=== common_ram_arbiter_flat ===
common_ram_arbiter_flat/ff_map.png
Other sequential cells in the stronger gray, the rest of the logic in the fainter gray.
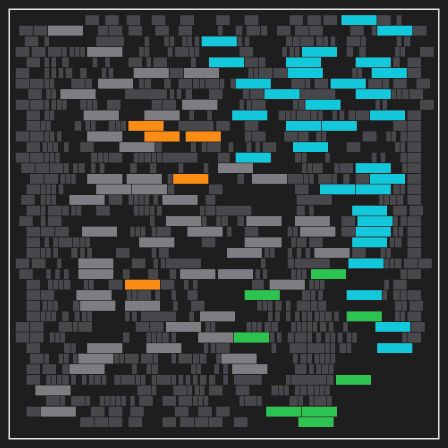
common_ram_arbiter_flat/m2.png
Cells faint in the background.
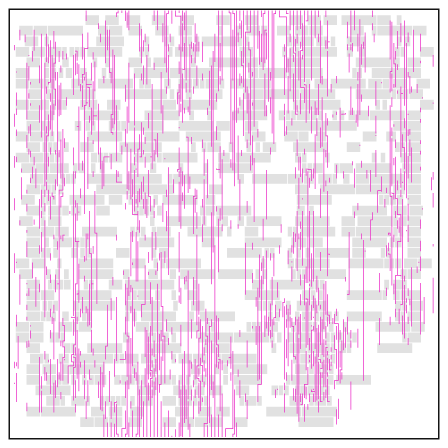
**src/rtl/common_ram_arbiter_if.sv**
```systemverilog
// Shared-RAM arbiter bus bundle.
// Carries the requester side (request/direction/address/write data in,
// completion pulse/error/read data/grant out) and the RAM side (separate
// read and write valid/ready ports).
//   slave  : arbiter's view (takes requests, drives the RAM ports)
//   master : environment's view (requesters plus RAM)
// Requester i occupies slice [i*W +: W] of the packed address/data vectors.
interface common_ram_arbiter_if #(
  parameter int REQUESTERS    = 2,
  parameter int ADDRESS_WIDTH = 5,
  parameter int DATA_WIDTH    = 32
);
  localparam int G = (REQUESTERS > 1) ? $clog2(REQUESTERS) : 1;

  logic [REQUESTERS-1:0]               req_vaild;
  logic [REQUESTERS-1:0]               req_write;
  logic [REQUESTERS*ADDRESS_WIDTH-1:0] req_address;
  logic [REQUESTERS*DATA_WIDTH-1:0]    req_write_data;
  logic [REQUESTERS-1:0]               req_ready;
  logic                                req_error;
  logic [DATA_WIDTH-1:0]               req_read_data;
  logic [G-1:0]                        grant_id;

  logic                     bus_read_vaild;
  logic                     bus_read_ready;
  logic [ADDRESS_WIDTH-1:0] bus_read_address;
  logic [DATA_WIDTH-1:0]    bus_read_data;
  logic                     bus_write_vaild;
  logic                     bus_write_ready;
  logic [ADDRESS_WIDTH-1:0] bus_write_address;
  logic [DATA_WIDTH-1:0]    bus_write_data;

  modport slave (
    input  req_vaild, req_write, req_address, req_write_data,
    output req_ready, req_error, req_read_data, grant_id,
    output bus_read_vaild, bus_read_address,
    input  bus_read_ready, bus_read_data,
    output bus_write_vaild, bus_write_address, bus_write_data,
    input  bus_write_ready
  );

  modport master (
    output req_vaild, req_write, req_address, req_write_data,
    input  req_ready, req_error, req_read_data, grant_id,
    input  bus_read_vaild, bus_read_address,
    output bus_read_ready, bus_read_data,
    input  bus_write_vaild, bus_write_address, bus_write_data,
    output bus_write_ready
  );
endinterface

```
**src/rtl/common_ram_arbiter.sv**
```systemverilog
// Round-robin arbiter/sequencer sharing one RAM between REQUESTERS masters.
// One transaction in flight: IDLE picks a winner and latches it, BUSY drives
// the selected RAM port from registers until accept (or watchdog abort),
// DONE issues a one-cycle req_ready pulse (visible the cycle after DONE).
// Ports:
//   clock - rising-edge clock
//   reset - asynchronous active-high reset
//   bus   - common_ram_arbiter_if.slave (requester and RAM signals)
module common_ram_arbiter #(
  parameter int REQUESTERS    = 2,
  parameter int ADDRESS_WIDTH = 5,
  parameter int DATA_WIDTH    = 32,
  parameter int TIMEOUT       = 16
) (
  input logic                  clock,
  input logic                  reset,
  common_ram_arbiter_if.slave  bus
);
  localparam int G = (REQUESTERS > 1) ? $clog2(REQUESTERS) : 1;
  localparam logic [G-1:0] LAST_RST = G'(REQUESTERS - 1);
  localparam logic [7:0]   WD_LIMIT = 8'(TIMEOUT);

  typedef enum logic [1:0] {IDLE, BUSY, DONE} state_t;
  state_t state, state_n;

  logic [G-1:0]             last_grant, pick;
  logic                     any_req, lat_write, err_flag, accept, abort;
  logic [7:0]               wdog;
  logic                     sel_write;
  logic [ADDRESS_WIDTH-1:0] sel_addr;
  logic [DATA_WIDTH-1:0]    sel_data;

  // Priority starts just above last_grant: first scan the indices above it,
  // then wrap around to the ones at or below it.
  always_comb begin
    pick    = last_grant;
    any_req = 1'b0;
    for (int j = 0; j < REQUESTERS; j++)
      if (!any_req && bus.req_vaild[j] && j > int'(last_grant)) begin
        any_req = 1'b1;
        pick    = G'(j);
      end
    for (int j = 0; j < REQUESTERS; j++)
      if (!any_req && bus.req_vaild[j] && j <= int'(last_grant)) begin
        any_req = 1'b1;
        pick    = G'(j);
      end
  end

  always_comb begin
    sel_write = 1'b0;
    sel_addr  = '0;
    sel_data  = '0;
    for (int j = 0; j < REQUESTERS; j++)
      if (pick == G'(j)) begin
        sel_write = bus.req_write[j];
        sel_addr  = bus.req_address[j*ADDRESS_WIDTH +: ADDRESS_WIDTH];
        sel_data  = bus.req_write_data[j*DATA_WIDTH +: DATA_WIDTH];
      end
  end

  // Only the latched direction's ready counts; the other port is ignored.
  assign accept = (state == BUSY) &&
                  (lat_write ? bus.bus_write_ready : bus.bus_read_ready);
  // Watchdog holds TIMEOUT on the last waiting cycle; abort on that edge.
  assign abort  = (state == BUSY) && !accept && (wdog == WD_LIMIT);

  always_ff @(posedge clock or posedge reset) begin
    if (reset) state <= IDLE;
    else       state <= state_n;
  end

  always_comb begin
    state_n = state;
    case (state)
      IDLE:    if (any_req) state_n = BUSY;
      BUSY:    if (accept || abort) state_n = DONE;
      DONE:    state_n = IDLE;
      default: state_n = IDLE;
    endcase
  end

  always_ff @(posedge clock or posedge reset) begin
    if (reset) begin
      bus.req_ready         <= '0;
      bus.req_error         <= 1'b0;
      bus.req_read_data     <= '0;
      bus.grant_id          <= '0;
      bus.bus_read_vaild    <= 1'b0;
      bus.bus_read_address  <= '0;
      bus.bus_write_vaild   <= 1'b0;
      bus.bus_write_address <= '0;
      bus.bus_write_data    <= '0;
      last_grant            <= LAST_RST;
      lat_write             <= 1'b0;
      err_flag              <= 1'b0;
      wdog                  <= '0;
    end else begin
      bus.req_ready <= '0;
      bus.req_error <= 1'b0;
      case (state)
        IDLE: if (any_req) begin
          bus.grant_id <= pick;
          lat_write    <= sel_write;
          wdog         <= '0;
          // Only the selected port's registers load; the other port holds.
          if (sel_write) begin
            bus.bus_write_vaild   <= 1'b1;
            bus.bus_write_address <= sel_addr;
            bus.bus_write_data    <= sel_data;
          end else begin
            bus.bus_read_vaild    <= 1'b1;
            bus.bus_read_address  <= sel_addr;
          end
        end
        BUSY: begin
          if (accept) begin
            bus.bus_read_vaild  <= 1'b0;
            bus.bus_write_vaild <= 1'b0;
            if (!lat_write) bus.req_read_data <= bus.bus_read_data;
          end else if (abort) begin
            bus.bus_read_vaild  <= 1'b0;
            bus.bus_write_vaild <= 1'b0;
            bus.req_read_data   <= '0;
            err_flag            <= 1'b1;
          end else begin
            wdog <= wdog + 8'd1;
          end
        end
        DONE: begin
          for (int j = 0; j < REQUESTERS; j++)
            if (bus.grant_id == G'(j)) bus.req_ready[j] <= 1'b1;
          bus.req_error <= err_flag;
          err_flag      <= 1'b0;
          last_grant    <= bus.grant_id;
        end
        default: ;
      endcase
    end
  end
endmodule

```
**src/flat_wrapper.sv**
```systemverilog
// flat-port wrapper written by rule: the top's interface ports become plain ports
module common_ram_arbiter_flat 
#(
  parameter int REQUESTERS    = 2,
  parameter int ADDRESS_WIDTH = 5,
  parameter int DATA_WIDTH    = 32,
  parameter int TIMEOUT       = 16
)
  (clock, reset, bus_req_vaild, bus_req_write, bus_req_address, bus_req_write_data, bus_req_ready, bus_req_error, bus_req_read_data, bus_grant_id, bus_bus_read_vaild, bus_bus_read_address, bus_bus_read_ready, bus_bus_read_data, bus_bus_write_vaild, bus_bus_write_address, bus_bus_write_data, bus_bus_write_ready);
  common_ram_arbiter_if #(.REQUESTERS(REQUESTERS), .ADDRESS_WIDTH(ADDRESS_WIDTH), .DATA_WIDTH(DATA_WIDTH)) bus_i ();
  input logic clock;
  input logic reset;
  input wire logic [$bits(bus_i.req_vaild)-1:0] bus_req_vaild;
  input wire logic [$bits(bus_i.req_write)-1:0] bus_req_write;
  input wire logic [$bits(bus_i.req_address)-1:0] bus_req_address;
  input wire logic [$bits(bus_i.req_write_data)-1:0] bus_req_write_data;
  output wire logic [$bits(bus_i.req_ready)-1:0] bus_req_ready;
  output wire logic [$bits(bus_i.req_error)-1:0] bus_req_error;
  output wire logic [$bits(bus_i.req_read_data)-1:0] bus_req_read_data;
  output wire logic [$bits(bus_i.grant_id)-1:0] bus_grant_id;
  output wire logic [$bits(bus_i.bus_read_vaild)-1:0] bus_bus_read_vaild;
  output wire logic [$bits(bus_i.bus_read_address)-1:0] bus_bus_read_address;
  input wire logic [$bits(bus_i.bus_read_ready)-1:0] bus_bus_read_ready;
  input wire logic [$bits(bus_i.bus_read_data)-1:0] bus_bus_read_data;
  output wire logic [$bits(bus_i.bus_write_vaild)-1:0] bus_bus_write_vaild;
  output wire logic [$bits(bus_i.bus_write_address)-1:0] bus_bus_write_address;
  output wire logic [$bits(bus_i.bus_write_data)-1:0] bus_bus_write_data;
  input wire logic [$bits(bus_i.bus_write_ready)-1:0] bus_bus_write_ready;
  assign bus_i.req_vaild = bus_req_vaild;
  assign bus_i.req_write = bus_req_write;
  assign bus_i.req_address = bus_req_address;
  assign bus_i.req_write_data = bus_req_write_data;
  assign bus_req_ready = bus_i.req_ready;
  assign bus_req_error = bus_i.req_error;
  assign bus_req_read_data = bus_i.req_read_data;
  assign bus_grant_id = bus_i.grant_id;
  assign bus_bus_read_vaild = bus_i.bus_read_vaild;
  assign bus_bus_read_address = bus_i.bus_read_address;
  assign bus_i.bus_read_ready = bus_bus_read_ready;
  assign bus_i.bus_read_data = bus_bus_read_data;
  assign bus_bus_write_vaild = bus_i.bus_write_vaild;
  assign bus_bus_write_address = bus_i.bus_write_address;
  assign bus_bus_write_data = bus_i.bus_write_data;
  assign bus_i.bus_write_ready = bus_bus_write_ready;
  common_ram_arbiter #(.REQUESTERS(REQUESTERS), .ADDRESS_WIDTH(ADDRESS_WIDTH), .DATA_WIDTH(DATA_WIDTH), .TIMEOUT(TIMEOUT)) u_core (.clock(clock), .reset(reset), .bus(bus_i));
endmodule
```
**config.mk**
```make
export PLATFORM = sky130hd
export DESIGN_NAME = common_ram_arbiter_flat
export DESIGN_NICKNAME = d
export VERILOG_FILES = /design/src/rtl/common_ram_arbiter_if.sv /design/src/rtl/common_ram_arbiter.sv /design/src/flat_wrapper.sv
export SDC_FILE = /design/constraint.sdc
export NUM_CORES = 1
export LEC_CHECK = 0
export ABC_AREA = 1
export ABC_CLOCK_PERIOD_IN_PS = 2970
export CORE_UTILIZATION = 38
export CTS_CLUSTER_DIAMETER = 50
export DETAILED_ROUTE_END_ITERATION = 7
export PLACE_DENSITY_LB_ADDON = 0.1
export SLEW_MARGIN = 20
export SYNTH_ARGS = -nofsm -noshare
export SYNTH_HDL_FRONTEND = slang
export SYNTH_SLANG_ARGS = --single-unit
```
**constraint.sdc**
```tcl
create_clock -name clock -period 2.97 [get_ports clock]
set_clock_uncertainty 0.15 [all_clocks]
set_input_delay 0.594 -clock clock [delete_from_list [all_inputs] [get_ports clock]]
set_output_delay 0.594 -clock clock [all_outputs]
set_load 0.02 [all_outputs]
```
==> run_results.csv <==
group,metric,value,unit
cts,clk_pin_slew,0.06,ns
worst_hold_path,hp-class,"flip-flop to flip-flop",
power_and_ir_drop,seqPwrFrac,0.317,
worst_setup_path,reg2reg_to,"u_core.bus.bus_write_data[24]$_DFFE_PP0P_",
drt,vias_per_cell,4.722,
sta,tightest_slew,0.5846,ns
synthesis,synth-compound-area-share,0.009591,
cts,cts_root_buf,"clkbuf_16",
power_and_ir_drop,p_int,3.810,mW
die,die_h,110.0,um
sta,rsz0062_at_grt,"no",
worst_hold_path,min-delay-start,"u_core.bus.req_read_data[5]$_DFFE_PP0P_",
outcome,status,"finished, final reports clean",
cells_and_area,top_regs,"u_core.bus.bus_write_data: 32 flops, u_core.bus.req_read_data: 32 flops, u_core.wdog: 8 flops",
synthesis,yosys_warnings,0,
drt,topRoutingLayerUsed,"met4",
synthesis,largest_area_cell,"dfrtp_1",
cts,clk_latency,0.34,ns
synthesis,yosysSeqAreaShare,0.5250,
synthesis,synth_flop_count,93,
drt,drt_iter0_drc,171,
power_and_ir_drop,swShare,0.4218,
synthesis,ys_sh_mux,0,
synthesis,synth-area-yosys,0.004436,mm2
die,floorplan.core_util,0.3885,
Notes on common_ram_arbiter_flat/ff_map.png above:
green -> u_core.wdog  # placed flops 8, where lower right
orange -> u_core.bus.bus_write_address  # placed flops 5
cyan -> u_core.bus.req_read_data  # placed flops 32
Seq power: 2.09 mW
Register Area: 0.002328 mm2
Seq area share: 0.3464
final core occ: 0.5886

Notes on common_ram_arbiter_flat/m2.png above:
main direction = vertical
share of all routed wire = 48%
longest straight run = 51.7 um
nets with wire on the layer = 659
wire length on this layer = 5870 um
Detailed Route WL: 12160 um
GR Util met2: 0.3375


=== lane_assist_ctrl ===
lane_assist_ctrl/m1.png
Supply wires on this layer in gray. Cells faint in the background.
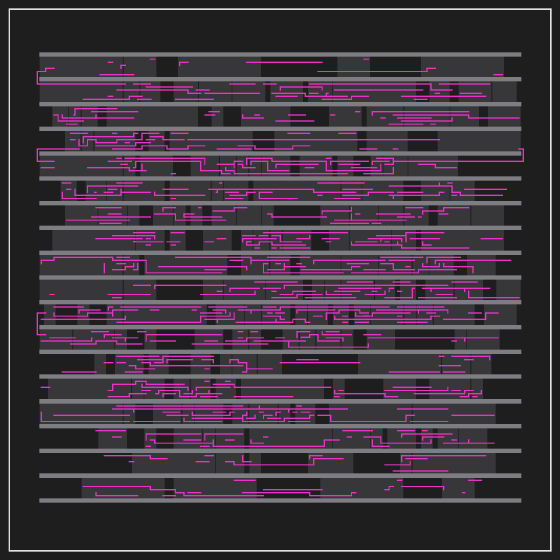
lane_assist_ctrl/ff_map.png
Other sequential cells in the stronger gray, the rest of the logic in the fainter gray.
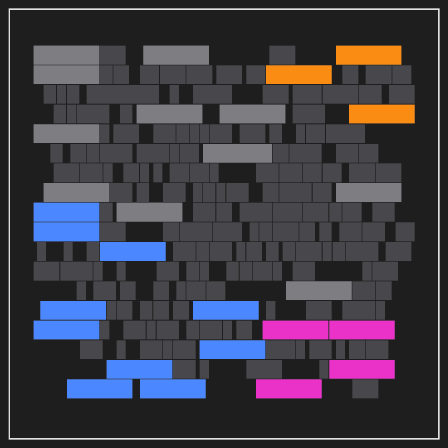
lane_assist_ctrl/port_trees.png
The bar under the picture is 20 um long.
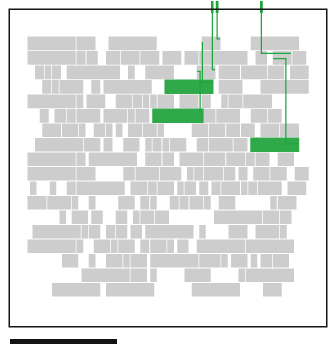
$ cat src/rtl/lane_assist_ctrl.sv
// lane_assist_ctrl
//   Lane-keeping assist controller. A departure input must be held for
//   DEBOUNCE_CYC consecutive edges before a correction starts. The correction
//   ramps its strength by RAMP_STEP per cycle, saturating at full scale. When
//   the correction ends the controller rests in COOLDOWN for COOLDOWN_CYC
//   cycles. A correction lasting MAX_ASSIST_CYC cycles latches a fault and
//   parks the controller in DISABLED until reset.
//
// Ports
//   CLK              clock, rising edge
//   RST              asynchronous, active-high reset
//   assist_right     vehicle departing the right side of the lane
//   assist_left      vehicle departing the left side of the lane
//   assist_disable   driver disables lane assist (level, highest priority)
//   driver_override  intentional lane change, suppresses correction
//   lane[2:0]        010 idle/armed, 001 correcting right, 100 correcting left,
//                    000 disabled
//   strength         correction magnitude, nonzero only while correcting
//   fault            sticky correction-timeout flag
module lane_assist_ctrl #(
  parameter int unsigned DEBOUNCE_CYC   = 4,
  parameter int unsigned COOLDOWN_CYC   = 8,
  parameter int unsigned MAX_ASSIST_CYC = 1000,
  parameter int unsigned LEVEL_W        = 4,
  parameter int unsigned RAMP_STEP      = 1
) (
  input  logic               CLK,
  input  logic               RST,
  input  logic               assist_right,
  input  logic               assist_left,
  input  logic               assist_disable,
  input  logic               driver_override,
  output logic [2:0]         lane,
  output logic [LEVEL_W-1:0] strength,
  output logic               fault
);

  // Counter widths cover the full parameter value.
  localparam int unsigned DB_W  = $clog2(DEBOUNCE_CYC + 1);
  localparam int unsigned CD_W  = $clog2(COOLDOWN_CYC + 1);
  localparam int unsigned AS_W  = $clog2(MAX_ASSIST_CYC + 1);
  localparam int unsigned SUM_W = LEVEL_W + 1;

  localparam logic [LEVEL_W-1:0] MAX_STRENGTH = '1;
  localparam logic [LEVEL_W-1:0] STEP         = LEVEL_W'(RAMP_STEP);

  localparam logic [2:0] LANE_IDLE  = 3'b010;
  localparam logic [2:0] LANE_RIGHT = 3'b001;
  localparam logic [2:0] LANE_LEFT  = 3'b100;
  localparam logic [2:0] LANE_OFF   = 3'b000;

  typedef enum logic [2:0] {
    ARMED    = 3'd0,
    PEND_R   = 3'd1,
    PEND_L   = 3'd2,
    ASSIST_R = 3'd3,
    ASSIST_L = 3'd4,
    COOLDOWN = 3'd5,
    DISABLED = 3'd6
  } state_e;

  state_e             state_q, state_d;
  logic [DB_W-1:0]    db_cnt_q, db_cnt_d;
  logic [CD_W-1:0]    cd_cnt_q, cd_cnt_d;
  logic [AS_W-1:0]    as_cnt_q, as_cnt_d;
  logic [LEVEL_W-1:0] strength_q, strength_d;
  logic               fault_q, fault_d;
  logic [2:0]         lane_q, lane_d;

  // A direction qualifies only when it alone is high and no override is active.
  logic          sel_r, sel_l;
  logic [SUM_W-1:0] ramp_sum;
  logic [LEVEL_W-1:0] ramp_sat;

  assign sel_r = assist_right & ~assist_left & ~driver_override;
  assign sel_l = assist_left & ~assist_right & ~driver_override;

  // Saturating ramp: the extra sum bit flags overflow past full scale.
  assign ramp_sum = {1'b0, strength_q} + SUM_W'(RAMP_STEP);
  assign ramp_sat = ramp_sum[LEVEL_W] ? MAX_STRENGTH : ramp_sum[LEVEL_W-1:0];

  // State and output registers.
  always_ff @(posedge CLK or posedge RST) begin
    if (RST) begin
      state_q    <= ARMED;
      db_cnt_q   <= '0;
      cd_cnt_q   <= '0;
      as_cnt_q   <= '0;
      strength_q <= '0;
      fault_q    <= 1'b0;
      lane_q     <= LANE_IDLE;
    end else begin
      state_q    <= state_d;
      db_cnt_q   <= db_cnt_d;
      cd_cnt_q   <= cd_cnt_d;
      as_cnt_q   <= as_cnt_d;
      strength_q <= strength_d;
      fault_q    <= fault_d;
      lane_q     <= lane_d;
    end
  end

  // Next-state, counter and strength logic.
  always_comb begin
    state_d    = state_q;
    db_cnt_d   = db_cnt_q;
    cd_cnt_d   = cd_cnt_q;
    as_cnt_d   = as_cnt_q;
    strength_d = strength_q;
    fault_d    = fault_q;

    if (assist_disable) begin
      state_d    = DISABLED;
      strength_d = '0;
    end else begin
      unique case (state_q)
        ARMED: begin
          strength_d = '0;
          if (sel_r) begin
            if (DEBOUNCE_CYC == 1) begin
              state_d    = ASSIST_R;
              strength_d = STEP;
            end else begin
              state_d = PEND_R;
            end
          end else if (sel_l) begin
            if (DEBOUNCE_CYC == 1) begin
              state_d    = ASSIST_L;
              strength_d = STEP;
            end else begin
              state_d = PEND_L;
            end
          end
        end

        PEND_R, PEND_L: begin
          if ((state_q == PEND_R && sel_r) || (state_q == PEND_L && sel_l)) begin
            if (db_cnt_q == DB_W'(DEBOUNCE_CYC - 1)) begin
              state_d    = (state_q == PEND_R) ? ASSIST_R : ASSIST_L;
              strength_d = STEP;
            end else begin
              db_cnt_d = db_cnt_q + DB_W'(1);
            end
          end else begin
            state_d = ARMED;
          end
        end

        ASSIST_R, ASSIST_L: begin
          if ((state_q == ASSIST_R && sel_r) || (state_q == ASSIST_L && sel_l)) begin
            // Counter holds the number of ASSIST cycles already completed.
            if (as_cnt_q == AS_W'(MAX_ASSIST_CYC - 1)) begin
              state_d    = DISABLED;
              fault_d    = 1'b1;
              strength_d = '0;
            end else begin
              as_cnt_d   = as_cnt_q + AS_W'(1);
              strength_d = ramp_sat;
            end
          end else begin
            // Release, reversal or override all end the correction.
            state_d    = COOLDOWN;
            strength_d = '0;
          end
        end

        COOLDOWN: begin
          strength_d = '0;
          if (cd_cnt_q == CD_W'(COOLDOWN_CYC - 1)) begin
            state_d = ARMED;
          end else begin
            cd_cnt_d = cd_cnt_q + CD_W'(1);
          end
        end

        DISABLED: begin
          strength_d = '0;
          if (!fault_q) begin
            state_d = ARMED;
          end
        end

        default: begin
          state_d    = ARMED;
          strength_d = '0;
        end
      endcase
    end

    // Every state change restarts all counters; entering a pending state
    // already accounts for the first qualifying sample.
    if (state_d != state_q) begin
      db_cnt_d = '0;
      cd_cnt_d = '0;
      as_cnt_d = '0;
      if (state_d == PEND_R || state_d == PEND_L) begin
        db_cnt_d = DB_W'(1);
      end
    end
  end

  // Lane status decoded from the upcoming state so it registers with it.
  always_comb begin
    lane_d = LANE_IDLE;
    unique case (state_d)
      ASSIST_R: lane_d = LANE_RIGHT;
      ASSIST_L: lane_d = LANE_LEFT;
      DISABLED: lane_d = LANE_OFF;
      default:  lane_d = LANE_IDLE;
    endcase
  end

  assign lane     = lane_q;
  assign strength = strength_q;
  assign fault    = fault_q;

endmodule

$ cat config.mk
export PLATFORM = sky130hd
export DESIGN_NAME = lane_assist_ctrl
export DESIGN_NICKNAME = d
export VERILOG_FILES = /design/src/rtl/lane_assist_ctrl.sv
export SDC_FILE = /design/constraint.sdc
export NUM_CORES = 1
export LEC_CHECK = 0
export ABC_CLOCK_PERIOD_IN_PS = 5000
export CAP_MARGIN = 20
export CORE_MARGIN = 3
export CORE_UTILIZATION = 62
export DETAILED_ROUTE_END_ITERATION = 12
export GPL_TIMING_DRIVEN = 0
export PLACE_DENSITY = 0.84
export SYNTH_ARGS = -nofsm -noshare
export SYNTH_HDL_FRONTEND = slang
export SYNTH_SLANG_ARGS = --single-unit
$ cat constraint.sdc
create_clock -name CLK -period 5 [get_ports CLK]
set_clock_uncertainty 0.1 [all_clocks]
set_input_delay 1 -clock CLK [delete_from_list [all_inputs] [get_ports CLK]]
set_output_delay 1 -clock CLK [all_outputs]
set_load 0.1 [all_outputs]
==> run_results.csv <==
group,metric,value,unit
grt,antenna_found_initial,0,
worst_setup_path,critPathLaunch,"lane[1]$_DFF_PP1_",
drt,post-route-drc-count,0,
outcome,status,"finished, final reports clean",
cells_and_area,n_fill_cell,179,
cts,cts_root_buf,"clkbuf_4",
cts,cts_setup_buffers,0,
die,chipWidth,59.29,um
cts,holdBufCountCts,0,
drt,vias_per_cell,6.168,
sta,period_minus_slack,3.090,ns
power_and_ir_drop,leakagePower,0.8324,nW
cts,clk_latency,0.33,ns
grt,use_met3,0.03050,
cts,clk_pin_slew,0.15,ns
cells_and_area,registers.top_by_ff_count,"as_cnt_q",
synthesis,ys_async_sr_fraction,1.000,
synthesis,synth_nets,189,
cells_and_area,final_cell_area,0.001982,mm2
power_and_ir_drop,ir_drop,0.1988,mV
synthesis,ys.flop_type,"dfrtp_1",
drt,drtPass1Iterations,4,
cells_and_area,seq_cell_count,28,
worst_setup_path,startpoint_type,"flip-flop",
synthesis,ys_cells,178,
cells_and_area,n_antenna_cell,0,
About lane_assist_ctrl/m1.png:
main direction = horizontal
longest straight run = 27.6 um
nets with wire on the layer = 187
Detailed Route WL: 3693 um
met1 usage: 0.3003
total number of vias: 1394

About lane_assist_ctrl/ff_map.png:
orange -> state_q  # placed flops 3
magenta -> cd_cnt_q  # placed flops 4, where lower right
blue -> as_cnt_q  # placed flops 10
not colored = 11
Seq power: 0.240 mW
final core occ: 0.7652
Seq area share: 0.3542
Register Area: 701.9 um2

About lane_assist_ctrl/port_trees.png:
green -> lane  # direction output, edge top, end cells 3, buffers 3, wire 67.9 um


=== pipeline_ctrl ===
pipeline_ctrl/m1.png
Supply wires on this layer in gray. Cells faint in the background.
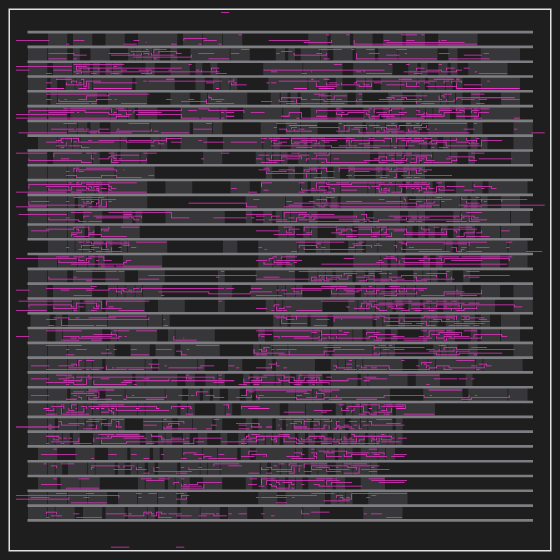
**config.mk**
```make
export PLATFORM = sky130hd
export DESIGN_NAME = pipeline_ctrl
export DESIGN_NICKNAME = d
export VERILOG_FILES = /design/src/rtl/pipeline_ctrl.sv
export SDC_FILE = /design/constraint.sdc
export NUM_CORES = 1
export LEC_CHECK = 0
export ABC_AREA = 1
export CORE_MARGIN = 3
export CORE_UTILIZATION = 45
export DETAILED_ROUTE_END_ITERATION = 8
export HOLD_SLACK_MARGIN = 0.08
export PLACE_DENSITY = 0.92
export SYNTH_ARGS = -nofsm -noshare
export SYNTH_HDL_FRONTEND = slang
export SYNTH_SLANG_ARGS = --single-unit
```
**constraint.sdc**
```tcl
create_clock -name clk -period 3.9 [get_ports clk]
set_input_delay 0.39 -clock clk [delete_from_list [all_inputs] [get_ports clk]]
set_output_delay 0.39 -clock clk [all_outputs]
set_load 0.1 [all_outputs]
```
**src/rtl/pipeline_ctrl.sv**
```systemverilog
// rtl/pipeline_ctrl.sv - pipeline stall/flush controller with exception sequencing and stall watchdog
module pipeline_ctrl #(
  parameter logic [31:0] EXC_VECTOR    = 32'h00000040,
  parameter logic [31:0] ERET_CODE     = 32'h0000000e,
  parameter int unsigned STALL_TIMEOUT = 1024
) (
  input  logic        clk,
  input  logic        rst,
  input  logic        stallreq_id_i,
  input  logic        stallreq_ex_i,
  input  logic        stallreq_mem_i,
  input  logic [31:0] excepttype_i,
  input  logic [31:0] cp0_epc_i,
  input  logic        stall_i_clr,
  output logic [5:0]  stall_o,
  output logic        flush_o,
  output logic [31:0] new_pc_o,
  output logic [31:0] stall_cycles_o,
  output logic        stall_timeout_o
);

  localparam int unsigned RW = $clog2(STALL_TIMEOUT + 1);
  localparam logic [RW-1:0] RUN_MAX = RW'(STALL_TIMEOUT);

  typedef enum logic [1:0] {
    RUN     = 2'd0,
    FLUSH   = 2'd1,
    RECOVER = 2'd2
  } state_t;

  state_t        state_q, state_d;
  logic          capture;
  logic [5:0]    stall_req;
  logic [31:0]   new_pc_q, new_pc_d;
  logic [31:0]   cycles_q, cycles_d;
  logic [RW-1:0] run_q, run_d;
  logic          timeout_q, timeout_d;

  always_comb begin
    stall_req = 6'b000000;
    if (stallreq_mem_i)     stall_req = 6'b011111;
    else if (stallreq_ex_i) stall_req = 6'b001111;
    else if (stallreq_id_i) stall_req = 6'b000111;
  end

  always_comb begin
    state_d = state_q;
    stall_o = 6'b000000;
    capture = 1'b0;
    case (state_q)
      RUN: begin
        if (excepttype_i != 32'h0) begin
          stall_o = 6'b111111;
          capture = 1'b1;
          state_d = FLUSH;
        end else begin
          stall_o = stall_req;
        end
      end
      FLUSH:   state_d = RECOVER;
      RECOVER: begin
        // Codes still visible here belong to already-flushed instructions.
        stall_o = stall_req;
        state_d = RUN;
      end
      default: state_d = RUN;
    endcase
    if (!rst) begin
      stall_o = 6'b000000;
      capture = 1'b0;
    end
  end

  always_comb begin
    new_pc_d = new_pc_q;
    if (capture) new_pc_d = (excepttype_i == ERET_CODE) ? cp0_epc_i : EXC_VECTOR;
  end

  always_comb begin
    cycles_d  = cycles_q;
    run_d     = run_q;
    timeout_d = timeout_q;
    if (stall_i_clr) begin
      cycles_d  = 32'h0;
      run_d     = '0;
      timeout_d = 1'b0;
    end else begin
      if (stall_o != 6'b000000) begin
        if (cycles_q != 32'hFFFFFFFF) cycles_d = cycles_q + 32'd1;
        if (run_q != RUN_MAX)         run_d    = run_q + RW'(1);
      end else begin
        run_d = '0;
      end
      // Flag rises with the edge that completes the run so it is visible one cycle later.
      if (run_d == RUN_MAX) timeout_d = 1'b1;
    end
  end

  always_ff @(posedge clk) begin
    if (!rst) begin
      state_q   <= RUN;
      new_pc_q  <= 32'h0;
      cycles_q  <= 32'h0;
      run_q     <= '0;
      timeout_q <= 1'b0;
    end else begin
      state_q   <= state_d;
      new_pc_q  <= new_pc_d;
      cycles_q  <= cycles_d;
      run_q     <= run_d;
      timeout_q <= timeout_d;
    end
  end

  assign flush_o         = (state_q == FLUSH);
  assign new_pc_o        = new_pc_q;
  assign stall_cycles_o  = cycles_q;
  assign stall_timeout_o = timeout_q;

endmodule

```
==> run_results.csv <==
group,metric,value,unit
outcome,status,"finished, final reports clean",
grt,grt_max_degree,36,
drt,routed_wl,11490,um
drt,drt_iter0_drc,186,
placed_design,dp_hpwl,8879,um
cts,htreeDepth,3,
power_and_ir_drop,swShare,0.2678,
synthesis,synth-area-yosys,0.003914,mm2
power_and_ir_drop,power_leader,"registers",
die,fp.coreArea,0.008341,mm2
cells_and_area,final-nonclk-buf-share,0.2522,
cells_and_area,n_fill_cell,687,
die,taps,105,
worst_setup_path,reg2reg_from,"stall_cycles_o[1]$_SDFFE_PP0P_",
sta,hold_violations,0,
synthesis,ys_sh_simple,0.3683,
synthesis,edf_count,0,
sta,fin_hold_ws,0.4637,ns
worst_setup_path,critPathSlowestCell,"o21ai_4",
sta,period_minus_slack,2.923,ns
sta,slew_violations,0,
worst_hold_path,min-delay-start,"stall_timeout_o$_SDFFE_PP0N_",
worst_setup_path,cp-end-kind,"output pin",
synthesis,top_cell,"nand2_1",
drt,wl_met1,4660,um
## Picture notes: pipeline_ctrl/m1.png
share of all routed wire = 41%
main direction = horizontal


=== btn5_seq_reader ===
btn5_seq_reader/m1.png
Supply wires on this layer in gray. Cells faint in the background.
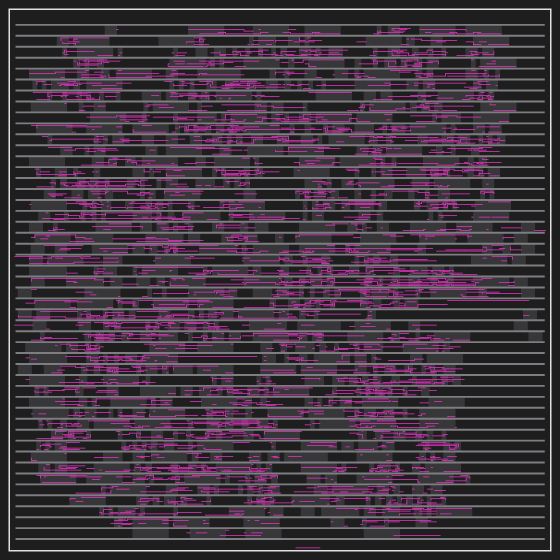
btn5_seq_reader/congestion_map.png
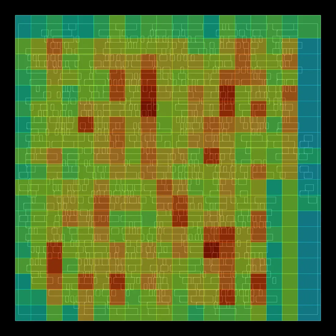
==> config.mk <==
export PLATFORM = sky130hd
export DESIGN_NAME = btn5_seq_reader
export DESIGN_NICKNAME = d
export VERILOG_FILES = /design/src/rtl/btn5_seq_reader.sv
export SDC_FILE = /design/constraint.sdc
export NUM_CORES = 1
export LEC_CHECK = 0
export CAP_MARGIN = 10
export CELL_PAD_IN_SITES_DETAIL_PLACEMENT = 1
export CELL_PAD_IN_SITES_GLOBAL_PLACEMENT = 2
export CORE_UTILIZATION = 42
export CTS_BUF_LIST = sky130_fd_sc_hd__clkbuf_8
export DETAILED_ROUTE_END_ITERATION = 7
export PLACE_DENSITY = 0.88
export RECOVER_POWER = 25
export SYNTH_ARGS = -nofsm -noshare
export SYNTH_HDL_FRONTEND = slang
export SYNTH_SLANG_ARGS = --single-unit
==> constraint.sdc <==
create_clock -name clk -period 6.7 [get_ports clk]
set_input_delay 1.34 -clock clk [delete_from_list [all_inputs] [get_ports clk]]
set_output_delay 1.34 -clock clk [all_outputs]
set_load 0.005 [all_outputs]
==> src/rtl/btn5_seq_reader.sv <==
// Five-button chase-order checker: sync, debounce and rising-edge detect per button,
// then a step tracker that expects presses 0..4 with an idle timeout between presses.

module btn5_db_bit #(
  parameter int DEBOUNCE_CYCLES = 1000000
) (
  input  logic clk,
  input  logic rst,
  input  logic btn_n_i,
  output logic db_o,
  output logic rise_o
);
  localparam int CW = (DEBOUNCE_CYCLES > 2) ? $clog2(DEBOUNCE_CYCLES) : 1;
  localparam logic [CW-1:0] CNT_MAX = CW'(DEBOUNCE_CYCLES - 1);

  logic          s1_q, s2_q, db_q, db_dly_q, db_d;
  logic [CW-1:0] cnt_q, cnt_d;
  logic          s;

  assign s = ~s2_q;

  always_comb begin
    cnt_d = cnt_q;
    db_d  = db_q;
    if (s == db_q)
      cnt_d = '0;
    else if (cnt_q == CNT_MAX) begin
      db_d  = s;
      cnt_d = '0;
    end else
      cnt_d = cnt_q + 1'b1;
  end

  // Sync flops reset to 1 so a held button looks released until it re-synchronizes.
  always_ff @(posedge clk or posedge rst) begin
    if (rst) begin
      s1_q     <= 1'b1;
      s2_q     <= 1'b1;
      db_q     <= 1'b0;
      db_dly_q <= 1'b0;
      cnt_q    <= '0;
    end else begin
      s1_q     <= btn_n_i;
      s2_q     <= s1_q;
      db_q     <= db_d;
      db_dly_q <= db_q;
      cnt_q    <= cnt_d;
    end
  end

  assign db_o   = db_q;
  assign rise_o = db_q & ~db_dly_q;
endmodule

module btn5_seq_reader #(
  parameter int DEBOUNCE_CYCLES = 1000000,
  parameter int TIMEOUT_CYCLES  = 250000000
) (
  input  logic       clk,
  input  logic       rst,
  input  logic [4:0] btn_n,
  output logic [4:0] btn_db,
  output logic       press_valid,
  output logic [2:0] press_code,
  output logic [2:0] step,
  output logic       seq_ok,
  output logic       seq_err,
  output logic [4:0] led
);
  localparam int NUM_BTN = 5;
  localparam int TW = (TIMEOUT_CYCLES > 2) ? $clog2(TIMEOUT_CYCLES) : 1;
  localparam logic [TW-1:0] TMO_MAX = TW'(TIMEOUT_CYCLES - 1);
  localparam logic [2:0] CODE_MULTI = 3'd7;
  localparam logic [2:0] LAST_STEP  = 3'd4;

  logic [NUM_BTN-1:0] rise;

  for (genvar g = 0; g < NUM_BTN; g++) begin : g_btn
    btn5_db_bit #(.DEBOUNCE_CYCLES(DEBOUNCE_CYCLES)) u_bit (
      .clk     (clk),
      .rst     (rst),
      .btn_n_i (btn_n[g]),
      .db_o    (btn_db[g]),
      .rise_o  (rise[g])
    );
  end

  logic          rise_any, rise_multi;
  logic [2:0]    rise_idx;
  logic          pv_q, pv_d, ok_q, ok_d, err_q, err_d;
  logic [2:0]    code_q, code_d;
  logic [2:0]    step_q, step_d;
  logic [TW-1:0] tmo_q, tmo_d;

  always_comb begin
    rise_idx = 3'd0;
    for (int i = 0; i < NUM_BTN; i++)
      if (rise[i]) rise_idx = 3'(i);
  end

  assign rise_any   = |rise;
  assign rise_multi = |(rise & (rise - 1'b1));

  // State register: step_q is the EXPECT state (next button index).
  always_ff @(posedge clk or posedge rst) begin
    if (rst) begin
      step_q <= 3'd0;
      tmo_q  <= '0;
      pv_q   <= 1'b0;
      code_q <= 3'd0;
      ok_q   <= 1'b0;
      err_q  <= 1'b0;
    end else begin
      step_q <= step_d;
      tmo_q  <= tmo_d;
      pv_q   <= pv_d;
      code_q <= code_d;
      ok_q   <= ok_d;
      err_q  <= err_d;
    end
  end

  // A press takes priority over a timeout expiring in the same cycle.
  always_comb begin
    step_d = step_q;
    tmo_d  = tmo_q;
    ok_d   = 1'b0;
    err_d  = 1'b0;
    pv_d   = rise_any;
    code_d = code_q;
    if (rise_any) begin
      code_d = rise_multi ? CODE_MULTI : rise_idx;
      tmo_d  = '0;
      if (!rise_multi && rise_idx == step_q) begin
        if (step_q == LAST_STEP) begin
          ok_d   = 1'b1;
          step_d = 3'd0;
        end else
          step_d = step_q + 3'd1;
      end else begin
        err_d  = 1'b1;
        step_d = 3'd0;
      end
    end else if (step_q == 3'd0)
      tmo_d = '0;
    else if (tmo_q == TMO_MAX) begin
      err_d  = 1'b1;
      step_d = 3'd0;
      tmo_d  = '0;
    end else
      tmo_d = tmo_q + 1'b1;
  end

  always_comb begin
    press_valid = pv_q;
    press_code  = code_q;
    step        = step_q;
    seq_ok      = ok_q;
    seq_err     = err_q;
    for (int i = 0; i < NUM_BTN; i++)
      led[i] = (3'(i) < step_q);
  end
endmodule

==> run_results.csv <==
group,metric,value,unit
placed_design,dpl.cell_count,964,
sta,tightest_slew,1.042,ns
cts,clk_latency,0.46,ns
die,chipWidth,134.3,um
placed_design,gp_congestion,0.7402,
outcome,status,"finished, final reports clean",
cells_and_area,seq_area_frac,0.4841,
worst_setup_path,arrival,1.81,ns
drt,met2WireLength,7711,um
drt,drtPass1Iterations,4,
drt,wl_per_cell,15.33,um
cts,cts_buffers,17,
grt,grt_max_degree,110,
power_and_ir_drop,p_int,1.332,mW
power_and_ir_drop,leakagePower,3.443,nW
drt,vias_per_cell,5.208,
cells_and_area,lay_top_cells,"158 x nor2_1, 147 x dfrtp_1, 62 x xor2_1, 59 x xnor2_1, 57 x nand3_1",
worst_hold_path,min-delay-start,"g_btn[4].u_bit.s1_q$_DFF_PP1_",
power_and_ir_drop,power_leader,"registers",
sta,rsz0062_at_grt,"no",
worst_hold_path,min_path_cells,0,
## Picture notes: btn5_seq_reader/m1.png
share of all routed wire = 46%
main direction = horizontal

## Picture notes: btn5_seq_reader/congestion_map.png
met1 usage: 0.2426
GR Util met2: 0.3250
final core occ: 0.4841


=== dram_req_sched ===
===== config.mk =====
export PLATFORM = sky130hd
export DESIGN_NAME = dram_req_sched
export DESIGN_NICKNAME = d
export VERILOG_FILES = /design/src/rtl/dram_req_sched.sv
export SDC_FILE = /design/constraint.sdc
export NUM_CORES = 1
export LEC_CHECK = 0
export CORE_MARGIN = 2
export CORE_UTILIZATION = 52
export DETAILED_ROUTE_END_ITERATION = 12
export GPL_ROUTABILITY_DRIVEN = 0
export MAX_ROUTING_LAYER = met4
export PLACE_DENSITY = 0.91
export RECOVER_POWER = 25
export SETUP_SLACK_MARGIN = 0.2
export SYNTH_ARGS = -nofsm -noshare
export SYNTH_HDL_FRONTEND = slang
export SYNTH_SLANG_ARGS = --single-unit

===== constraint.sdc =====
create_clock -name gclk -period 4.6 [get_ports gclk]
set_clock_uncertainty 0.05 [all_clocks]
set_input_delay 0.92 -clock gclk [delete_from_list [all_inputs] [get_ports gclk]]
set_output_delay 0.92 -clock gclk [all_outputs]
set_load 0.005 [all_outputs]

===== src/rtl/dram_req_sched.sv =====
// Round-robin DRAM request scheduler: per-port credits, in-order return-info FIFO, read/write completion.
// Optional return-info parity check is enabled by defining DRAM_REQ_SCHED_PARITY_EN.
module dram_req_sched #(
   parameter int NPORT    = 4,
   parameter int RETDEPTH = 16,
   parameter int MAXOUT   = 4,
   parameter int ADDRW    = 27,
   parameter int TIDW     = 6
) (
   input  logic                    gclk,
   input  logic                    rst,
   input  logic [NPORT-1:0]        req_valid,
   input  logic [NPORT-1:0]        req_we,
   output logic [NPORT-1:0]        req_ready,
   input  logic [NPORT*ADDRW-1:0]  req_addr,
   input  logic [NPORT*TIDW-1:0]   req_tid,
   output logic                    af_we,
   output logic [ADDRW-1:0]        af_addr,
   output logic                    af_wr,
   input  logic                    af_full,
   input  logic                    wb_full,
   input  logic                    rb_empty,
   output logic                    rb_re,
   output logic [NPORT-1:0]        rsp_valid,
   output logic [NPORT-1:0]        rsp_done,
   output logic [TIDW-1:0]         rsp_tid,
   output logic                    rsp_write,
   output logic                    luterr
);

   localparam int PW = $clog2(NPORT);
   localparam int AW = $clog2(RETDEPTH);
   localparam int CW = $clog2(MAXOUT + 1);
`ifdef DRAM_REQ_SCHED_PARITY_EN
   localparam int EW = PW + TIDW + 2;
`else
   localparam int EW = PW + TIDW + 1;
`endif
   localparam logic [CW-1:0] MAXOUT_C = CW'(MAXOUT);
   localparam logic [AW:0]   ALMOST_C = (AW+1)'(RETDEPTH - 2);

   logic             en;
   logic [PW-1:0]    rr_ptr;
   logic [PW-1:0]    gnt_idx;
   logic             gnt_any;
   logic [NPORT-1:0] elig;
   logic [CW-1:0]    credit [NPORT];
   int               scan_idx;

   logic [EW-1:0]    ret_mem [RETDEPTH];
   logic [AW-1:0]    wr_ptr;
   logic [AW-1:0]    rd_ptr;
   logic [AW:0]      ret_cnt;
   logic             ret_almost_full;
   logic [EW-1:0]    push_ent;
   logic [EW-1:0]    head_ent;
   logic             head_valid;
   logic             head_we;
   logic [TIDW-1:0]  head_tid;
   logic [PW-1:0]    head_port;
   logic             head_seen;
   logic             pop_wr;
   logic             pop;

   always_comb begin
      for (int i = 0; i < NPORT; i++)
         elig[i] = req_valid[i] & en & (credit[i] < MAXOUT_C);
   end

   // Scan from rr_ptr upward with wrap; first eligible port wins.
   always_comb begin
      gnt_any  = 1'b0;
      gnt_idx  = '0;
      scan_idx = 0;
      for (int k = 0; k < NPORT; k++) begin
         scan_idx = int'(rr_ptr) + k;
         if (scan_idx >= NPORT)
            scan_idx = scan_idx - NPORT;
         if (!gnt_any && elig[scan_idx[PW-1:0]]) begin
            gnt_any = 1'b1;
            gnt_idx = scan_idx[PW-1:0];
         end
      end
   end

   always_comb begin
      req_ready = '0;
      if (gnt_any)
         req_ready[gnt_idx] = 1'b1;
   end

`ifdef DRAM_REQ_SCHED_PARITY_EN
   assign push_ent = {^{gnt_idx, req_tid[gnt_idx*TIDW +: TIDW], req_we[gnt_idx]},
                      gnt_idx, req_tid[gnt_idx*TIDW +: TIDW], req_we[gnt_idx]};
`else
   assign push_ent = {gnt_idx, req_tid[gnt_idx*TIDW +: TIDW], req_we[gnt_idx]};
`endif

   assign head_ent        = ret_mem[rd_ptr];
   assign head_we         = head_ent[0];
   assign head_tid        = head_ent[TIDW:1];
   assign head_port       = head_ent[PW+TIDW:TIDW+1];
   assign head_valid      = (ret_cnt != '0);
   assign ret_almost_full = (ret_cnt >= ALMOST_C);
   assign rb_re           = head_valid & ~head_we & ~rb_empty;
   // Writes need no read data; they retire after sitting one cycle at the head.
   assign pop_wr          = head_valid & head_we & head_seen;
   assign pop             = rb_re | pop_wr;

   always_ff @(posedge gclk) begin
      if (!rst && gnt_any)
         ret_mem[wr_ptr] <= push_ent;
   end

   always_ff @(posedge gclk) begin
      if (rst) begin
         en        <= 1'b0;
         rr_ptr    <= '0;
         wr_ptr    <= '0;
         rd_ptr    <= '0;
         ret_cnt   <= '0;
         head_seen <= 1'b0;
         af_we     <= 1'b0;
         af_addr   <= '0;
         af_wr     <= 1'b0;
         rsp_valid <= '0;
         rsp_done  <= '0;
         rsp_tid   <= '0;
         rsp_write <= 1'b0;
      end else begin
         en    <= ~af_full & ~wb_full & ~ret_almost_full;
         af_we <= gnt_any;
         if (gnt_any) begin
            af_addr <= req_addr[gnt_idx*ADDRW +: ADDRW];
            af_wr   <= req_we[gnt_idx];
            rr_ptr  <= (gnt_idx == PW'(NPORT - 1)) ? '0 : gnt_idx + 1'b1;
            wr_ptr  <= wr_ptr + 1'b1;
         end
         if (pop)
            rd_ptr <= rd_ptr + 1'b1;
         case ({gnt_any, pop})
            2'b10:   ret_cnt <= ret_cnt + 1'b1;
            2'b01:   ret_cnt <= ret_cnt - 1'b1;
            default: ret_cnt <= ret_cnt;
         endcase
         head_seen <= head_valid & head_we & ~head_seen;
         rsp_valid <= '0;
         rsp_done  <= '0;
         if (pop)
            rsp_done[head_port] <= 1'b1;
         if (rb_re)
            rsp_valid[head_port] <= 1'b1;
         rsp_tid   <= pop ? head_tid : '0;
         rsp_write <= pop_wr;
      end
   end

   for (genvar gi = 0; gi < NPORT; gi++) begin : g_credit
      logic inc;
      logic dec;
      assign inc = gnt_any && (gnt_idx == PW'(gi));
      assign dec = pop && (head_port == PW'(gi));
      always_ff @(posedge gclk) begin
         if (rst)
            credit[gi] <= '0;
         else if (inc && !dec)
            credit[gi] <= credit[gi] + 1'b1;
         else if (dec && !inc)
            credit[gi] <= credit[gi] - 1'b1;
      end
   end

`ifdef DRAM_REQ_SCHED_PARITY_EN
   logic luterr_q;
   // Stored parity makes the XOR over a whole intact entry zero.
   always_ff @(posedge gclk) begin
      if (rst)
         luterr_q <= 1'b0;
      else if (pop && (^head_ent))
         luterr_q <= 1'b1;
   end
   assign luterr = luterr_q;
`else
   assign luterr = 1'b0;
`endif

endmodule


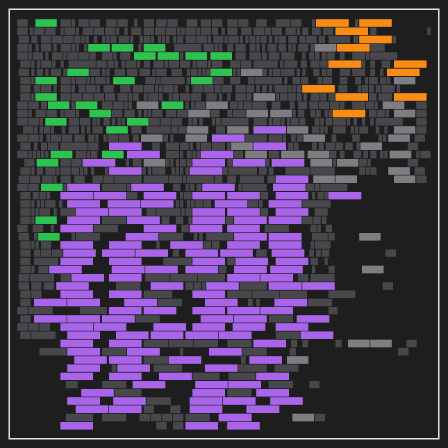
dram_req_sched/ff_map.png
Other sequential cells in the stronger gray, the rest of the logic in the fainter gray.
purple -> ret_mem  # placed flops 144
green -> af_addr  # placed flops 27, where upper left
orange -> credit  # placed flops 12, where upper right

==> run_results.csv <==
group,metric,value,unit
cts,clk_pin_slew,0.06,ns
sta,period_used_share,0.9439,
placed_design,dp_slack,0.1603,ns
outcome,status,"complete, but fails checks",
outcome,violations,"max-capacitance violations, max-slew violations",
sta,slew_violations,65,
power_and_ir_drop,power.switching,0.9337,mW
cells_and_area,inv_count,24,
cells_and_area,seq_cell_count,221,
worst_setup_path,cp.required,3.63,ns
job,maxCapViolations,2,
cells_and_area,non_clock_buffer_count,224,
die,die_h,141.7,um
cells_and_area,utilization,0.6864,
placed_design,portBuffers,193,
power_and_ir_drop,p_clk,1.73,mW
worst_hold_path,min_path_cells,2,
cells_and_area,nClkBuffers,33,
cts,cts_setup_buffers,0,

=== squid_error_corrector ===
squid_error_corrector/congestion_map.png
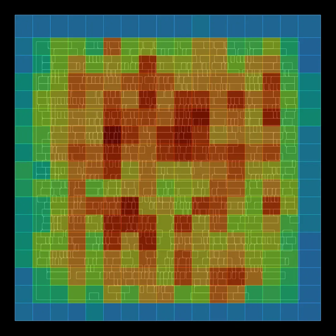
squid_error_corrector/m1.png
Supply wires on this layer in gray. Cells faint in the background.
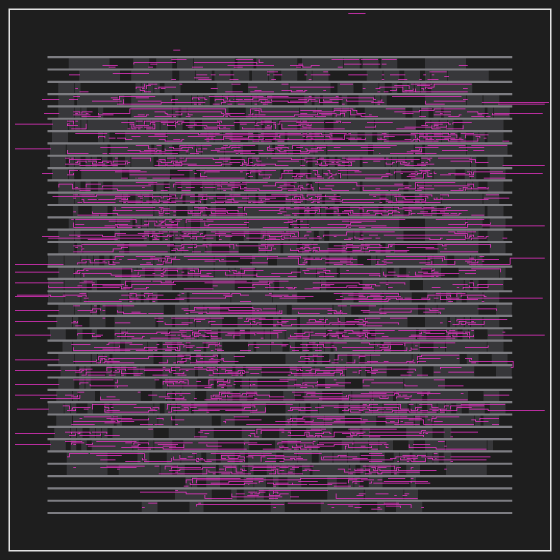
--- config.mk ---
export PLATFORM = sky130hd
export DESIGN_NAME = squid_error_corrector
export DESIGN_NICKNAME = d
export VERILOG_FILES = /design/src/rtl/squid_pkg.sv /design/src/rtl/GFMULT.sv /design/src/rtl/sym_pos_check.sv /design/src/rtl/squid_error_corrector.sv
export SDC_FILE = /design/constraint.sdc
export NUM_CORES = 1
export LEC_CHECK = 0
export ABC_CLOCK_PERIOD_IN_PS = 10380
export CAP_MARGIN = 20
export CORE_MARGIN = 8
export CORE_UTILIZATION = 58
export CTS_BUF_LIST = sky130_fd_sc_hd__clkbuf_8 sky130_fd_sc_hd__clkbuf_16
export CTS_CLUSTER_DIAMETER = 60
export DETAILED_ROUTE_END_ITERATION = 6
export PLACE_DENSITY = 0.87
export SYNTH_ARGS = -nofsm -noshare
export SYNTH_HDL_FRONTEND = slang
export SYNTH_SLANG_ARGS = --single-unit
--- constraint.sdc ---
create_clock -name clk -period 10.38 [get_ports clk]
set_clock_uncertainty 0.15 [all_clocks]
set_input_delay 2.076 -clock clk [delete_from_list [all_inputs] [get_ports clk]]
set_output_delay 2.076 -clock clk [all_outputs]
set_load 0.02 [all_outputs]
--- src/rtl/squid_pkg.sv ---
// squid_pkg: shared constants for the SQUID single-symbol error corrector.
// - Code geometry (SYM_W, NUM_DATA, NUM_PAR, NUM_POS).
// - status_e result codes and state_e corrector FSM states.
// - H: parity-check matrix, row k = contribution of each position to syn[k].
//   Columns 0-7 are vp0..vp7 and columns 8-11 are pp0..pp3.
// - HINV0: GF(16) inverses of row H[0]. They turn syn[0] into the error value e.
package squid_pkg;

  localparam int SYM_W    = 4;
  localparam int NUM_DATA = 8;
  localparam int NUM_PAR  = 4;
  localparam int NUM_POS  = NUM_DATA + NUM_PAR;

  typedef enum logic [1:0] {
    NE  = 2'b00,
    CE  = 2'b01,
    DUE = 2'b10
  } status_e;

  typedef enum logic [1:0] {
    IDLE   = 2'b00,
    SEARCH = 2'b01,
    DONE   = 2'b10
  } state_e;

  localparam logic [3:0] H [4][12] = '{
    '{4'd9,  4'd13, 4'd15, 4'd14, 4'd7, 4'd10, 4'd5,  4'd11, 4'd12, 4'd6, 4'd3,  4'd8 },
    '{4'd13, 4'd14, 4'd10, 4'd11, 4'd6, 4'd8,  4'd2,  4'd9,  4'd15, 4'd7, 4'd5,  4'd12},
    '{4'd15, 4'd10, 4'd12, 4'd8,  4'd1, 4'd15, 4'd10, 4'd12, 4'd8,  4'd1, 4'd15, 4'd10},
    '{4'd14, 4'd11, 4'd8,  4'd9,  4'd7, 4'd12, 4'd4,  4'd13, 4'd10, 4'd6, 4'd2,  4'd15}
  };

  localparam logic [3:0] HINV0 [12] = '{
    4'd2, 4'd4, 4'd8, 4'd3, 4'd6, 4'd12, 4'd11, 4'd5, 4'd10, 4'd7, 4'd14, 4'd15
  };

endpackage

--- src/rtl/GFMULT.sv ---
// GFMULT: combinational GF(2^4) multiplier, field polynomial x^4+x+1.
// Ports: a, b - operands; p - product a*b.
module GFMULT (
  input  logic [3:0] a,
  input  logic [3:0] b,
  output logic [3:0] p
);

  // Shift-and-add: t walks through a*x^i, reduced modulo x^4+x+1 each step.
  always_comb begin
    logic [3:0] t;
    p = '0;
    t = a;
    for (int i = 0; i < 4; i++) begin
      if (b[i]) p = p ^ t;
      t = {t[2:0], 1'b0} ^ {2'b00, t[3], t[3]};
    end
  end

endmodule

--- src/rtl/sym_pos_check.sv ---
// sym_pos_check: tests whether the syndromes are explained by a single
// error at one codeword position.
// Ports: idx - position under test (0-7 data, 8-11 parity);
//        syn - syndromes syn[0]..syn[3];
//        hit - syndromes match e * column idx;
//        e   - error value syn[0] * HINV0[idx].
module sym_pos_check (
  input  logic [3:0]      idx,
  input  logic [3:0][3:0] syn,
  output logic            hit,
  output logic [3:0]      e
);
  import squid_pkg::*;

  logic [3:0] c_inv, c1, c2, c3;
  logic [3:0] p1, p2, p3;

  // Positions past the last column read zero constants. The counter never
  // reaches them, but the mux stays fully defined.
  always_comb begin
    c_inv = '0;
    c1    = '0;
    c2    = '0;
    c3    = '0;
    if (idx < 4'(NUM_POS)) begin
      c_inv = HINV0[idx];
      c1    = H[1][idx];
      c2    = H[2][idx];
      c3    = H[3][idx];
    end
  end

  GFMULT u_mul_e  (.a(syn[0]), .b(c_inv), .p(e));
  GFMULT u_mul_s1 (.a(e),      .b(c1),    .p(p1));
  GFMULT u_mul_s2 (.a(e),      .b(c2),    .p(p2));
  GFMULT u_mul_s3 (.a(e),      .b(c3),    .p(p3));

  // A zero syn[0] gives e=0. That only "matches" an all-zero syndrome,
  // which is not an error, so it is excluded here.
  assign hit = (syn[0] != '0) && (p1 == syn[1]) && (p2 == syn[2]) && (p3 == syn[3]);

endmodule

--- src/rtl/squid_error_corrector.sv ---
// squid_error_corrector: single-symbol GF(16) corrector for SQUID codewords.
// One codeword (8 data symbols, 4 parity symbols, 4 syndromes) is accepted
// per handshake. One position is tested per clock, and then the corrected
// data, a status code and the error position are presented.
// Ports:
//   clk, rst                       - clock, asynchronous active-high reset
//   in_valid/in_ready, vp, pp, syn - codeword input handshake
//   out_valid/out_ready            - result handshake
//   dout    - corrected data symbols (symbol i = bits 4i+3:4i)
//   status  - 00 NE, 01 CE, 10 DUE
//   err_pos - corrected position (0-7 data, 8-11 parity), 0 unless CE
// Build option SQUID_EARLY_TERM_EN: when defined, the search stops at the
// first hit and a zero syndrome skips the search. When undefined, all 12
// positions are scanned, so the latency is constant.
module squid_error_corrector (
  input  logic            clk,
  input  logic            rst,
  input  logic            in_valid,
  output logic            in_ready,
  input  logic [3:0][7:0] vp,
  input  logic [3:0][3:0] pp,
  input  logic [3:0][3:0] syn,
  output logic            out_valid,
  input  logic            out_ready,
  output logic [3:0][7:0] dout,
  output logic [1:0]      status,
  output logic [3:0]      err_pos
);
  import squid_pkg::*;

  localparam logic [3:0] LAST_POS = 4'(NUM_POS - 1);

  state_e state, state_nx;

  logic [NUM_DATA-1:0][SYM_W-1:0] vp_sym, cap_vp, dout_r, res_dout;
  logic [NUM_PAR-1:0][SYM_W-1:0]  cap_pp, cap_syn;
  logic [3:0] idx, err_e, err_idx, err_pos_r, res_pos;
  logic [3:0] e_cur, e_sel, pos_sel;
  logic       found, found_now, hit, last, cap_zero, load_res, load_zero;
  status_e    status_r, res_status;
  logic       unused_pp;

  // The port is declared as a flat 32-bit bundle. Here it is viewed as
  // eight 4-bit symbols.
  assign vp_sym = vp;

  // Parity symbols are captured with the codeword. Only data symbols are
  // emitted, so a parity-position error only affects status and err_pos.
  assign unused_pp = ^cap_pp;

  sym_pos_check u_chk (
    .idx (idx),
    .syn (cap_syn),
    .hit (hit),
    .e   (e_cur)
  );

  assign last      = (idx == LAST_POS);
  assign cap_zero  = (cap_syn == '0);
  assign found_now = found || hit;
  // Only the first hit counts. A hit recorded earlier in the scan takes
  // precedence over the position under test now.
  assign e_sel     = found ? err_e   : e_cur;
  assign pos_sel   = found ? err_idx : idx;

  always_comb begin
    res_dout   = cap_vp;
    res_status = DUE;
    res_pos    = '0;
    if (cap_zero) begin
      res_status = NE;
    end else if (found_now) begin
      res_status = CE;
      res_pos    = pos_sel;
      if (pos_sel < 4'(NUM_DATA))
        res_dout[pos_sel[2:0]] = cap_vp[pos_sel[2:0]] ^ e_sel;
    end
  end

  always_comb begin
    state_nx  = state;
    in_ready  = 1'b0;
    out_valid = 1'b0;
    load_res  = 1'b0;
    load_zero = 1'b0;
    case (state)
      IDLE: begin
        in_ready = 1'b1;
        if (in_valid) begin
`ifdef SQUID_EARLY_TERM_EN
          if (syn == '0) begin
            state_nx  = DONE;
            load_zero = 1'b1;
          end else begin
            state_nx = SEARCH;
          end
`else
          state_nx = SEARCH;
`endif
        end
      end
      SEARCH: begin
`ifdef SQUID_EARLY_TERM_EN
        if (hit || last) begin
`else
        if (last) begin
`endif
          state_nx = DONE;
          load_res = 1'b1;
        end
      end
      DONE: begin
        out_valid = 1'b1;
        if (out_ready) state_nx = IDLE;
      end
      default: state_nx = IDLE;
    endcase
  end

  always_ff @(posedge clk or posedge rst) begin
    if (rst) begin
      state     <= IDLE;
      idx       <= '0;
      cap_vp    <= '0;
      cap_pp    <= '0;
      cap_syn   <= '0;
      found     <= 1'b0;
      err_e     <= '0;
      err_idx   <= '0;
      dout_r    <= '0;
      status_r  <= NE;
      err_pos_r <= '0;
    end else begin
      state <= state_nx;
      if (state == IDLE && in_valid) begin
        cap_vp  <= vp_sym;
        cap_pp  <= pp;
        cap_syn <= syn;
        idx     <= '0;
        found   <= 1'b0;
      end else if (state == SEARCH) begin
        if (!last) idx <= idx + 4'd1;
        if (hit && !found) begin
          found   <= 1'b1;
          err_e   <= e_cur;
          err_idx <= idx;
        end
      end
      // Result registers load only when DONE is entered. This keeps them
      // stable while the result is back-pressured.
      if (load_zero) begin
        dout_r    <= vp_sym;
        status_r  <= NE;
        err_pos_r <= '0;
      end else if (load_res) begin
        dout_r    <= res_dout;
        status_r  <= res_status;
        err_pos_r <= res_pos;
      end
    end
  end

  assign dout    = dout_r;
  assign status  = status_r;
  assign err_pos = err_pos_r;

endmodule
==> run_results.csv <==
group,metric,value,unit
outcome,status,"finished, final reports clean",
die,floorplan.core_util,0.5985,
synthesis,netlist_top_cells_count,"207 x nand2_1, 101 x dfrtp_1, 62 x nor2_1",
cells_and_area,seq_cell_count,101,
cells_and_area,final_cell_area,0.007350,mm2
cts,cts_resized,0,
cells_and_area,lay_top_cells,"207 x nand2_1, 101 x dfrtp_1, 91 x clkdlybuf4s50_1, 62 x nor2_1, 50 x a21oi_1",
grt,grt_usage,0.2393,
drt,route.vias.total,5636,
cells_and_area,non_clock_buffer_count,97,
cts,clk_latency,0.37,ns
cts,clk_pin_slew,0.09,ns
grt,grt_max_degree,64,
worst_setup_path,critPathLaunch,"idx[1]$_DFFE_PP0P_",
grt,grt_pass1_wl,28070,um
sta,fmax,0.1687,GHz
cts,cts.sinks,101,
sta,setup_violations,0,
cells_and_area,layout_top_cell,"nand2_1",
grt,use_met3,0.05905,
worst_setup_path,reg2reg_from,"idx[1]$_DFFE_PP0P_",
cts,cts_buffers,9,
## Picture notes: squid_error_corrector/congestion_map.png
final core occ: 0.7119
average wire per standard cell: 17.96 um

## Picture notes: squid_error_corrector/m1.png
main direction = horizontal
share of all routed wire = 44%


=== turn_scheduler ===
turn_scheduler/ff_map.png
Other sequential cells in the stronger gray, the rest of the logic in the fainter gray.
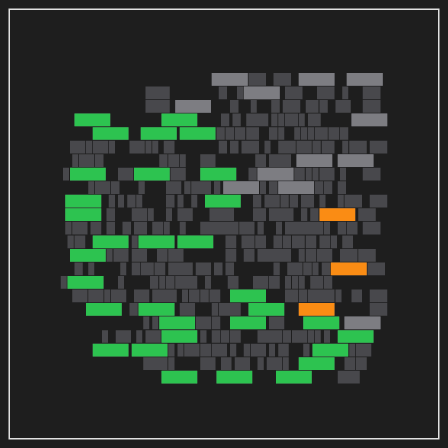
===== src/rtl/turn_scheduler.sv =====
// Match-level Cat vs Dog turn sequencer: grants aim/throw turns, applies hit damage,
// enforces aim/flight timeouts and declares the winner. Optional macro: TURN_STARTER_ALT_EN.
module turn_scheduler #(
  parameter int unsigned AIM_TIMEOUT = 650000000,
  parameter int unsigned FLIGHT_MAX  = 195000000,
  parameter int unsigned SETTLE_CYC  = 65000000,
  parameter int unsigned HP_INIT     = 5,
  parameter int unsigned HP_W        = 3
) (
  input  logic            clk,
  input  logic            rst,
  input  logic            start,
  input  logic            throw_start,
  input  logic            proj_done,
  input  logic            proj_hit,
  output logic            cat_turn,
  output logic            dog_turn,
  output logic            turn_timeout,
  output logic [HP_W-1:0] cat_hp,
  output logic [HP_W-1:0] dog_hp,
  output logic            game_over,
  output logic            winner,
  output logic [2:0]      state_dbg
);

  typedef enum logic [2:0] {
    S_IDLE   = 3'd0,
    S_AIM    = 3'd1,
    S_FLIGHT = 3'd2,
    S_SETTLE = 3'd3,
    S_OVER   = 3'd4
  } state_t;

  localparam logic [31:0]     AIM_LAST    = 32'(AIM_TIMEOUT - 1);
  localparam logic [31:0]     FLIGHT_LAST = 32'(FLIGHT_MAX - 1);
  localparam logic [31:0]     SETTLE_LAST = 32'(SETTLE_CYC - 1);
  localparam logic [HP_W-1:0] HP_LOAD     = HP_W'(HP_INIT);
  localparam logic [HP_W-1:0] HP_ONE      = HP_W'(1);

  state_t          r_state;
  logic [31:0]     r_cnt;
  logic            r_side;
  logic [HP_W-1:0] r_cat_hp;
  logic [HP_W-1:0] r_dog_hp;
  logic            r_cat_turn;
  logic            r_dog_turn;
  logic            r_timeout;
  logic            r_game_over;
  logic            r_winner;

  logic            w_aim_exp;
  logic            w_flight_exp;
  logic            w_settle_exp;
  logic [HP_W-1:0] w_opp_hp;
  logic [HP_W-1:0] w_opp_hp_dec;
  logic            w_start_side;

  assign w_aim_exp    = (r_cnt == AIM_LAST);
  assign w_flight_exp = (r_cnt == FLIGHT_LAST);
  assign w_settle_exp = (r_cnt == SETTLE_LAST);
  assign w_opp_hp     = r_side ? r_cat_hp : r_dog_hp;
  assign w_opp_hp_dec = (w_opp_hp == '0) ? '0 : (w_opp_hp - HP_ONE);

`ifdef TURN_STARTER_ALT_EN
  // Starting side of the most recent match; flips on each restart from OVER.
  logic r_first_side;
  assign w_start_side = (r_state == S_OVER) ? ~r_first_side : r_first_side;
`else
  assign w_start_side = 1'b0;
`endif

  always_ff @(posedge clk) begin
    if (rst) begin
      r_state     <= S_IDLE;
      r_cnt       <= '0;
      r_side      <= 1'b0;
      r_cat_hp    <= '0;
      r_dog_hp    <= '0;
      r_cat_turn  <= 1'b0;
      r_dog_turn  <= 1'b0;
      r_timeout   <= 1'b0;
      r_game_over <= 1'b0;
      r_winner    <= 1'b0;
`ifdef TURN_STARTER_ALT_EN
      r_first_side <= 1'b0;
`endif
    end else begin
      r_timeout <= 1'b0;
      r_cnt     <= r_cnt + 32'd1;
      case (r_state)
        S_IDLE, S_OVER: begin
          if (start) begin
            r_state     <= S_AIM;
            r_cnt       <= '0;
            r_cat_hp    <= HP_LOAD;
            r_dog_hp    <= HP_LOAD;
            r_side      <= w_start_side;
            r_cat_turn  <= ~w_start_side;
            r_dog_turn  <= w_start_side;
            r_game_over <= 1'b0;
            r_winner    <= 1'b0;
`ifdef TURN_STARTER_ALT_EN
            r_first_side <= w_start_side;
`endif
          end
        end
        S_AIM: begin
          // A throw in the expiry cycle wins over the timeout.
          if (throw_start) begin
            r_state <= S_FLIGHT;
            r_cnt   <= '0;
          end else if (w_aim_exp) begin
            r_state    <= S_SETTLE;
            r_cnt      <= '0;
            r_timeout  <= 1'b1;
            r_cat_turn <= 1'b0;
            r_dog_turn <= 1'b0;
          end
        end
        S_FLIGHT: begin
          if (proj_done) begin
            r_cnt      <= '0;
            r_cat_turn <= 1'b0;
            r_dog_turn <= 1'b0;
            r_state    <= S_SETTLE;
            if (proj_hit) begin
              if (r_side) r_cat_hp <= w_opp_hp_dec;
              else        r_dog_hp <= w_opp_hp_dec;
              if (w_opp_hp_dec == '0) begin
                r_state     <= S_OVER;
                r_game_over <= 1'b1;
                r_winner    <= r_side;
              end
            end
          end else if (w_flight_exp) begin
            r_state    <= S_SETTLE;
            r_cnt      <= '0;
            r_timeout  <= 1'b1;
            r_cat_turn <= 1'b0;
            r_dog_turn <= 1'b0;
          end
        end
        S_SETTLE: begin
          if (w_settle_exp) begin
            r_state    <= S_AIM;
            r_cnt      <= '0;
            r_side     <= ~r_side;
            r_cat_turn <= r_side;
            r_dog_turn <= ~r_side;
          end
        end
        default: begin
          r_state <= S_IDLE;
          r_cnt   <= '0;
        end
      endcase
    end
  end

  assign cat_turn     = r_cat_turn;
  assign dog_turn     = r_dog_turn;
  assign turn_timeout = r_timeout;
  assign cat_hp       = r_cat_hp;
  assign dog_hp       = r_dog_hp;
  assign game_over    = r_game_over;
  assign winner       = r_winner;
  assign state_dbg    = r_state;

endmodule


===== config.mk =====
export PLATFORM = sky130hd
export DESIGN_NAME = turn_scheduler
export DESIGN_NICKNAME = d
export VERILOG_FILES = /design/src/rtl/turn_scheduler.sv
export SDC_FILE = /design/constraint.sdc
export NUM_CORES = 1
export LEC_CHECK = 0
export CAP_MARGIN = 10
export CORE_MARGIN = 10
export CORE_UTILIZATION = 55
export CTS_CLUSTER_DIAMETER = 100
export DETAILED_ROUTE_END_ITERATION = 16
export PLACE_DENSITY = 0.79
export SETUP_SLACK_MARGIN = 0.1
export SLEW_MARGIN = 15
export SYNTH_ARGS = -nofsm -noshare
export SYNTH_HDL_FRONTEND = slang
export SYNTH_SLANG_ARGS = --single-unit

===== constraint.sdc =====
create_clock -name clk -period 6.3 [get_ports clk]
set_input_delay 1.575 -clock clk [delete_from_list [all_inputs] [get_ports clk]]
set_output_delay 1.575 -clock clk [all_outputs]
set_load 0.05 [all_outputs]

==> run_results.csv <==
group,metric,value,unit
outcome,status,"finished, final reports clean",
synthesis,ys_sh_mux,0.004175,
synthesis,ys.flop_type,"dfxtp_1",
power_and_ir_drop,seq_power,0.363,mW
power_and_ir_drop,power.switching,0.3702,mW
grt,grt_max_degree,32,
synthesis,ys_async_sr_fraction,0,
worst_setup_path,r2r_slack,3.50,ns
power_and_ir_drop,swShare,0.4057,
synthesis,avgSynthCellArea,8.353,um2
sta,fin_skew,0.008856,ns
cells_and_area,drive_gt1_frac,0.06291,
cts,clk_pin_slew,0.08,ns
cts,cts.sinks,47,
die,chipWidth,86.02,um
placed_design,gp_congestion,0.8525,
drt,wl_met1,2418,um
synthesis,ys_cells,287,
worst_setup_path,reg2reg_to,"state_dbg[1]$_SDFFE_PP0P_",
worst_hold_path,min-delay-start,"r_cnt[0]$_SDFF_PP0_",
sta,period_used_share,0.5336,
sta,fin_tns_setup,0,ns
cells_and_area,non_clock_buffer_count,19,
cells_and_area,nNetsFinal,310,
sta,setup_violations,0,
## Picture notes: turn_scheduler/ff_map.png
orange -> state_dbg  # placed flops 3
green -> r_cnt  # placed flops 32
final core occ: 0.6516
Seq area share: 0.3509
Register Area: 940.9 um2


=== calc_key_sequencer ===
[src/rtl/calc_key_sequencer.sv]
// calc_key_sequencer
//   Control sequencer for a two-function (add/subtract) calculator. Takes
//   debounced one-cycle key strobes and assembles multi-digit BCD-style
//   operands A and B. It selects add or subtract, issues a one-cycle execute
//   strobe to the datapath, and then holds the result for display.
//   Supports operand chaining from a previous result, a per-operand digit
//   limit, clear-entry and a soft clear-all.
//
// Parameters
//   NUM_DIGITS  4-bit digits per operand (OPW = 4*NUM_DIGITS)
//   CHAIN_EN    1: operator key in DONE reuses result as operand A
//
// Ports
//   clock       system clock, rising edge
//   clrAll      asynchronous active-low reset
//   keyValid    one-cycle key strobe
//   keyCode     0-9 digit, A add, B sub, C clear entry, D clear all,
//               E ignored, F equals
//   result      datapath result, valid the cycle after execStrobe
//   operandA    operand A register
//   operandB    operand B register
//   addSub      0 = add, 1 = subtract
//   execStrobe  one-cycle compute request (high while in EXEC)
//   showResult  high in DONE
//   digitCount  digits entered into the current operand
//   state       current state encoding
module calc_key_sequencer #(
  parameter int NUM_DIGITS = 2,
  parameter bit CHAIN_EN   = 1'b1,
  localparam int OPW = 4 * NUM_DIGITS,
  localparam int DCW = $clog2(NUM_DIGITS + 1)
) (
  input  logic           clock,
  input  logic           clrAll,
  input  logic           keyValid,
  input  logic [3:0]     keyCode,
  input  logic [OPW-1:0] result,
  output logic [OPW-1:0] operandA,
  output logic [OPW-1:0] operandB,
  output logic           addSub,
  output logic           execStrobe,
  output logic           showResult,
  output logic [DCW-1:0] digitCount,
  output logic [2:0]     state
);

  typedef enum logic [2:0] {
    ENTER_A = 3'd0,
    ENTER_B = 3'd1,
    EXEC    = 3'd2,
    DONE    = 3'd3
  } state_t;

  state_t cur_state, nxt_state;

  logic [OPW-1:0] a_nxt, b_nxt;
  logic           add_sub_nxt;
  logic [DCW-1:0] dc_nxt;

  // Key decode; every decoded key is already qualified by keyValid.
  logic key_digit, key_op, key_eq, key_ce, key_ca, clear_all, room;

  always_comb begin
    key_digit = keyValid && (keyCode <= 4'h9);
    key_op    = keyValid && ((keyCode == 4'hA) || (keyCode == 4'hB));
    key_eq    = keyValid && (keyCode == 4'hF);
    key_ce    = keyValid && (keyCode == 4'hC);
    key_ca    = keyValid && (keyCode == 4'hD);
    // Clear-entry in DONE behaves as clear-all; EXEC ignores every key.
    clear_all = (cur_state != EXEC) && (key_ca || (key_ce && (cur_state == DONE)));
    room      = (digitCount < DCW'(NUM_DIGITS));
  end

  // State register plus all registered outputs.
  always_ff @(posedge clock or negedge clrAll) begin
    if (!clrAll) begin
      cur_state  <= ENTER_A;
      operandA   <= '0;
      operandB   <= '0;
      addSub     <= 1'b0;
      digitCount <= '0;
      execStrobe <= 1'b0;
    end else begin
      cur_state  <= nxt_state;
      operandA   <= a_nxt;
      operandB   <= b_nxt;
      addSub     <= add_sub_nxt;
      digitCount <= dc_nxt;
      // Registered from the next state so the pulse spans exactly the EXEC cycle.
      execStrobe <= (nxt_state == EXEC);
    end
  end

  // Next-state logic.
  always_comb begin
    nxt_state = cur_state;
    case (cur_state)
      ENTER_A: begin
        if (clear_all)   nxt_state = ENTER_A;
        else if (key_op) nxt_state = ENTER_B;
      end
      ENTER_B: begin
        if (clear_all)   nxt_state = ENTER_A;
        else if (key_eq) nxt_state = EXEC;
      end
      EXEC: nxt_state = DONE;
      DONE: begin
        if (clear_all || key_digit)  nxt_state = ENTER_A;
        else if (key_op && CHAIN_EN) nxt_state = ENTER_B;
        else if (key_eq)             nxt_state = EXEC;
      end
      default: nxt_state = ENTER_A;
    endcase
  end

  // Output logic: next values of the registered outputs, plus decoded showResult.
  always_comb begin
    a_nxt       = operandA;
    b_nxt       = operandB;
    add_sub_nxt = addSub;
    dc_nxt      = digitCount;
    showResult  = (cur_state == DONE);
    if (clear_all) begin
      a_nxt       = '0;
      b_nxt       = '0;
      add_sub_nxt = 1'b0;
      dc_nxt      = '0;
    end else begin
      case (cur_state)
        ENTER_A: begin
          if (key_digit && room) begin
            a_nxt  = (operandA << 4) | OPW'(keyCode);
            dc_nxt = digitCount + DCW'(1);
          end else if (key_op) begin
            add_sub_nxt = keyCode[0];
            b_nxt       = '0;
            dc_nxt      = '0;
          end else if (key_ce) begin
            a_nxt  = '0;
            dc_nxt = '0;
          end
        end
        ENTER_B: begin
          if (key_digit && room) begin
            b_nxt  = (operandB << 4) | OPW'(keyCode);
            dc_nxt = digitCount + DCW'(1);
          end else if (key_op) begin
            add_sub_nxt = keyCode[0];
          end else if (key_ce) begin
            b_nxt  = '0;
            dc_nxt = '0;
          end
        end
        DONE: begin
          if (key_digit) begin
            a_nxt  = OPW'(keyCode);
            b_nxt  = '0;
            dc_nxt = DCW'(1);
          end else if (key_op && CHAIN_EN) begin
            a_nxt       = result;
            add_sub_nxt = keyCode[0];
            b_nxt       = '0;
            dc_nxt      = '0;
          end
        end
        default: ;
      endcase
    end
  end

  assign state = cur_state;

endmodule

[config.mk]
export PLATFORM = sky130hd
export DESIGN_NAME = calc_key_sequencer
export DESIGN_NICKNAME = d
export VERILOG_FILES = /design/src/rtl/calc_key_sequencer.sv
export SDC_FILE = /design/constraint.sdc
export NUM_CORES = 1
export LEC_CHECK = 0
export ABC_AREA = 1
export CORE_ASPECT_RATIO = 2
export CORE_MARGIN = 8
export CORE_UTILIZATION = 35
export CTS_CLUSTER_SIZE = 12
export DETAILED_ROUTE_END_ITERATION = 12
export GPL_ROUTABILITY_DRIVEN = 0
export SKIP_CTS_REPAIR_TIMING = 1
export SYNTH_ARGS = -nofsm -noshare
export SYNTH_HDL_FRONTEND = slang
export SYNTH_SLANG_ARGS = --single-unit
[constraint.sdc]
create_clock -name clock -period 2.13 [get_ports clock]
set_input_delay 0.639 -clock clock [delete_from_list [all_inputs] [get_ports clock]]
set_output_delay 0.639 -clock clock [all_outputs]
set_load 0.03 [all_outputs]
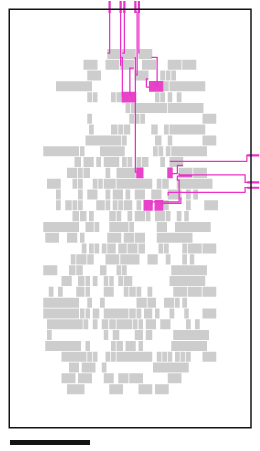
calc_key_sequencer/port_trees.png
The bar under the picture is 20 um long.
magenta -> result  # direction input, edge 5 top, 3 right, end cells 8, buffers 8, wire 216 um
# IOs: 39
# port buffers: 38

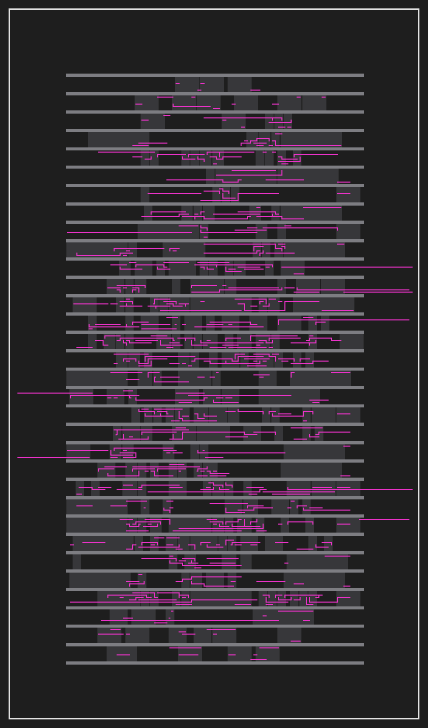
calc_key_sequencer/m1.png
Supply wires on this layer in gray. Cells faint in the background.
nets with wire on the layer = 231
share of all routed wire = 38%
main direction = horizontal
wire length on this layer = 1530 um
total number of vias: 1450
Detailed Route WL: 3999 um
met1 usage: 0.1326

==> run_results.csv <==
group,metric,value,unit
outcome,status,"finished, final reports clean",
synthesis,synth-area-yosys,0.001383,mm2
worst_setup_path,critPathLaunch,"state[0]$_DFF_PN0_",
sta,timing.final.ws_setup,0.07568,ns
power_and_ir_drop,ir_drop,0.4631,mV
cts,cts_buffer_depth,2,
power_and_ir_drop,power,1.156,mW
cells_and_area,n_fill_cell,425,
worst_hold_path,min_path_cells,2,
cells_and_area,comb_area,708.2,um2
cells_and_area,drive_gt1_frac,0.1660,
worst_setup_path,worstPathCellList,"clkdlybuf4s50_1",
placed_design,dp_hpwl,3233,um
synthesis,ys_async_sr_fraction,1.000,
cells_and_area,layout_top_cell,"nand2_1",
worst_hold_path,min-delay-start,"operandB[5]$_DFFE_PN0P_",

=== dff_pipe ===
$ cat config.mk
export PLATFORM = sky130hd
export DESIGN_NAME = dff_pipe
export DESIGN_NICKNAME = d
export VERILOG_FILES = /design/src/rtl/dff_pipe_pkg.sv /design/src/rtl/dff_pipe_stage.sv /design/src/rtl/dff_pipe.sv
export SDC_FILE = /design/constraint.sdc
export NUM_CORES = 1
export LEC_CHECK = 0
export ABC_CLOCK_PERIOD_IN_PS = 3800
export CAP_MARGIN = 20
export CORE_MARGIN = 5
export CORE_UTILIZATION = 55
export CTS_CLUSTER_SIZE = 28
export DETAILED_ROUTE_END_ITERATION = 6
export GPL_ROUTABILITY_DRIVEN = 0
export GPL_TIMING_DRIVEN = 0
export PLACE_DENSITY = 0.82
export REMOVE_ABC_BUFFERS = 1
export SYNTH_ARGS = -nofsm -noshare
export SYNTH_HDL_FRONTEND = slang
export SYNTH_HIERARCHICAL = 1
export SYNTH_SLANG_ARGS = --single-unit
$ cat constraint.sdc
create_clock -name clk -period 3.8 [get_ports clk]
set_input_delay 0.38 -clock clk [delete_from_list [all_inputs] [get_ports clk]]
set_output_delay 0.38 -clock clk [all_outputs]
set_load 0.03 [all_outputs]
$ cat src/rtl/dff_pipe_pkg.sv
// Shared types and helpers for the elastic register pipeline.
// Imported by dff_pipe and dff_pipe_stage.
package dff_pipe_pkg;

    typedef int unsigned occ_width_t;

    // Replicated across WIDTH to form the default stage reset value.
    localparam logic DefaultResetBit = 1'b0;

    function automatic occ_width_t occ_w(input int unsigned depth);
        return $clog2(depth + 1);
    endfunction

endpackage

$ cat src/rtl/dff_pipe_stage.sv
// One pipeline stage: valid flag plus data word.
// Loads whenever rdy is high; data is captured only for a valid upstream word.
module dff_pipe_stage
    import dff_pipe_pkg::*;
#(
    parameter int unsigned        WIDTH     = 8,
    parameter logic [WIDTH-1:0]   RESET_VAL = {WIDTH{DefaultResetBit}}
) (
    input  logic             clk,
    input  logic             rstn,
    input  logic             up_valid,
    input  logic [WIDTH-1:0] up_data,
    input  logic             rdy,
    output logic             v,
    output logic [WIDTH-1:0] d
);

    logic             v_q, v_d;
    logic [WIDTH-1:0] d_q, d_d;

    always_comb begin
        v_d = v_q;
        d_d = d_q;
        if (rdy) begin
            v_d = up_valid;
            if (up_valid) begin
                d_d = up_data;
            end
        end
    end

    always_ff @(posedge clk) begin
        if (!rstn) begin
            v_q <= 1'b0;
            d_q <= RESET_VAL;
        end else begin
            v_q <= v_d;
            d_q <= d_d;
        end
    end

    assign v = v_q;
    assign d = d_q;

endmodule

$ cat src/rtl/dff_pipe.sv
// Elastic WIDTH x DEPTH register pipeline with valid/ready flow control,
// bubble collapsing, synchronous flush and a combinational occupancy count.
module dff_pipe
    import dff_pipe_pkg::*;
#(
    parameter int unsigned      WIDTH     = 8,
    parameter int unsigned      DEPTH     = 4,
    parameter logic [WIDTH-1:0] RESET_VAL = {WIDTH{DefaultResetBit}}
) (
    input  logic                       clk,
    input  logic                       rstn,
    input  logic                       in_valid,
    output logic                       in_ready,
    input  logic [WIDTH-1:0]           in_data,
    input  logic                       flush,
    output logic                       out_valid,
    input  logic                       out_ready,
    output logic [WIDTH-1:0]           out_data,
    output logic [occ_w(DEPTH)-1:0]    occupancy
);

    localparam occ_width_t OccW = occ_w(DEPTH);

    logic [DEPTH-1:0] v;
    logic [DEPTH-1:0] rdy;
    logic [WIDTH-1:0] d [DEPTH];

    // Unrolled ready chain: a stage can load if any stage at or below it is
    // empty, or the consumer takes the last word.
    always_comb begin
        logic acc;
        acc = out_ready;
        rdy = '0;
        for (int i = int'(DEPTH) - 1; i >= 0; i--) begin
            acc    = acc || !v[i];
            rdy[i] = acc;
        end
    end

    // Flush forces every stage to load an empty word, clearing v but not d.
    for (genvar i = 0; i < DEPTH; i++) begin : stage
        logic             up_valid;
        logic [WIDTH-1:0] up_data;

        if (i == 0) begin : g_src_in
            assign up_valid = in_valid && !flush;
            assign up_data  = in_data;
        end else begin : g_src_prev
            assign up_valid = v[i-1] && !flush;
            assign up_data  = d[i-1];
        end

        dff_pipe_stage #(
            .WIDTH     (WIDTH),
            .RESET_VAL (RESET_VAL)
        ) u_stage (
            .clk      (clk),
            .rstn     (rstn),
            .up_valid (up_valid),
            .up_data  (up_data),
            .rdy      (rdy[i] || flush),
            .v        (v[i]),
            .d        (d[i])
        );
    end

    assign in_ready  = rdy[0] && !flush;
    assign out_valid = v[DEPTH-1];
    assign out_data  = d[DEPTH-1];

    always_comb begin
        occupancy = '0;
        for (int i = 0; i < int'(DEPTH); i++) begin
            occupancy = occupancy + OccW'(v[i]);
        end
    end

endmodule

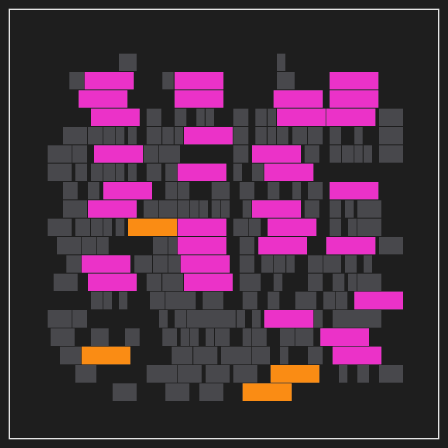
dff_pipe/ff_map.png
Other cells in gray.
magenta -> stage.u_stage/d  # placed flops 32
orange -> stage.u_stage/v  # placed flops 4, where bottom center

==> run_results.csv <==
group,metric,value,unit
outcome,status,"finished, final reports clean",
drt,post-route-drc-count,0,
cells_and_area,drive_gt1_frac,0.08629,
cells_and_area,lay_top_cells,"36 x dfxtp_1, 33 x nand4_1, 33 x nand2_1, 32 x o21ai_1, 24 x clkdlybuf4s50_1",
sta,fin_tns_setup,0,ns
synthesis,yosys_warnings,6,
synthesis,netlist_top_cells_count,"36 x dfxtp_1, 33 x nand2_1, 33 x nand4_1",
cells_and_area,seq_cell_count,36,
synthesis,ys_async_sr_fraction,0,
worst_setup_path,max_stage_delay,0.67,ns
power_and_ir_drop,power_leader,"registers",
cells_and_area,comb_share,0.3824,
cells_and_area,seq_area_frac,0.4034,
worst_setup_path,r2r_slack,2.07,ns
synthesis,ys_cells,183,
power_and_ir_drop,seq_power,0.386,mW
synthesis,synthDominantCellAreaShare,0.4571,
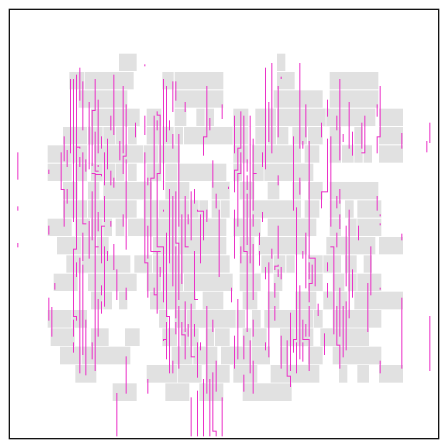
dff_pipe/m2.png
Cells faint in the background.
main direction = vertical
wire length on this layer = 1390 um
nets with wire on the layer = 167
longest straight run = 29.2 um
GR Util met2: 0.2652
Detailed Route WL: 2775 um
total number of vias: 1251


=== gf2_rref_stream ===
gf2_rref_stream/m2.png
Cells faint in the background.
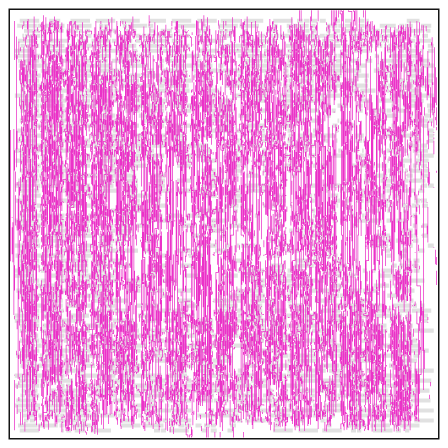
## config.mk

```make
export PLATFORM = sky130hd
export DESIGN_NAME = gf2_rref_stream
export DESIGN_NICKNAME = d
export VERILOG_FILES = /design/src/rtl/gf2_rref_stream.sv
export SDC_FILE = /design/constraint.sdc
export NUM_CORES = 1
export LEC_CHECK = 0
export CORE_MARGIN = 2
export CORE_UTILIZATION = 55
export DETAILED_ROUTE_END_ITERATION = 10
export PLACE_DENSITY = 0.72
export SLEW_MARGIN = 20
export SYNTH_ARGS = -nofsm -noshare
export SYNTH_HDL_FRONTEND = slang
export SYNTH_SLANG_ARGS = --single-unit
```

## constraint.sdc

```tcl
create_clock -name clk -period 17.05 [get_ports clk]
set_clock_uncertainty 0.1 [all_clocks]
set_input_delay 5.115 -clock clk [delete_from_list [all_inputs] [get_ports clk]]
set_output_delay 5.115 -clock clk [all_outputs]
set_load 0.02 [all_outputs]
```

## src/rtl/gf2_rref_stream.sv

```systemverilog
// Streaming GF(2) row reducer: loads rows, reduces to RREF in place, then streams rows,
// rank, pivot-column mask and RHS inconsistency out.
// state | meaning
// IDLE  | accept input rows; results of previous job held
// SCAN  | priority search for a pivot in the current column
// SWAP  | move the found pivot row up to row index rank
// ELIM  | clear the pivot column in every other active row
// CHECK | evaluate RHS inconsistency over rows >= rank
// OUT   | stream result rows
module gf2_rref_stream #(
  parameter int MAX_ROWS   = 16,
  parameter int MAX_COLS   = 16,
  parameter int MAX_ROWS_W = $clog2(MAX_ROWS + 1),
  parameter int MAX_COLS_W = $clog2(MAX_COLS + 1)
) (
  input  logic                  clk,
  input  logic                  rst_n,
  input  logic [MAX_ROWS_W-1:0] rows,
  input  logic [MAX_COLS_W-1:0] cols,
  input  logic                  aug_mode,
  input  logic                  abort,
  input  logic                  in_valid,
  output logic                  in_ready,
  input  logic [MAX_COLS-1:0]   in_row,
  output logic                  out_valid,
  input  logic                  out_ready,
  output logic [MAX_COLS-1:0]   out_row,
  output logic                  out_last,
  output logic                  busy,
  output logic [MAX_ROWS_W-1:0] rank,
  output logic [MAX_COLS-1:0]   pivot_mask,
  output logic                  inconsistent
);

  localparam int RIDX_W = (MAX_ROWS > 1) ? $clog2(MAX_ROWS) : 1;
  localparam int CIDX_W = (MAX_COLS > 1) ? $clog2(MAX_COLS) : 1;
  localparam logic [MAX_ROWS_W-1:0] ROW_ONE  = 1;
  localparam logic [MAX_COLS_W-1:0] COL_ONE  = 1;
  localparam logic [RIDX_W-1:0]     RIDX_ONE = 1;
  localparam logic [CIDX_W-1:0]     CIDX_ONE = 1;

  typedef enum logic [2:0] {IDLE, SCAN, SWAP, ELIM, CHECK, OUT} state_t;
  state_t state, state_nxt;

  logic [MAX_COLS-1:0]   m [MAX_ROWS];
  logic [RIDX_W-1:0]     load_cnt, out_idx, piv, pivot_row, rank_idx;
  logic [CIDX_W-1:0]     col, rhs_idx;
  logic [MAX_ROWS_W-1:0] rank_q, rows_m1;
  logic [MAX_COLS_W-1:0] last_col;
  logic [MAX_COLS-1:0]   mask_q, col_mask;
  logic                  incons_q, cfg_ok, accept, load_last, found, col_last;
  logic                  elim_last, rhs_any, out_fire, out_at_last;

  assign rows_m1     = rows - ROW_ONE;
  assign last_col    = cols - COL_ONE - MAX_COLS_W'(aug_mode);
  assign rank_idx    = RIDX_W'(rank_q);
  assign rhs_idx     = CIDX_W'(cols - COL_ONE);
  assign cfg_ok      = (rows >= ROW_ONE) && (rows <= MAX_ROWS_W'(MAX_ROWS)) &&
                       (cols >= COL_ONE) && (cols <= MAX_COLS_W'(MAX_COLS));
  assign in_ready    = rst_n && (state == IDLE) && cfg_ok && !abort;
  assign accept      = in_valid && in_ready;
  assign load_last   = MAX_ROWS_W'(load_cnt) == rows_m1;
  assign col_last    = MAX_COLS_W'(col) == last_col;
  assign elim_last   = col_last || ((rank_q + ROW_ONE) == rows);
  assign out_at_last = MAX_ROWS_W'(out_idx) == rows_m1;

  assign out_valid    = (state == OUT);
  assign out_row      = m[out_idx];
  assign out_last     = out_valid && out_at_last;
  assign out_fire     = out_valid && out_ready;
  assign busy         = (state != IDLE);
  assign rank         = rank_q;
  assign pivot_mask   = mask_q;
  assign inconsistent = incons_q;

  // Descending scan so the lowest qualifying row index wins.
  always_comb begin
    found     = 1'b0;
    pivot_row = '0;
    rhs_any   = 1'b0;
    col_mask  = '0;
    for (int r = MAX_ROWS - 1; r >= 0; r--) begin
      if (r >= int'(rank_q) && r < int'(rows) && m[r][col]) begin
        found     = 1'b1;
        pivot_row = RIDX_W'(r);
      end
    end
    for (int r = 0; r < MAX_ROWS; r++) begin
      if (r >= int'(rank_q) && r < int'(rows) && m[r][rhs_idx]) rhs_any = 1'b1;
    end
    for (int c = 0; c < MAX_COLS; c++) col_mask[c] = (c < int'(cols));
  end

  always_comb begin
    state_nxt = state;
    case (state)
      IDLE:  if (accept && load_last)
               state_nxt = (aug_mode && cols == COL_ONE) ? CHECK : SCAN;
      SCAN:  if (!found)                state_nxt = col_last ? CHECK : SCAN;
             else if (pivot_row == rank_idx) state_nxt = ELIM;
             else                       state_nxt = SWAP;
      SWAP:  state_nxt = ELIM;
      ELIM:  state_nxt = elim_last ? CHECK : SCAN;
      CHECK: state_nxt = OUT;
      OUT:   if (out_fire && out_at_last) state_nxt = IDLE;
      default: state_nxt = IDLE;
    endcase
    if (abort) state_nxt = IDLE;
  end

  always_ff @(posedge clk) begin
    if (!rst_n) state <= IDLE;
    else        state <= state_nxt;
  end

  always_ff @(posedge clk) begin
    if (!rst_n) begin
      for (int r = 0; r < MAX_ROWS; r++) m[r] <= '0;
      load_cnt <= '0;
      out_idx  <= '0;
      piv      <= '0;
      col      <= '0;
      rank_q   <= '0;
      mask_q   <= '0;
      incons_q <= 1'b0;
    end else if (abort) begin
      load_cnt <= '0;
      out_idx  <= '0;
      col      <= '0;
      rank_q   <= '0;
      mask_q   <= '0;
      incons_q <= 1'b0;
    end else begin
      case (state)
        IDLE: if (accept) begin
          if (load_cnt == '0) begin
            for (int r = 0; r < MAX_ROWS; r++) if (r >= int'(rows)) m[r] <= '0;
            rank_q   <= '0;
            mask_q   <= '0;
            incons_q <= 1'b0;
          end
          m[load_cnt] <= in_row & col_mask;
          load_cnt    <= load_last ? '0 : load_cnt + RIDX_ONE;
          col         <= '0;
        end
        SCAN: begin
          piv <= pivot_row;
          if (!found && !col_last) col <= col + CIDX_ONE;
        end
        SWAP: begin
          m[piv]      <= m[rank_idx];
          m[rank_idx] <= m[piv];
        end
        ELIM: begin
          for (int r = 0; r < MAX_ROWS; r++) begin
            if (r != int'(rank_q) && r < int'(rows) && m[r][col]) m[r] <= m[r] ^ m[rank_idx];
          end
          mask_q[col] <= 1'b1;
          rank_q      <= rank_q + ROW_ONE;
          if (!elim_last) col <= col + CIDX_ONE;
        end
        CHECK: begin
          incons_q <= aug_mode && rhs_any;
          out_idx  <= '0;
        end
        OUT: if (out_fire) out_idx <= out_at_last ? '0 : out_idx + RIDX_ONE;
        default: ;
      endcase
    end
  end

endmodule

```

==> run_results.csv <==
group,metric,value,unit
outcome,status,"finished, final reports clean",
synthesis,ys.flop_type,"edfxtp_1",
synthesis,ys_sh_mux,0.3146,
worst_setup_path,crit_buf_inv,3,
drt,met2WireLength,56670,um
worst_setup_path,critPathLaunch,"rows[0]",
die,num_rows,83,
job,warnings,37,
worst_setup_path,path_class,"input port to output pin",
grt,grt_pass1_vias,24800,
cells_and_area,seq_area_frac,0.2805,
drt,wl_per_cell,48.32,um
worst_setup_path,reg2reg_from,"col[3]$_SDFFE_PP0P_",
synthesis,synth-compound-area-share,0.1879,
sta,period_used_share,0.8022,
cts,clk_latency,0.59,ns
power_and_ir_drop,pg_comb,0.397,mW
worst_setup_path,startpoint_type,"input port",
power_and_ir_drop,swShare,0.3153,
synthesis,synth_cells,2365,
synthesis,synth-area-yosys,0.02884,mm2
placed_design,dpl.cell_count,2903,
Notes on gf2_rref_stream/m2.png above:
nets with wire on the layer = 2075
main direction = vertical
share of all routed wire = 39%


=== tlk2711_rd_arb ===
===== src/rtl/tlk2711_rd_arb.sv =====
// Round-robin read-command arbiter for NUM_CH tx channels in front of one DMA read port.
// An owner FIFO records which channel each issued command belongs to, so returned bursts go back to that channel.
module tlk2711_rd_arb #(
  parameter int NUM_CH     = 4,
  parameter int ADDR_WIDTH = 48,
  parameter int DLEN_WIDTH = 16,
  parameter int DATA_WIDTH = 64,
  parameter int OUT_DEPTH  = 4
) (
  input  logic                                      clk,
  input  logic                                      rst,
  input  logic                                      i_soft_rst,
  input  logic [NUM_CH-1:0]                         i_ch_en,
  input  logic [NUM_CH-1:0]                         i_ch_cmd_req,
  input  logic [NUM_CH*(DLEN_WIDTH+ADDR_WIDTH)-1:0] i_ch_cmd_data,
  output logic [NUM_CH-1:0]                         o_ch_cmd_ack,
  output logic                                      o_rd_cmd_req,
  output logic [DLEN_WIDTH+ADDR_WIDTH-1:0]          o_rd_cmd_data,
  input  logic                                      i_rd_cmd_ack,
  input  logic                                      i_dma_rd_valid,
  input  logic                                      i_dma_rd_last,
  input  logic [DATA_WIDTH-1:0]                     i_dma_rd_data,
  output logic                                      o_dma_rd_ready,
  output logic [NUM_CH-1:0]                         o_ch_rd_valid,
  output logic [NUM_CH-1:0]                         o_ch_rd_last,
  output logic [DATA_WIDTH-1:0]                     o_ch_rd_data,
  input  logic [NUM_CH-1:0]                         i_ch_rd_ready,
  output logic [$clog2(OUT_DEPTH):0]                o_outstanding
);

  localparam int CMD_W = DLEN_WIDTH + ADDR_WIDTH;
  localparam int CH_W  = $clog2(NUM_CH);
  localparam int PTR_W = $clog2(OUT_DEPTH);
  localparam int CNT_W = PTR_W + 1;

  typedef enum logic {
    ST_IDLE,
    ST_REQ
  } state_t;

  state_t            state_reg, state_next;
  logic [CH_W-1:0]   rr_ptr_reg, rr_ptr_next;
  logic [CH_W-1:0]   gnt_id_reg, gnt_id_next;
  logic              cmd_req_reg, cmd_req_next;
  logic [CMD_W-1:0]  cmd_data_reg, cmd_data_next;

  logic [CH_W-1:0]   owner_mem [OUT_DEPTH];
  logic [PTR_W-1:0]  wr_ptr_reg, rd_ptr_reg;
  logic [CNT_W-1:0]  count_reg;

  logic              flush;
  logic [NUM_CH-1:0] eligible;
  logic              pick_valid;
  logic [CH_W-1:0]   pick_id;
  logic [NUM_CH-1:0] ack_vec;
  logic              push;
  logic              pop;
  logic              fifo_empty;
  logic              fifo_full;
  logic [CH_W-1:0]   owner;

  assign flush      = rst | i_soft_rst;
  assign fifo_empty = (count_reg == '0);
  assign fifo_full  = (count_reg == CNT_W'(OUT_DEPTH));
  assign owner      = owner_mem[rd_ptr_reg];

  // Channel index 'offset' places after 'base', wrapping at NUM_CH (which need not be a power of 2).
  function automatic logic [CH_W-1:0] ch_index(input logic [CH_W-1:0] base, input int offset);
    int sum;
    sum = int'(base) + offset;
    if (sum >= NUM_CH) sum = sum - NUM_CH;
    return CH_W'(sum);
  endfunction

  // Round-robin search starting at rr_ptr.
  always_comb begin
    eligible   = i_ch_cmd_req & i_ch_en;
    pick_valid = 1'b0;
    pick_id    = '0;
    for (int k = 0; k < NUM_CH; k++) begin
      if (!pick_valid && eligible[ch_index(rr_ptr_reg, k)]) begin
        pick_valid = 1'b1;
        pick_id    = ch_index(rr_ptr_reg, k);
      end
    end
  end

  always_comb begin
    state_next    = state_reg;
    rr_ptr_next   = rr_ptr_reg;
    gnt_id_next   = gnt_id_reg;
    cmd_req_next  = cmd_req_reg;
    cmd_data_next = cmd_data_reg;
    push          = 1'b0;
    ack_vec       = '0;
    case (state_reg)
      ST_IDLE: begin
        if (!fifo_full && pick_valid) begin
          state_next    = ST_REQ;
          gnt_id_next   = pick_id;
          cmd_req_next  = 1'b1;
          cmd_data_next = i_ch_cmd_data[int'(pick_id)*CMD_W +: CMD_W];
        end
      end
      ST_REQ: begin
        // Once issued, the command completes even if the channel drops its request.
        if (i_rd_cmd_ack) begin
          push                = 1'b1;
          ack_vec[gnt_id_reg] = 1'b1;
          rr_ptr_next         = (gnt_id_reg == CH_W'(NUM_CH - 1)) ? '0 : gnt_id_reg + 1'b1;
          cmd_req_next        = 1'b0;
          state_next          = ST_IDLE;
        end
      end
      default: state_next = ST_IDLE;
    endcase
  end

  always_ff @(posedge clk) begin
    if (flush) begin
      state_reg    <= ST_IDLE;
      rr_ptr_reg   <= '0;
      gnt_id_reg   <= '0;
      cmd_req_reg  <= 1'b0;
      cmd_data_reg <= '0;
    end else begin
      state_reg    <= state_next;
      rr_ptr_reg   <= rr_ptr_next;
      gnt_id_reg   <= gnt_id_next;
      cmd_req_reg  <= cmd_req_next;
      cmd_data_reg <= cmd_data_next;
    end
  end

  assign pop = i_dma_rd_valid & o_dma_rd_ready & i_dma_rd_last;

  // Storage needs no reset: occupancy alone decides what is valid.
  always_ff @(posedge clk) begin
    if (push) owner_mem[wr_ptr_reg] <= gnt_id_reg;
  end

  always_ff @(posedge clk) begin
    if (flush) begin
      wr_ptr_reg <= '0;
      rd_ptr_reg <= '0;
      count_reg  <= '0;
    end else begin
      if (push) wr_ptr_reg <= wr_ptr_reg + 1'b1;
      if (pop)  rd_ptr_reg <= rd_ptr_reg + 1'b1;
      case ({push, pop})
        2'b10:   count_reg <= count_reg + 1'b1;
        2'b01:   count_reg <= count_reg - 1'b1;
        default: count_reg <= count_reg;
      endcase
    end
  end

  // Beats arriving with no owner are held off rather than dropped.
  assign o_dma_rd_ready = !fifo_empty && i_ch_rd_ready[owner];
  assign o_ch_rd_data   = fifo_empty ? '0 : i_dma_rd_data;

  generate
    for (genvar gi = 0; gi < NUM_CH; gi++) begin : g_route
      assign o_ch_rd_valid[gi] = !fifo_empty && (owner == CH_W'(gi)) && i_dma_rd_valid;
      assign o_ch_rd_last[gi]  = !fifo_empty && (owner == CH_W'(gi)) && i_dma_rd_last;
    end
  endgenerate

  assign o_ch_cmd_ack  = ack_vec;
  assign o_rd_cmd_req  = cmd_req_reg;
  assign o_rd_cmd_data = cmd_data_reg;
  assign o_outstanding = count_reg;

endmodule


===== config.mk =====
export PLATFORM = sky130hd
export DESIGN_NAME = tlk2711_rd_arb
export DESIGN_NICKNAME = d
export VERILOG_FILES = /design/src/rtl/tlk2711_rd_arb.sv
export SDC_FILE = /design/constraint.sdc
export NUM_CORES = 1
export LEC_CHECK = 0
export CAP_MARGIN = 30
export CORE_AREA = 8 8 182 184
export DETAILED_ROUTE_END_ITERATION = 10
export DIE_AREA = 0 0 190 192
export GPL_TIMING_DRIVEN = 0
export PLACE_DENSITY_LB_ADDON = 0.3
export SYNTH_ARGS = -nofsm -noshare
export SYNTH_HDL_FRONTEND = slang
export SYNTH_SLANG_ARGS = --single-unit

===== constraint.sdc =====
create_clock -name clk -period 2.9 [get_ports clk]
set_input_delay 0.435 -clock clk [delete_from_list [all_inputs] [get_ports clk]]
set_output_delay 0.435 -clock clk [all_outputs]
set_load 0.05 [all_outputs]

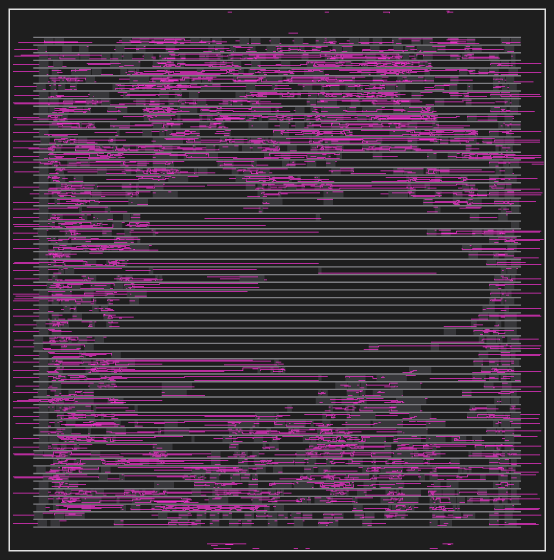
tlk2711_rd_arb/m1.png
Supply wires on this layer in gray. Cells faint in the background.
nets with wire on the layer = 1418
wire length on this layer = 14100 um
main direction = horizontal
Detailed Route WL: 36990 um
met1 usage: 0.2002
total number of vias: 7697

==> run_results.csv <==
group,metric,value,unit
outcome,status,"finished, final reports clean",
power_and_ir_drop,pg_comb,1.53,mW
cells_and_area,clkCellAreaFrac,0.02844,
grt,use_met3,0.06772,
sta,fin_hold_ws,0.4510,ns
grt,grt_pass1_vias,8314,
cells_and_area,drive_gt1_frac,0.03571,
cts,holdBufCountCts,0,
cells_and_area,layout_top_cell,"clkdlybuf4s50_1",
cells_and_area,seq_cell_count,87,
die,chipWidth,190,um
power_and_ir_drop,seqPwrFrac,0.315,
worst_setup_path,reg2reg_to,"o_outstanding[2]$_SDFFE_PP0P_",
cts,cts_setup_buffers,1,
power_and_ir_drop,clockPowerShare,0.318,
synthesis,ys_cells,733,
drt,drt_iter0_drc,245,
cells_and_area,inv_count,11,
sta,period_minus_slack,2.776,ns
sta,fin_tns_setup,0,ns
sta,fmax,0.3602,GHz
worst_setup_path,cpMostUsedCell,"clkbuf_1",
worst_setup_path,crit_buf_inv,3,

=== rr_mux_arbiter_4 ===
rr_mux_arbiter_4/m2.png
Cells faint in the background.
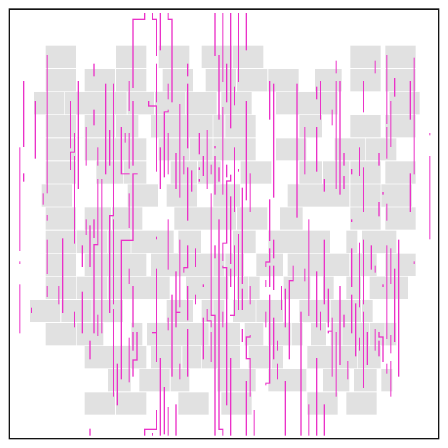
rr_mux_arbiter_4/m1.png
Supply wires on this layer in gray. Cells faint in the background.
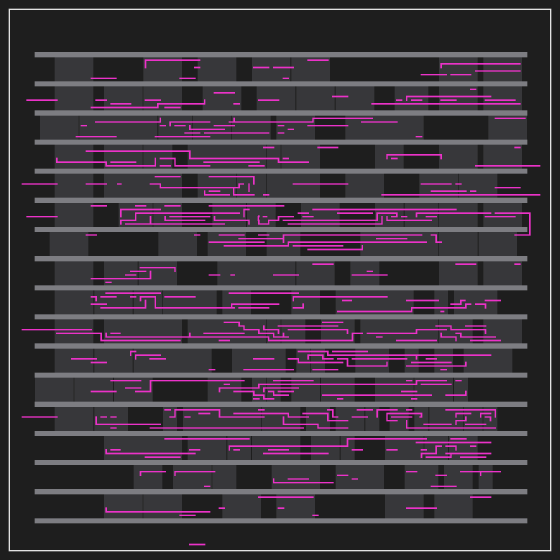
`src/rtl/rr_mux_arbiter_4.sv`:
```
// rr_mux_arbiter_4: 4:1 round-robin or fixed-priority arbiter that
// registers the winning word into a one-deep valid/ready output stage.
module rr_mux_arbiter_4 #(
  parameter int WIDTH      = 8,
  parameter bit FIXED_PRIO = 1'b0
) (
  input  logic             clk,
  input  logic             rst,
  input  logic [3:0]       i_req,
  input  logic [WIDTH-1:0] i_a,
  input  logic [WIDTH-1:0] i_b,
  input  logic [WIDTH-1:0] i_c,
  input  logic [WIDTH-1:0] i_d,
  output logic [3:0]       o_gnt,
  output logic [1:0]       o_sel,
  output logic             o_valid,
  output logic [WIDTH-1:0] o_data,
  input  logic             i_ready
);

  typedef enum logic {
    EMPTY = 1'b0,
    FULL  = 1'b1
  } state_t;

  state_t           state_q, state_d;
  logic [WIDTH-1:0] data_q, data_d, word;
  logic [1:0]       sel_q, sel_d;
  logic [1:0]       last_q, last_d;
  logic [1:0]       win, rr_idx;
  logic             rr_found;
  logic             cap;

  // A full stage can only take a new word if it drains this cycle.
  assign cap = (|i_req) & ((state_q == EMPTY) | i_ready) & ~rst;

  always_comb begin
    win      = 2'd0;
    rr_idx   = 2'd0;
    rr_found = 1'b0;
    if (FIXED_PRIO) begin
      for (int k = 3; k >= 0; k--) begin
        if (i_req[k]) win = 2'(k);
      end
    end else begin
      for (int k = 0; k < 4; k++) begin
        rr_idx = last_q + 2'(k + 1);
        if (!rr_found && i_req[rr_idx]) begin
          win      = rr_idx;
          rr_found = 1'b1;
        end
      end
    end
  end

  always_comb begin
    word = i_a;
    unique case (win)
      2'd0: word = i_a;
      2'd1: word = i_b;
      2'd2: word = i_c;
      2'd3: word = i_d;
    endcase
  end

  always_comb begin
    o_gnt = 4'b0000;
    if (cap) o_gnt[win] = 1'b1;
  end

  always_ff @(posedge clk) begin
    if (rst) begin
      state_q <= EMPTY;
    end else begin
      state_q <= state_d;
    end
  end

  always_comb begin
    state_d = state_q;
    if (cap) begin
      state_d = FULL;
    end else if (i_ready) begin
      state_d = EMPTY;
    end
  end

  always_comb begin
    data_d = data_q;
    sel_d  = sel_q;
    last_d = last_q;
    if (cap) begin
      data_d = word;
      sel_d  = win;
      last_d = win;
    end
  end

  always_ff @(posedge clk) begin
    if (rst) begin
      data_q <= '0;
      sel_q  <= 2'd0;
      last_q <= 2'd3;
    end else begin
      data_q <= data_d;
      sel_q  <= sel_d;
      last_q <= last_d;
    end
  end

  always_comb begin
    o_valid = (state_q == FULL);
    o_data  = data_q;
    o_sel   = sel_q;
  end

endmodule

```
`config.mk`:
```
export PLATFORM = sky130hd
export DESIGN_NAME = rr_mux_arbiter_4
export DESIGN_NICKNAME = d
export VERILOG_FILES = /design/src/rtl/rr_mux_arbiter_4.sv
export SDC_FILE = /design/constraint.sdc
export NUM_CORES = 1
export LEC_CHECK = 0
export CORE_MARGIN = 2
export CORE_UTILIZATION = 37
export CTS_BUF_LIST = sky130_fd_sc_hd__clkbuf_8 sky130_fd_sc_hd__clkbuf_16
export DETAILED_ROUTE_END_ITERATION = 8
export PLACE_DENSITY = 0.8
export SKIP_CTS_REPAIR_TIMING = 1
export SLEW_MARGIN = 20
export SYNTH_ARGS = -nofsm -noshare
export SYNTH_HDL_FRONTEND = slang
export SYNTH_SLANG_ARGS = --single-unit
```
`constraint.sdc`:
```
create_clock -name clk -period 2.9 [get_ports clk]
set_input_delay 0.435 -clock clk [delete_from_list [all_inputs] [get_ports clk]]
set_output_delay 0.435 -clock clk [all_outputs]
set_load 0.02 [all_outputs]
```
==> run_results.csv <==
group,metric,value,unit
worst_setup_path,reg2reg_to,"o_data[2]$_SDFFE_PP0P_",
cts,cts_root_buf,"clkbuf_8",
placed_design,dp_hpwl,1887,um
synthesis,ys_sh_simple,0.2057,
worst_setup_path,crit_buf_inv,4,
grt,grt_pass1_wl,3926,um
power_and_ir_drop,seqPwrFrac,0.339,
worst_setup_path,cp.required,2.47,ns
worst_setup_path,critPathSlowestCell,"clkdlybuf4s50_1",
synthesis,netlist_top_cells_count,"17 x mux2i_1, 13 x dfxtp_1, 9 x o221ai_1",
synthesis,ys_async_sr_fraction,0,
drt,topRoutingLayerUsed,"met4",
drt,drt_iter0_drc,12,
synthesis,ys_sh_mux,0.2135,
placed_design,dp_slack,0.005198,ns
synthesis,ys_cells,83,
worst_setup_path,reg2reg_from,"last_q[1]$_SDFFE_PP1P_",
synthesis,avgSynthCellArea,9.603,um2
worst_setup_path,critPathCapture,"o_gnt[0]",
power_and_ir_drop,leakagePower,0.6601,nW
synthesis,ys.flop_type,"dfxtp_1",
outcome,status,"finished, final reports clean",
die,chipWidth,50.41,um
cells_and_area,n_antenna_cell,0,
synthesis,synthDominantCellAreaShare,0.3265,
About rr_mux_arbiter_4/m2.png:
longest straight run = 24.7 um
main direction = vertical
share of all routed wire = 49%
nets with wire on the layer = 163
Detailed Route WL: 2370 um
GR Util met2: 0.3728
total number of vias: 907

About rr_mux_arbiter_4/m1.png:
longest straight run = 15.2 um
wire length on this layer = 1000 um
share of all routed wire = 42%
nets with wire on the layer = 154
main direction = horizontal
met1 usage: 0.2224


=== aurora_dual_crc16_insert ===
aurora_dual_crc16_insert/m2.png
Cells faint in the background.
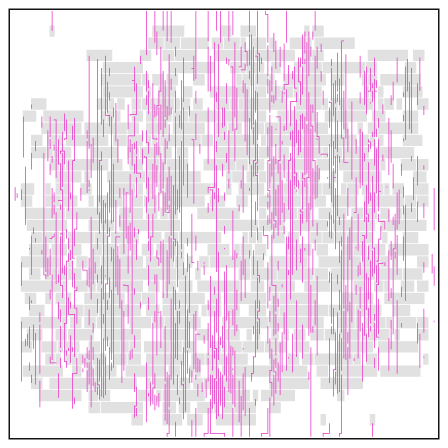
aurora_dual_crc16_insert/ff_map.png
Other sequential cells in the stronger gray, the rest of the logic in the fainter gray.
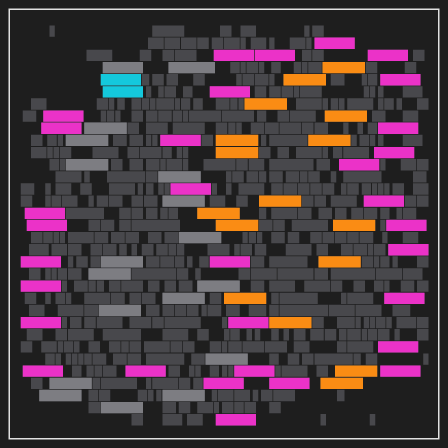
aurora_dual_crc16_insert/congestion_map.png
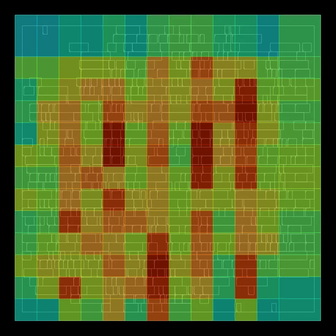
**src/rtl/aurora_crc16_pkg.sv**
```systemverilog
// Shared CRC16 arithmetic and frame-state encoding for the Aurora dual-CRC16
// transmit inserter and its receive-side checker.
package aurora_crc16_pkg;

  localparam logic [15:0] CRC_POLY_DEFAULT = 16'h1021;
  localparam logic [15:0] CRC_INIT_DEFAULT = 16'hFFFF;

  typedef enum logic [1:0] {
    IDLE = 2'd0,
    DATA = 2'd1,
    CRC  = 2'd2
  } frame_state_t;

  // Non-reflected, MSB-first: sixteen serial LFSR shifts folded into one call.
  function automatic logic [15:0] crc16_step16(
    input logic [15:0] crc,
    input logic [15:0] data,
    input logic [15:0] poly
  );
    logic [15:0] c;
    logic        fb;
    c = crc;
    for (int i = 15; i >= 0; i--) begin
      fb = c[15] ^ data[i];
      c  = {c[14:0], 1'b0} ^ (fb ? poly : 16'h0000);
    end
    return c;
  endfunction

endpackage

```
**src/rtl/crc16_lane.sv**
```systemverilog
// One CRC16 lane: combinational next-CRC feeding a register with
// synchronous clear (priority) and enable.
module crc16_lane
  import aurora_crc16_pkg::*;
#(
  parameter logic [15:0] CRC_POLY = CRC_POLY_DEFAULT,
  parameter logic [15:0] CRC_INIT = CRC_INIT_DEFAULT
) (
  input  logic        clk,
  input  logic        rst_n,
  input  logic        clr,
  input  logic        en,
  input  logic [15:0] data,
  output logic [15:0] crc
);

  logic [15:0] crc_next;

  assign crc_next = crc16_step16(crc, data, CRC_POLY);

  always_ff @(posedge clk or negedge rst_n) begin
    if (!rst_n) begin
      crc <= CRC_INIT;
    end else if (clr) begin
      crc <= CRC_INIT;
    end else if (en) begin
      crc <= crc_next;
    end
  end

endmodule

```
**src/rtl/aurora_dual_crc16_insert.sv**
```systemverilog
// Aurora TX dual-CRC16 inserter: forwards 32-bit frame words through one
// output register and appends {crc_a, crc_b} as the tlast word.
module aurora_dual_crc16_insert
  import aurora_crc16_pkg::*;
#(
  parameter logic [15:0] CRC_POLY = CRC_POLY_DEFAULT,
  parameter logic [15:0] CRC_INIT = CRC_INIT_DEFAULT
) (
  input  logic        aclk,
  input  logic        aresetn,
  input  logic        channel_up,
  input  logic [0:31] s_axis_tdata,
  input  logic [0:3]  s_axis_tkeep,
  input  logic        s_axis_tvalid,
  output logic        s_axis_tready,
  input  logic        s_axis_tlast,
  output logic [0:31] m_axis_tdata,
  output logic [0:3]  m_axis_tkeep,
  output logic        m_axis_tvalid,
  input  logic        m_axis_tready,
  output logic        m_axis_tlast
);

  frame_state_t state;
  logic         out_free;
  logic         accept;
  logic         crc_emit;
  logic         crc_clr;
  logic [15:0]  crc_a;
  logic [15:0]  crc_b;
  logic         tkeep_unused;

  // Every beat is treated as a full word regardless of tkeep.
  assign tkeep_unused = ^s_axis_tkeep;
  assign m_axis_tkeep = 4'hF;

  assign out_free      = !m_axis_tvalid || m_axis_tready;
  assign s_axis_tready = aresetn && channel_up && (state != CRC) && out_free;
  assign accept        = s_axis_tvalid && s_axis_tready;
  assign crc_emit      = channel_up && (state == CRC) && out_free;
  assign crc_clr       = !channel_up || crc_emit;

  crc16_lane #(.CRC_POLY(CRC_POLY), .CRC_INIT(CRC_INIT)) u_lane_a (
    .clk   (aclk),
    .rst_n (aresetn),
    .clr   (crc_clr),
    .en    (accept),
    .data  (s_axis_tdata[0:15]),
    .crc   (crc_a)
  );

  crc16_lane #(.CRC_POLY(CRC_POLY), .CRC_INIT(CRC_INIT)) u_lane_b (
    .clk   (aclk),
    .rst_n (aresetn),
    .clr   (crc_clr),
    .en    (accept),
    .data  (s_axis_tdata[16:31]),
    .crc   (crc_b)
  );

  // Output register stage and frame FSM; a channel drop discards the pending word.
  always_ff @(posedge aclk or negedge aresetn) begin
    if (!aresetn) begin
      state         <= IDLE;
      m_axis_tvalid <= 1'b0;
      m_axis_tlast  <= 1'b0;
      m_axis_tdata  <= '0;
    end else if (!channel_up) begin
      state         <= IDLE;
      m_axis_tvalid <= 1'b0;
      m_axis_tlast  <= 1'b0;
    end else if (accept) begin
      m_axis_tdata  <= s_axis_tdata;
      m_axis_tlast  <= 1'b0;
      m_axis_tvalid <= 1'b1;
      state         <= s_axis_tlast ? CRC : DATA;
    end else if (crc_emit) begin
      m_axis_tdata  <= {crc_a, crc_b};
      m_axis_tlast  <= 1'b1;
      m_axis_tvalid <= 1'b1;
      state         <= IDLE;
    end else if (m_axis_tready) begin
      m_axis_tvalid <= 1'b0;
    end
  end

endmodule

```
**config.mk**
```make
export PLATFORM = sky130hd
export DESIGN_NAME = aurora_dual_crc16_insert
export DESIGN_NICKNAME = d
export VERILOG_FILES = /design/src/rtl/aurora_crc16_pkg.sv /design/src/rtl/crc16_lane.sv /design/src/rtl/aurora_dual_crc16_insert.sv
export SDC_FILE = /design/constraint.sdc
export NUM_CORES = 1
export LEC_CHECK = 0
export CORE_MARGIN = 2
export CORE_UTILIZATION = 47
export CTS_CLUSTER_DIAMETER = 120
export CTS_CLUSTER_SIZE = 28
export DETAILED_ROUTE_END_ITERATION = 10
export PLACE_DENSITY = 0.73
export SLEW_MARGIN = 10
export SYNTH_ARGS = -nofsm -noshare
export SYNTH_HDL_FRONTEND = slang
export SYNTH_SLANG_ARGS = --single-unit
```
**constraint.sdc**
```tcl
create_clock -name aclk -period 2 [get_ports aclk]
set_input_delay 0.4 -clock aclk [delete_from_list [all_inputs] [get_ports aclk]]
set_output_delay 0.4 -clock aclk [all_outputs]
set_load 0.1 [all_outputs]
```
==> run_results.csv <==
group,metric,value,unit
cts,htreeDepth,3,
sta,timing.final.ws_setup,-0.1176,ns
worst_setup_path,cp_max_fo,2,
sta,fin_tns_setup,-0.1786,ns
power_and_ir_drop,power_per_cell_area,1629,mW/mm2
die,die_h,95.85,um
die,taps,105,
synthesis,edf_count,0,
drt,drt_iter0_drc,121,
synthesis,ys_async_sr_fraction,1.000,
cells_and_area,nNetsFinal,586,
power_and_ir_drop,leakagePower,2.706,nW
grt,grt_pass1_vias,3395,
die,chipWidth,95.85,um
sta,setup_violations,4,
outcome,violations,"negative setup slack",
outcome,status,"complete, but fails checks",
worst_setup_path,worstPathCellList,"xor2_1, xnor3_2, xnor2_4, xnor3_1, or3_1, nand3_2",
job,warnings,33,
Notes on aurora_dual_crc16_insert/m2.png above:
nets with wire on the layer = 513
longest straight run = 34.7 um
share of all routed wire = 50%

Notes on aurora_dual_crc16_insert/ff_map.png above:
magenta -> m_axis_tdata  # placed flops 32, where spread over the die
cyan -> state  # placed flops 2
orange -> u_lane_b.crc  # placed flops 16
Seq area share: 0.3002
final core occ: 0.7076
Seq power: 2.01 mW
Register Area: 0.001745 mm2

Notes on aurora_dual_crc16_insert/congestion_map.png above:
Tot GR Track Use: 0.2294
global route hottest layer: met2
GR Util met2: 0.4050



==> notes/layouts.md <==
Pictures saved along the way, in no particular order.

Sequential cells colored by netlist name.
Other sequential cells in the stronger gray, the rest of the logic in the fainter gray.
Plate I
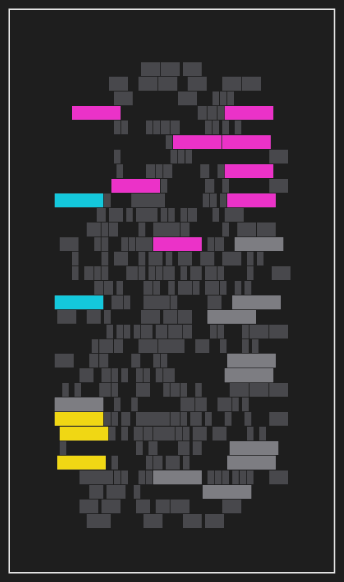
Plate II
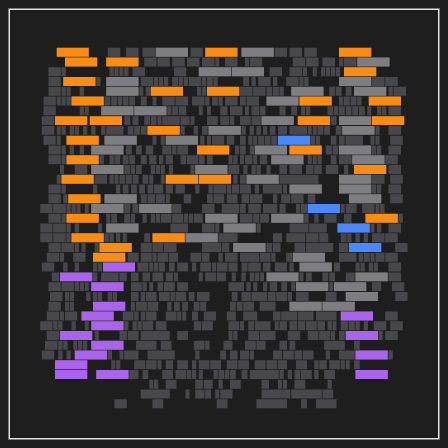
Plate III
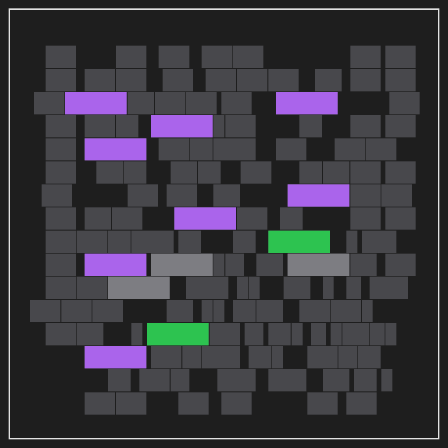
Plate IV
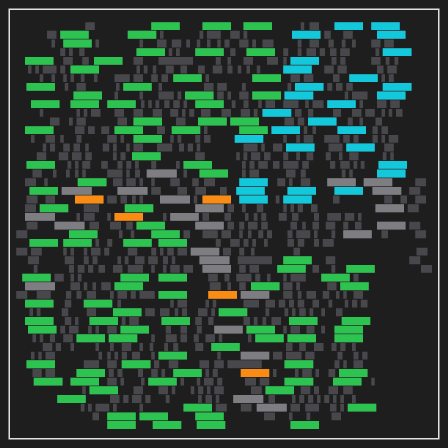
Plate V
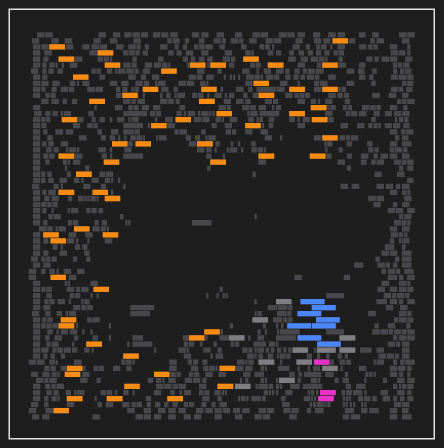
Plate VI
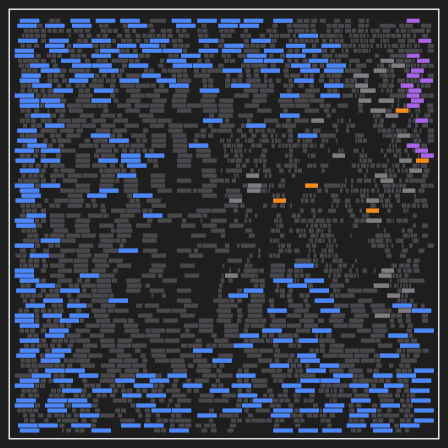
The one with the fewest cells is Plate III.
squid_error_corrector is Plate II.
calc_key_sequencer is Plate I.
btn5_seq_reader is Plate IV.
tlk2711_rd_arb is Plate V.
rr_mux_arbiter_4 is Plate III.
gf2_rref_stream is Plate VI.


==> notes/layouts.md <==
Pictures saved along the way, in no particular order.

Met1 routing.
Supply wires on this layer in gray. Cells faint in the background.
panel A
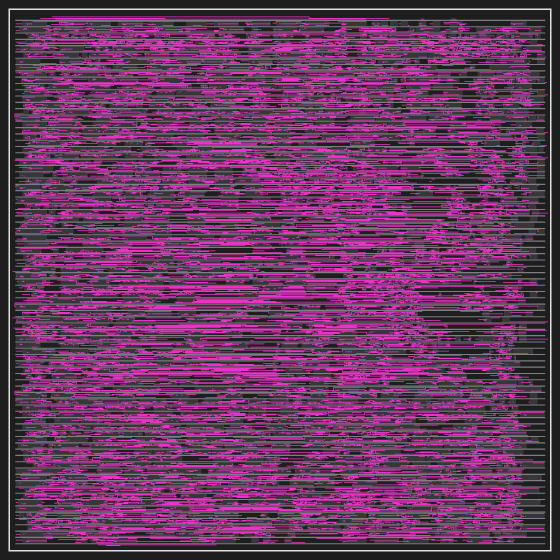
panel B
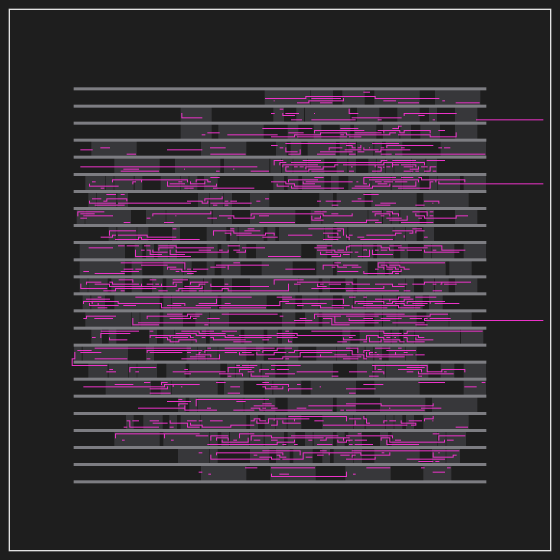
panel C
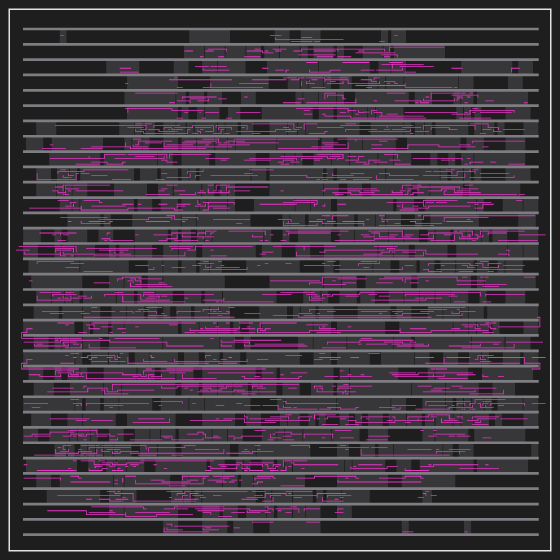
panel D
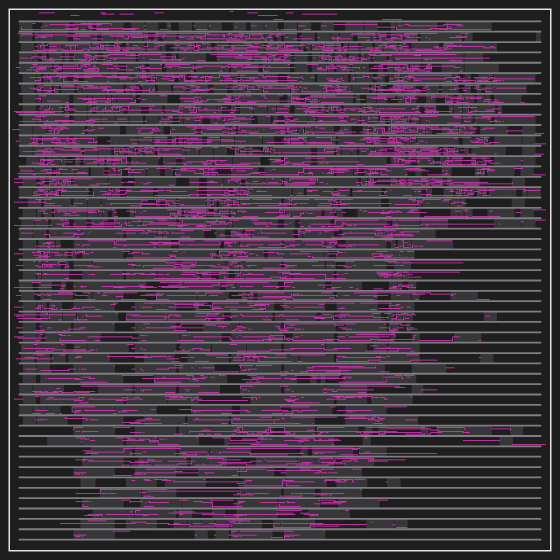
panel E
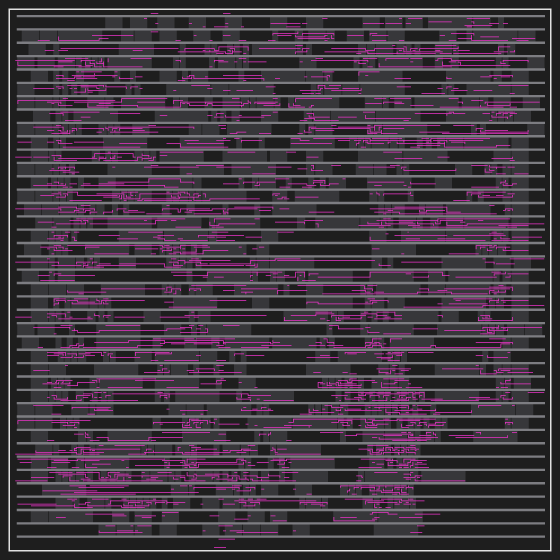
panel F
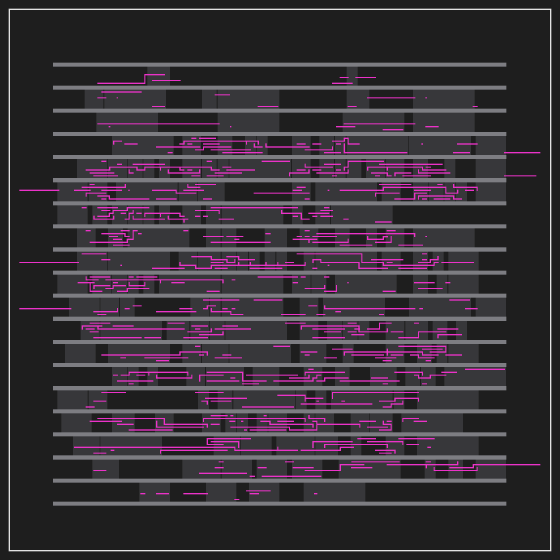
aurora_dual_crc16_insert is panel C.
dff_pipe is panel F.
common_ram_arbiter_flat is panel E.
turn_scheduler is panel B.
gf2_rref_stream is panel A.
dram_req_sched is panel D.

Key to panel B:
nets with wire on the layer = 284
longest straight run = 30.4 um
wire length on this layer = 2420 um

No activity file was given, so power comes from the tool's default toggle rates.
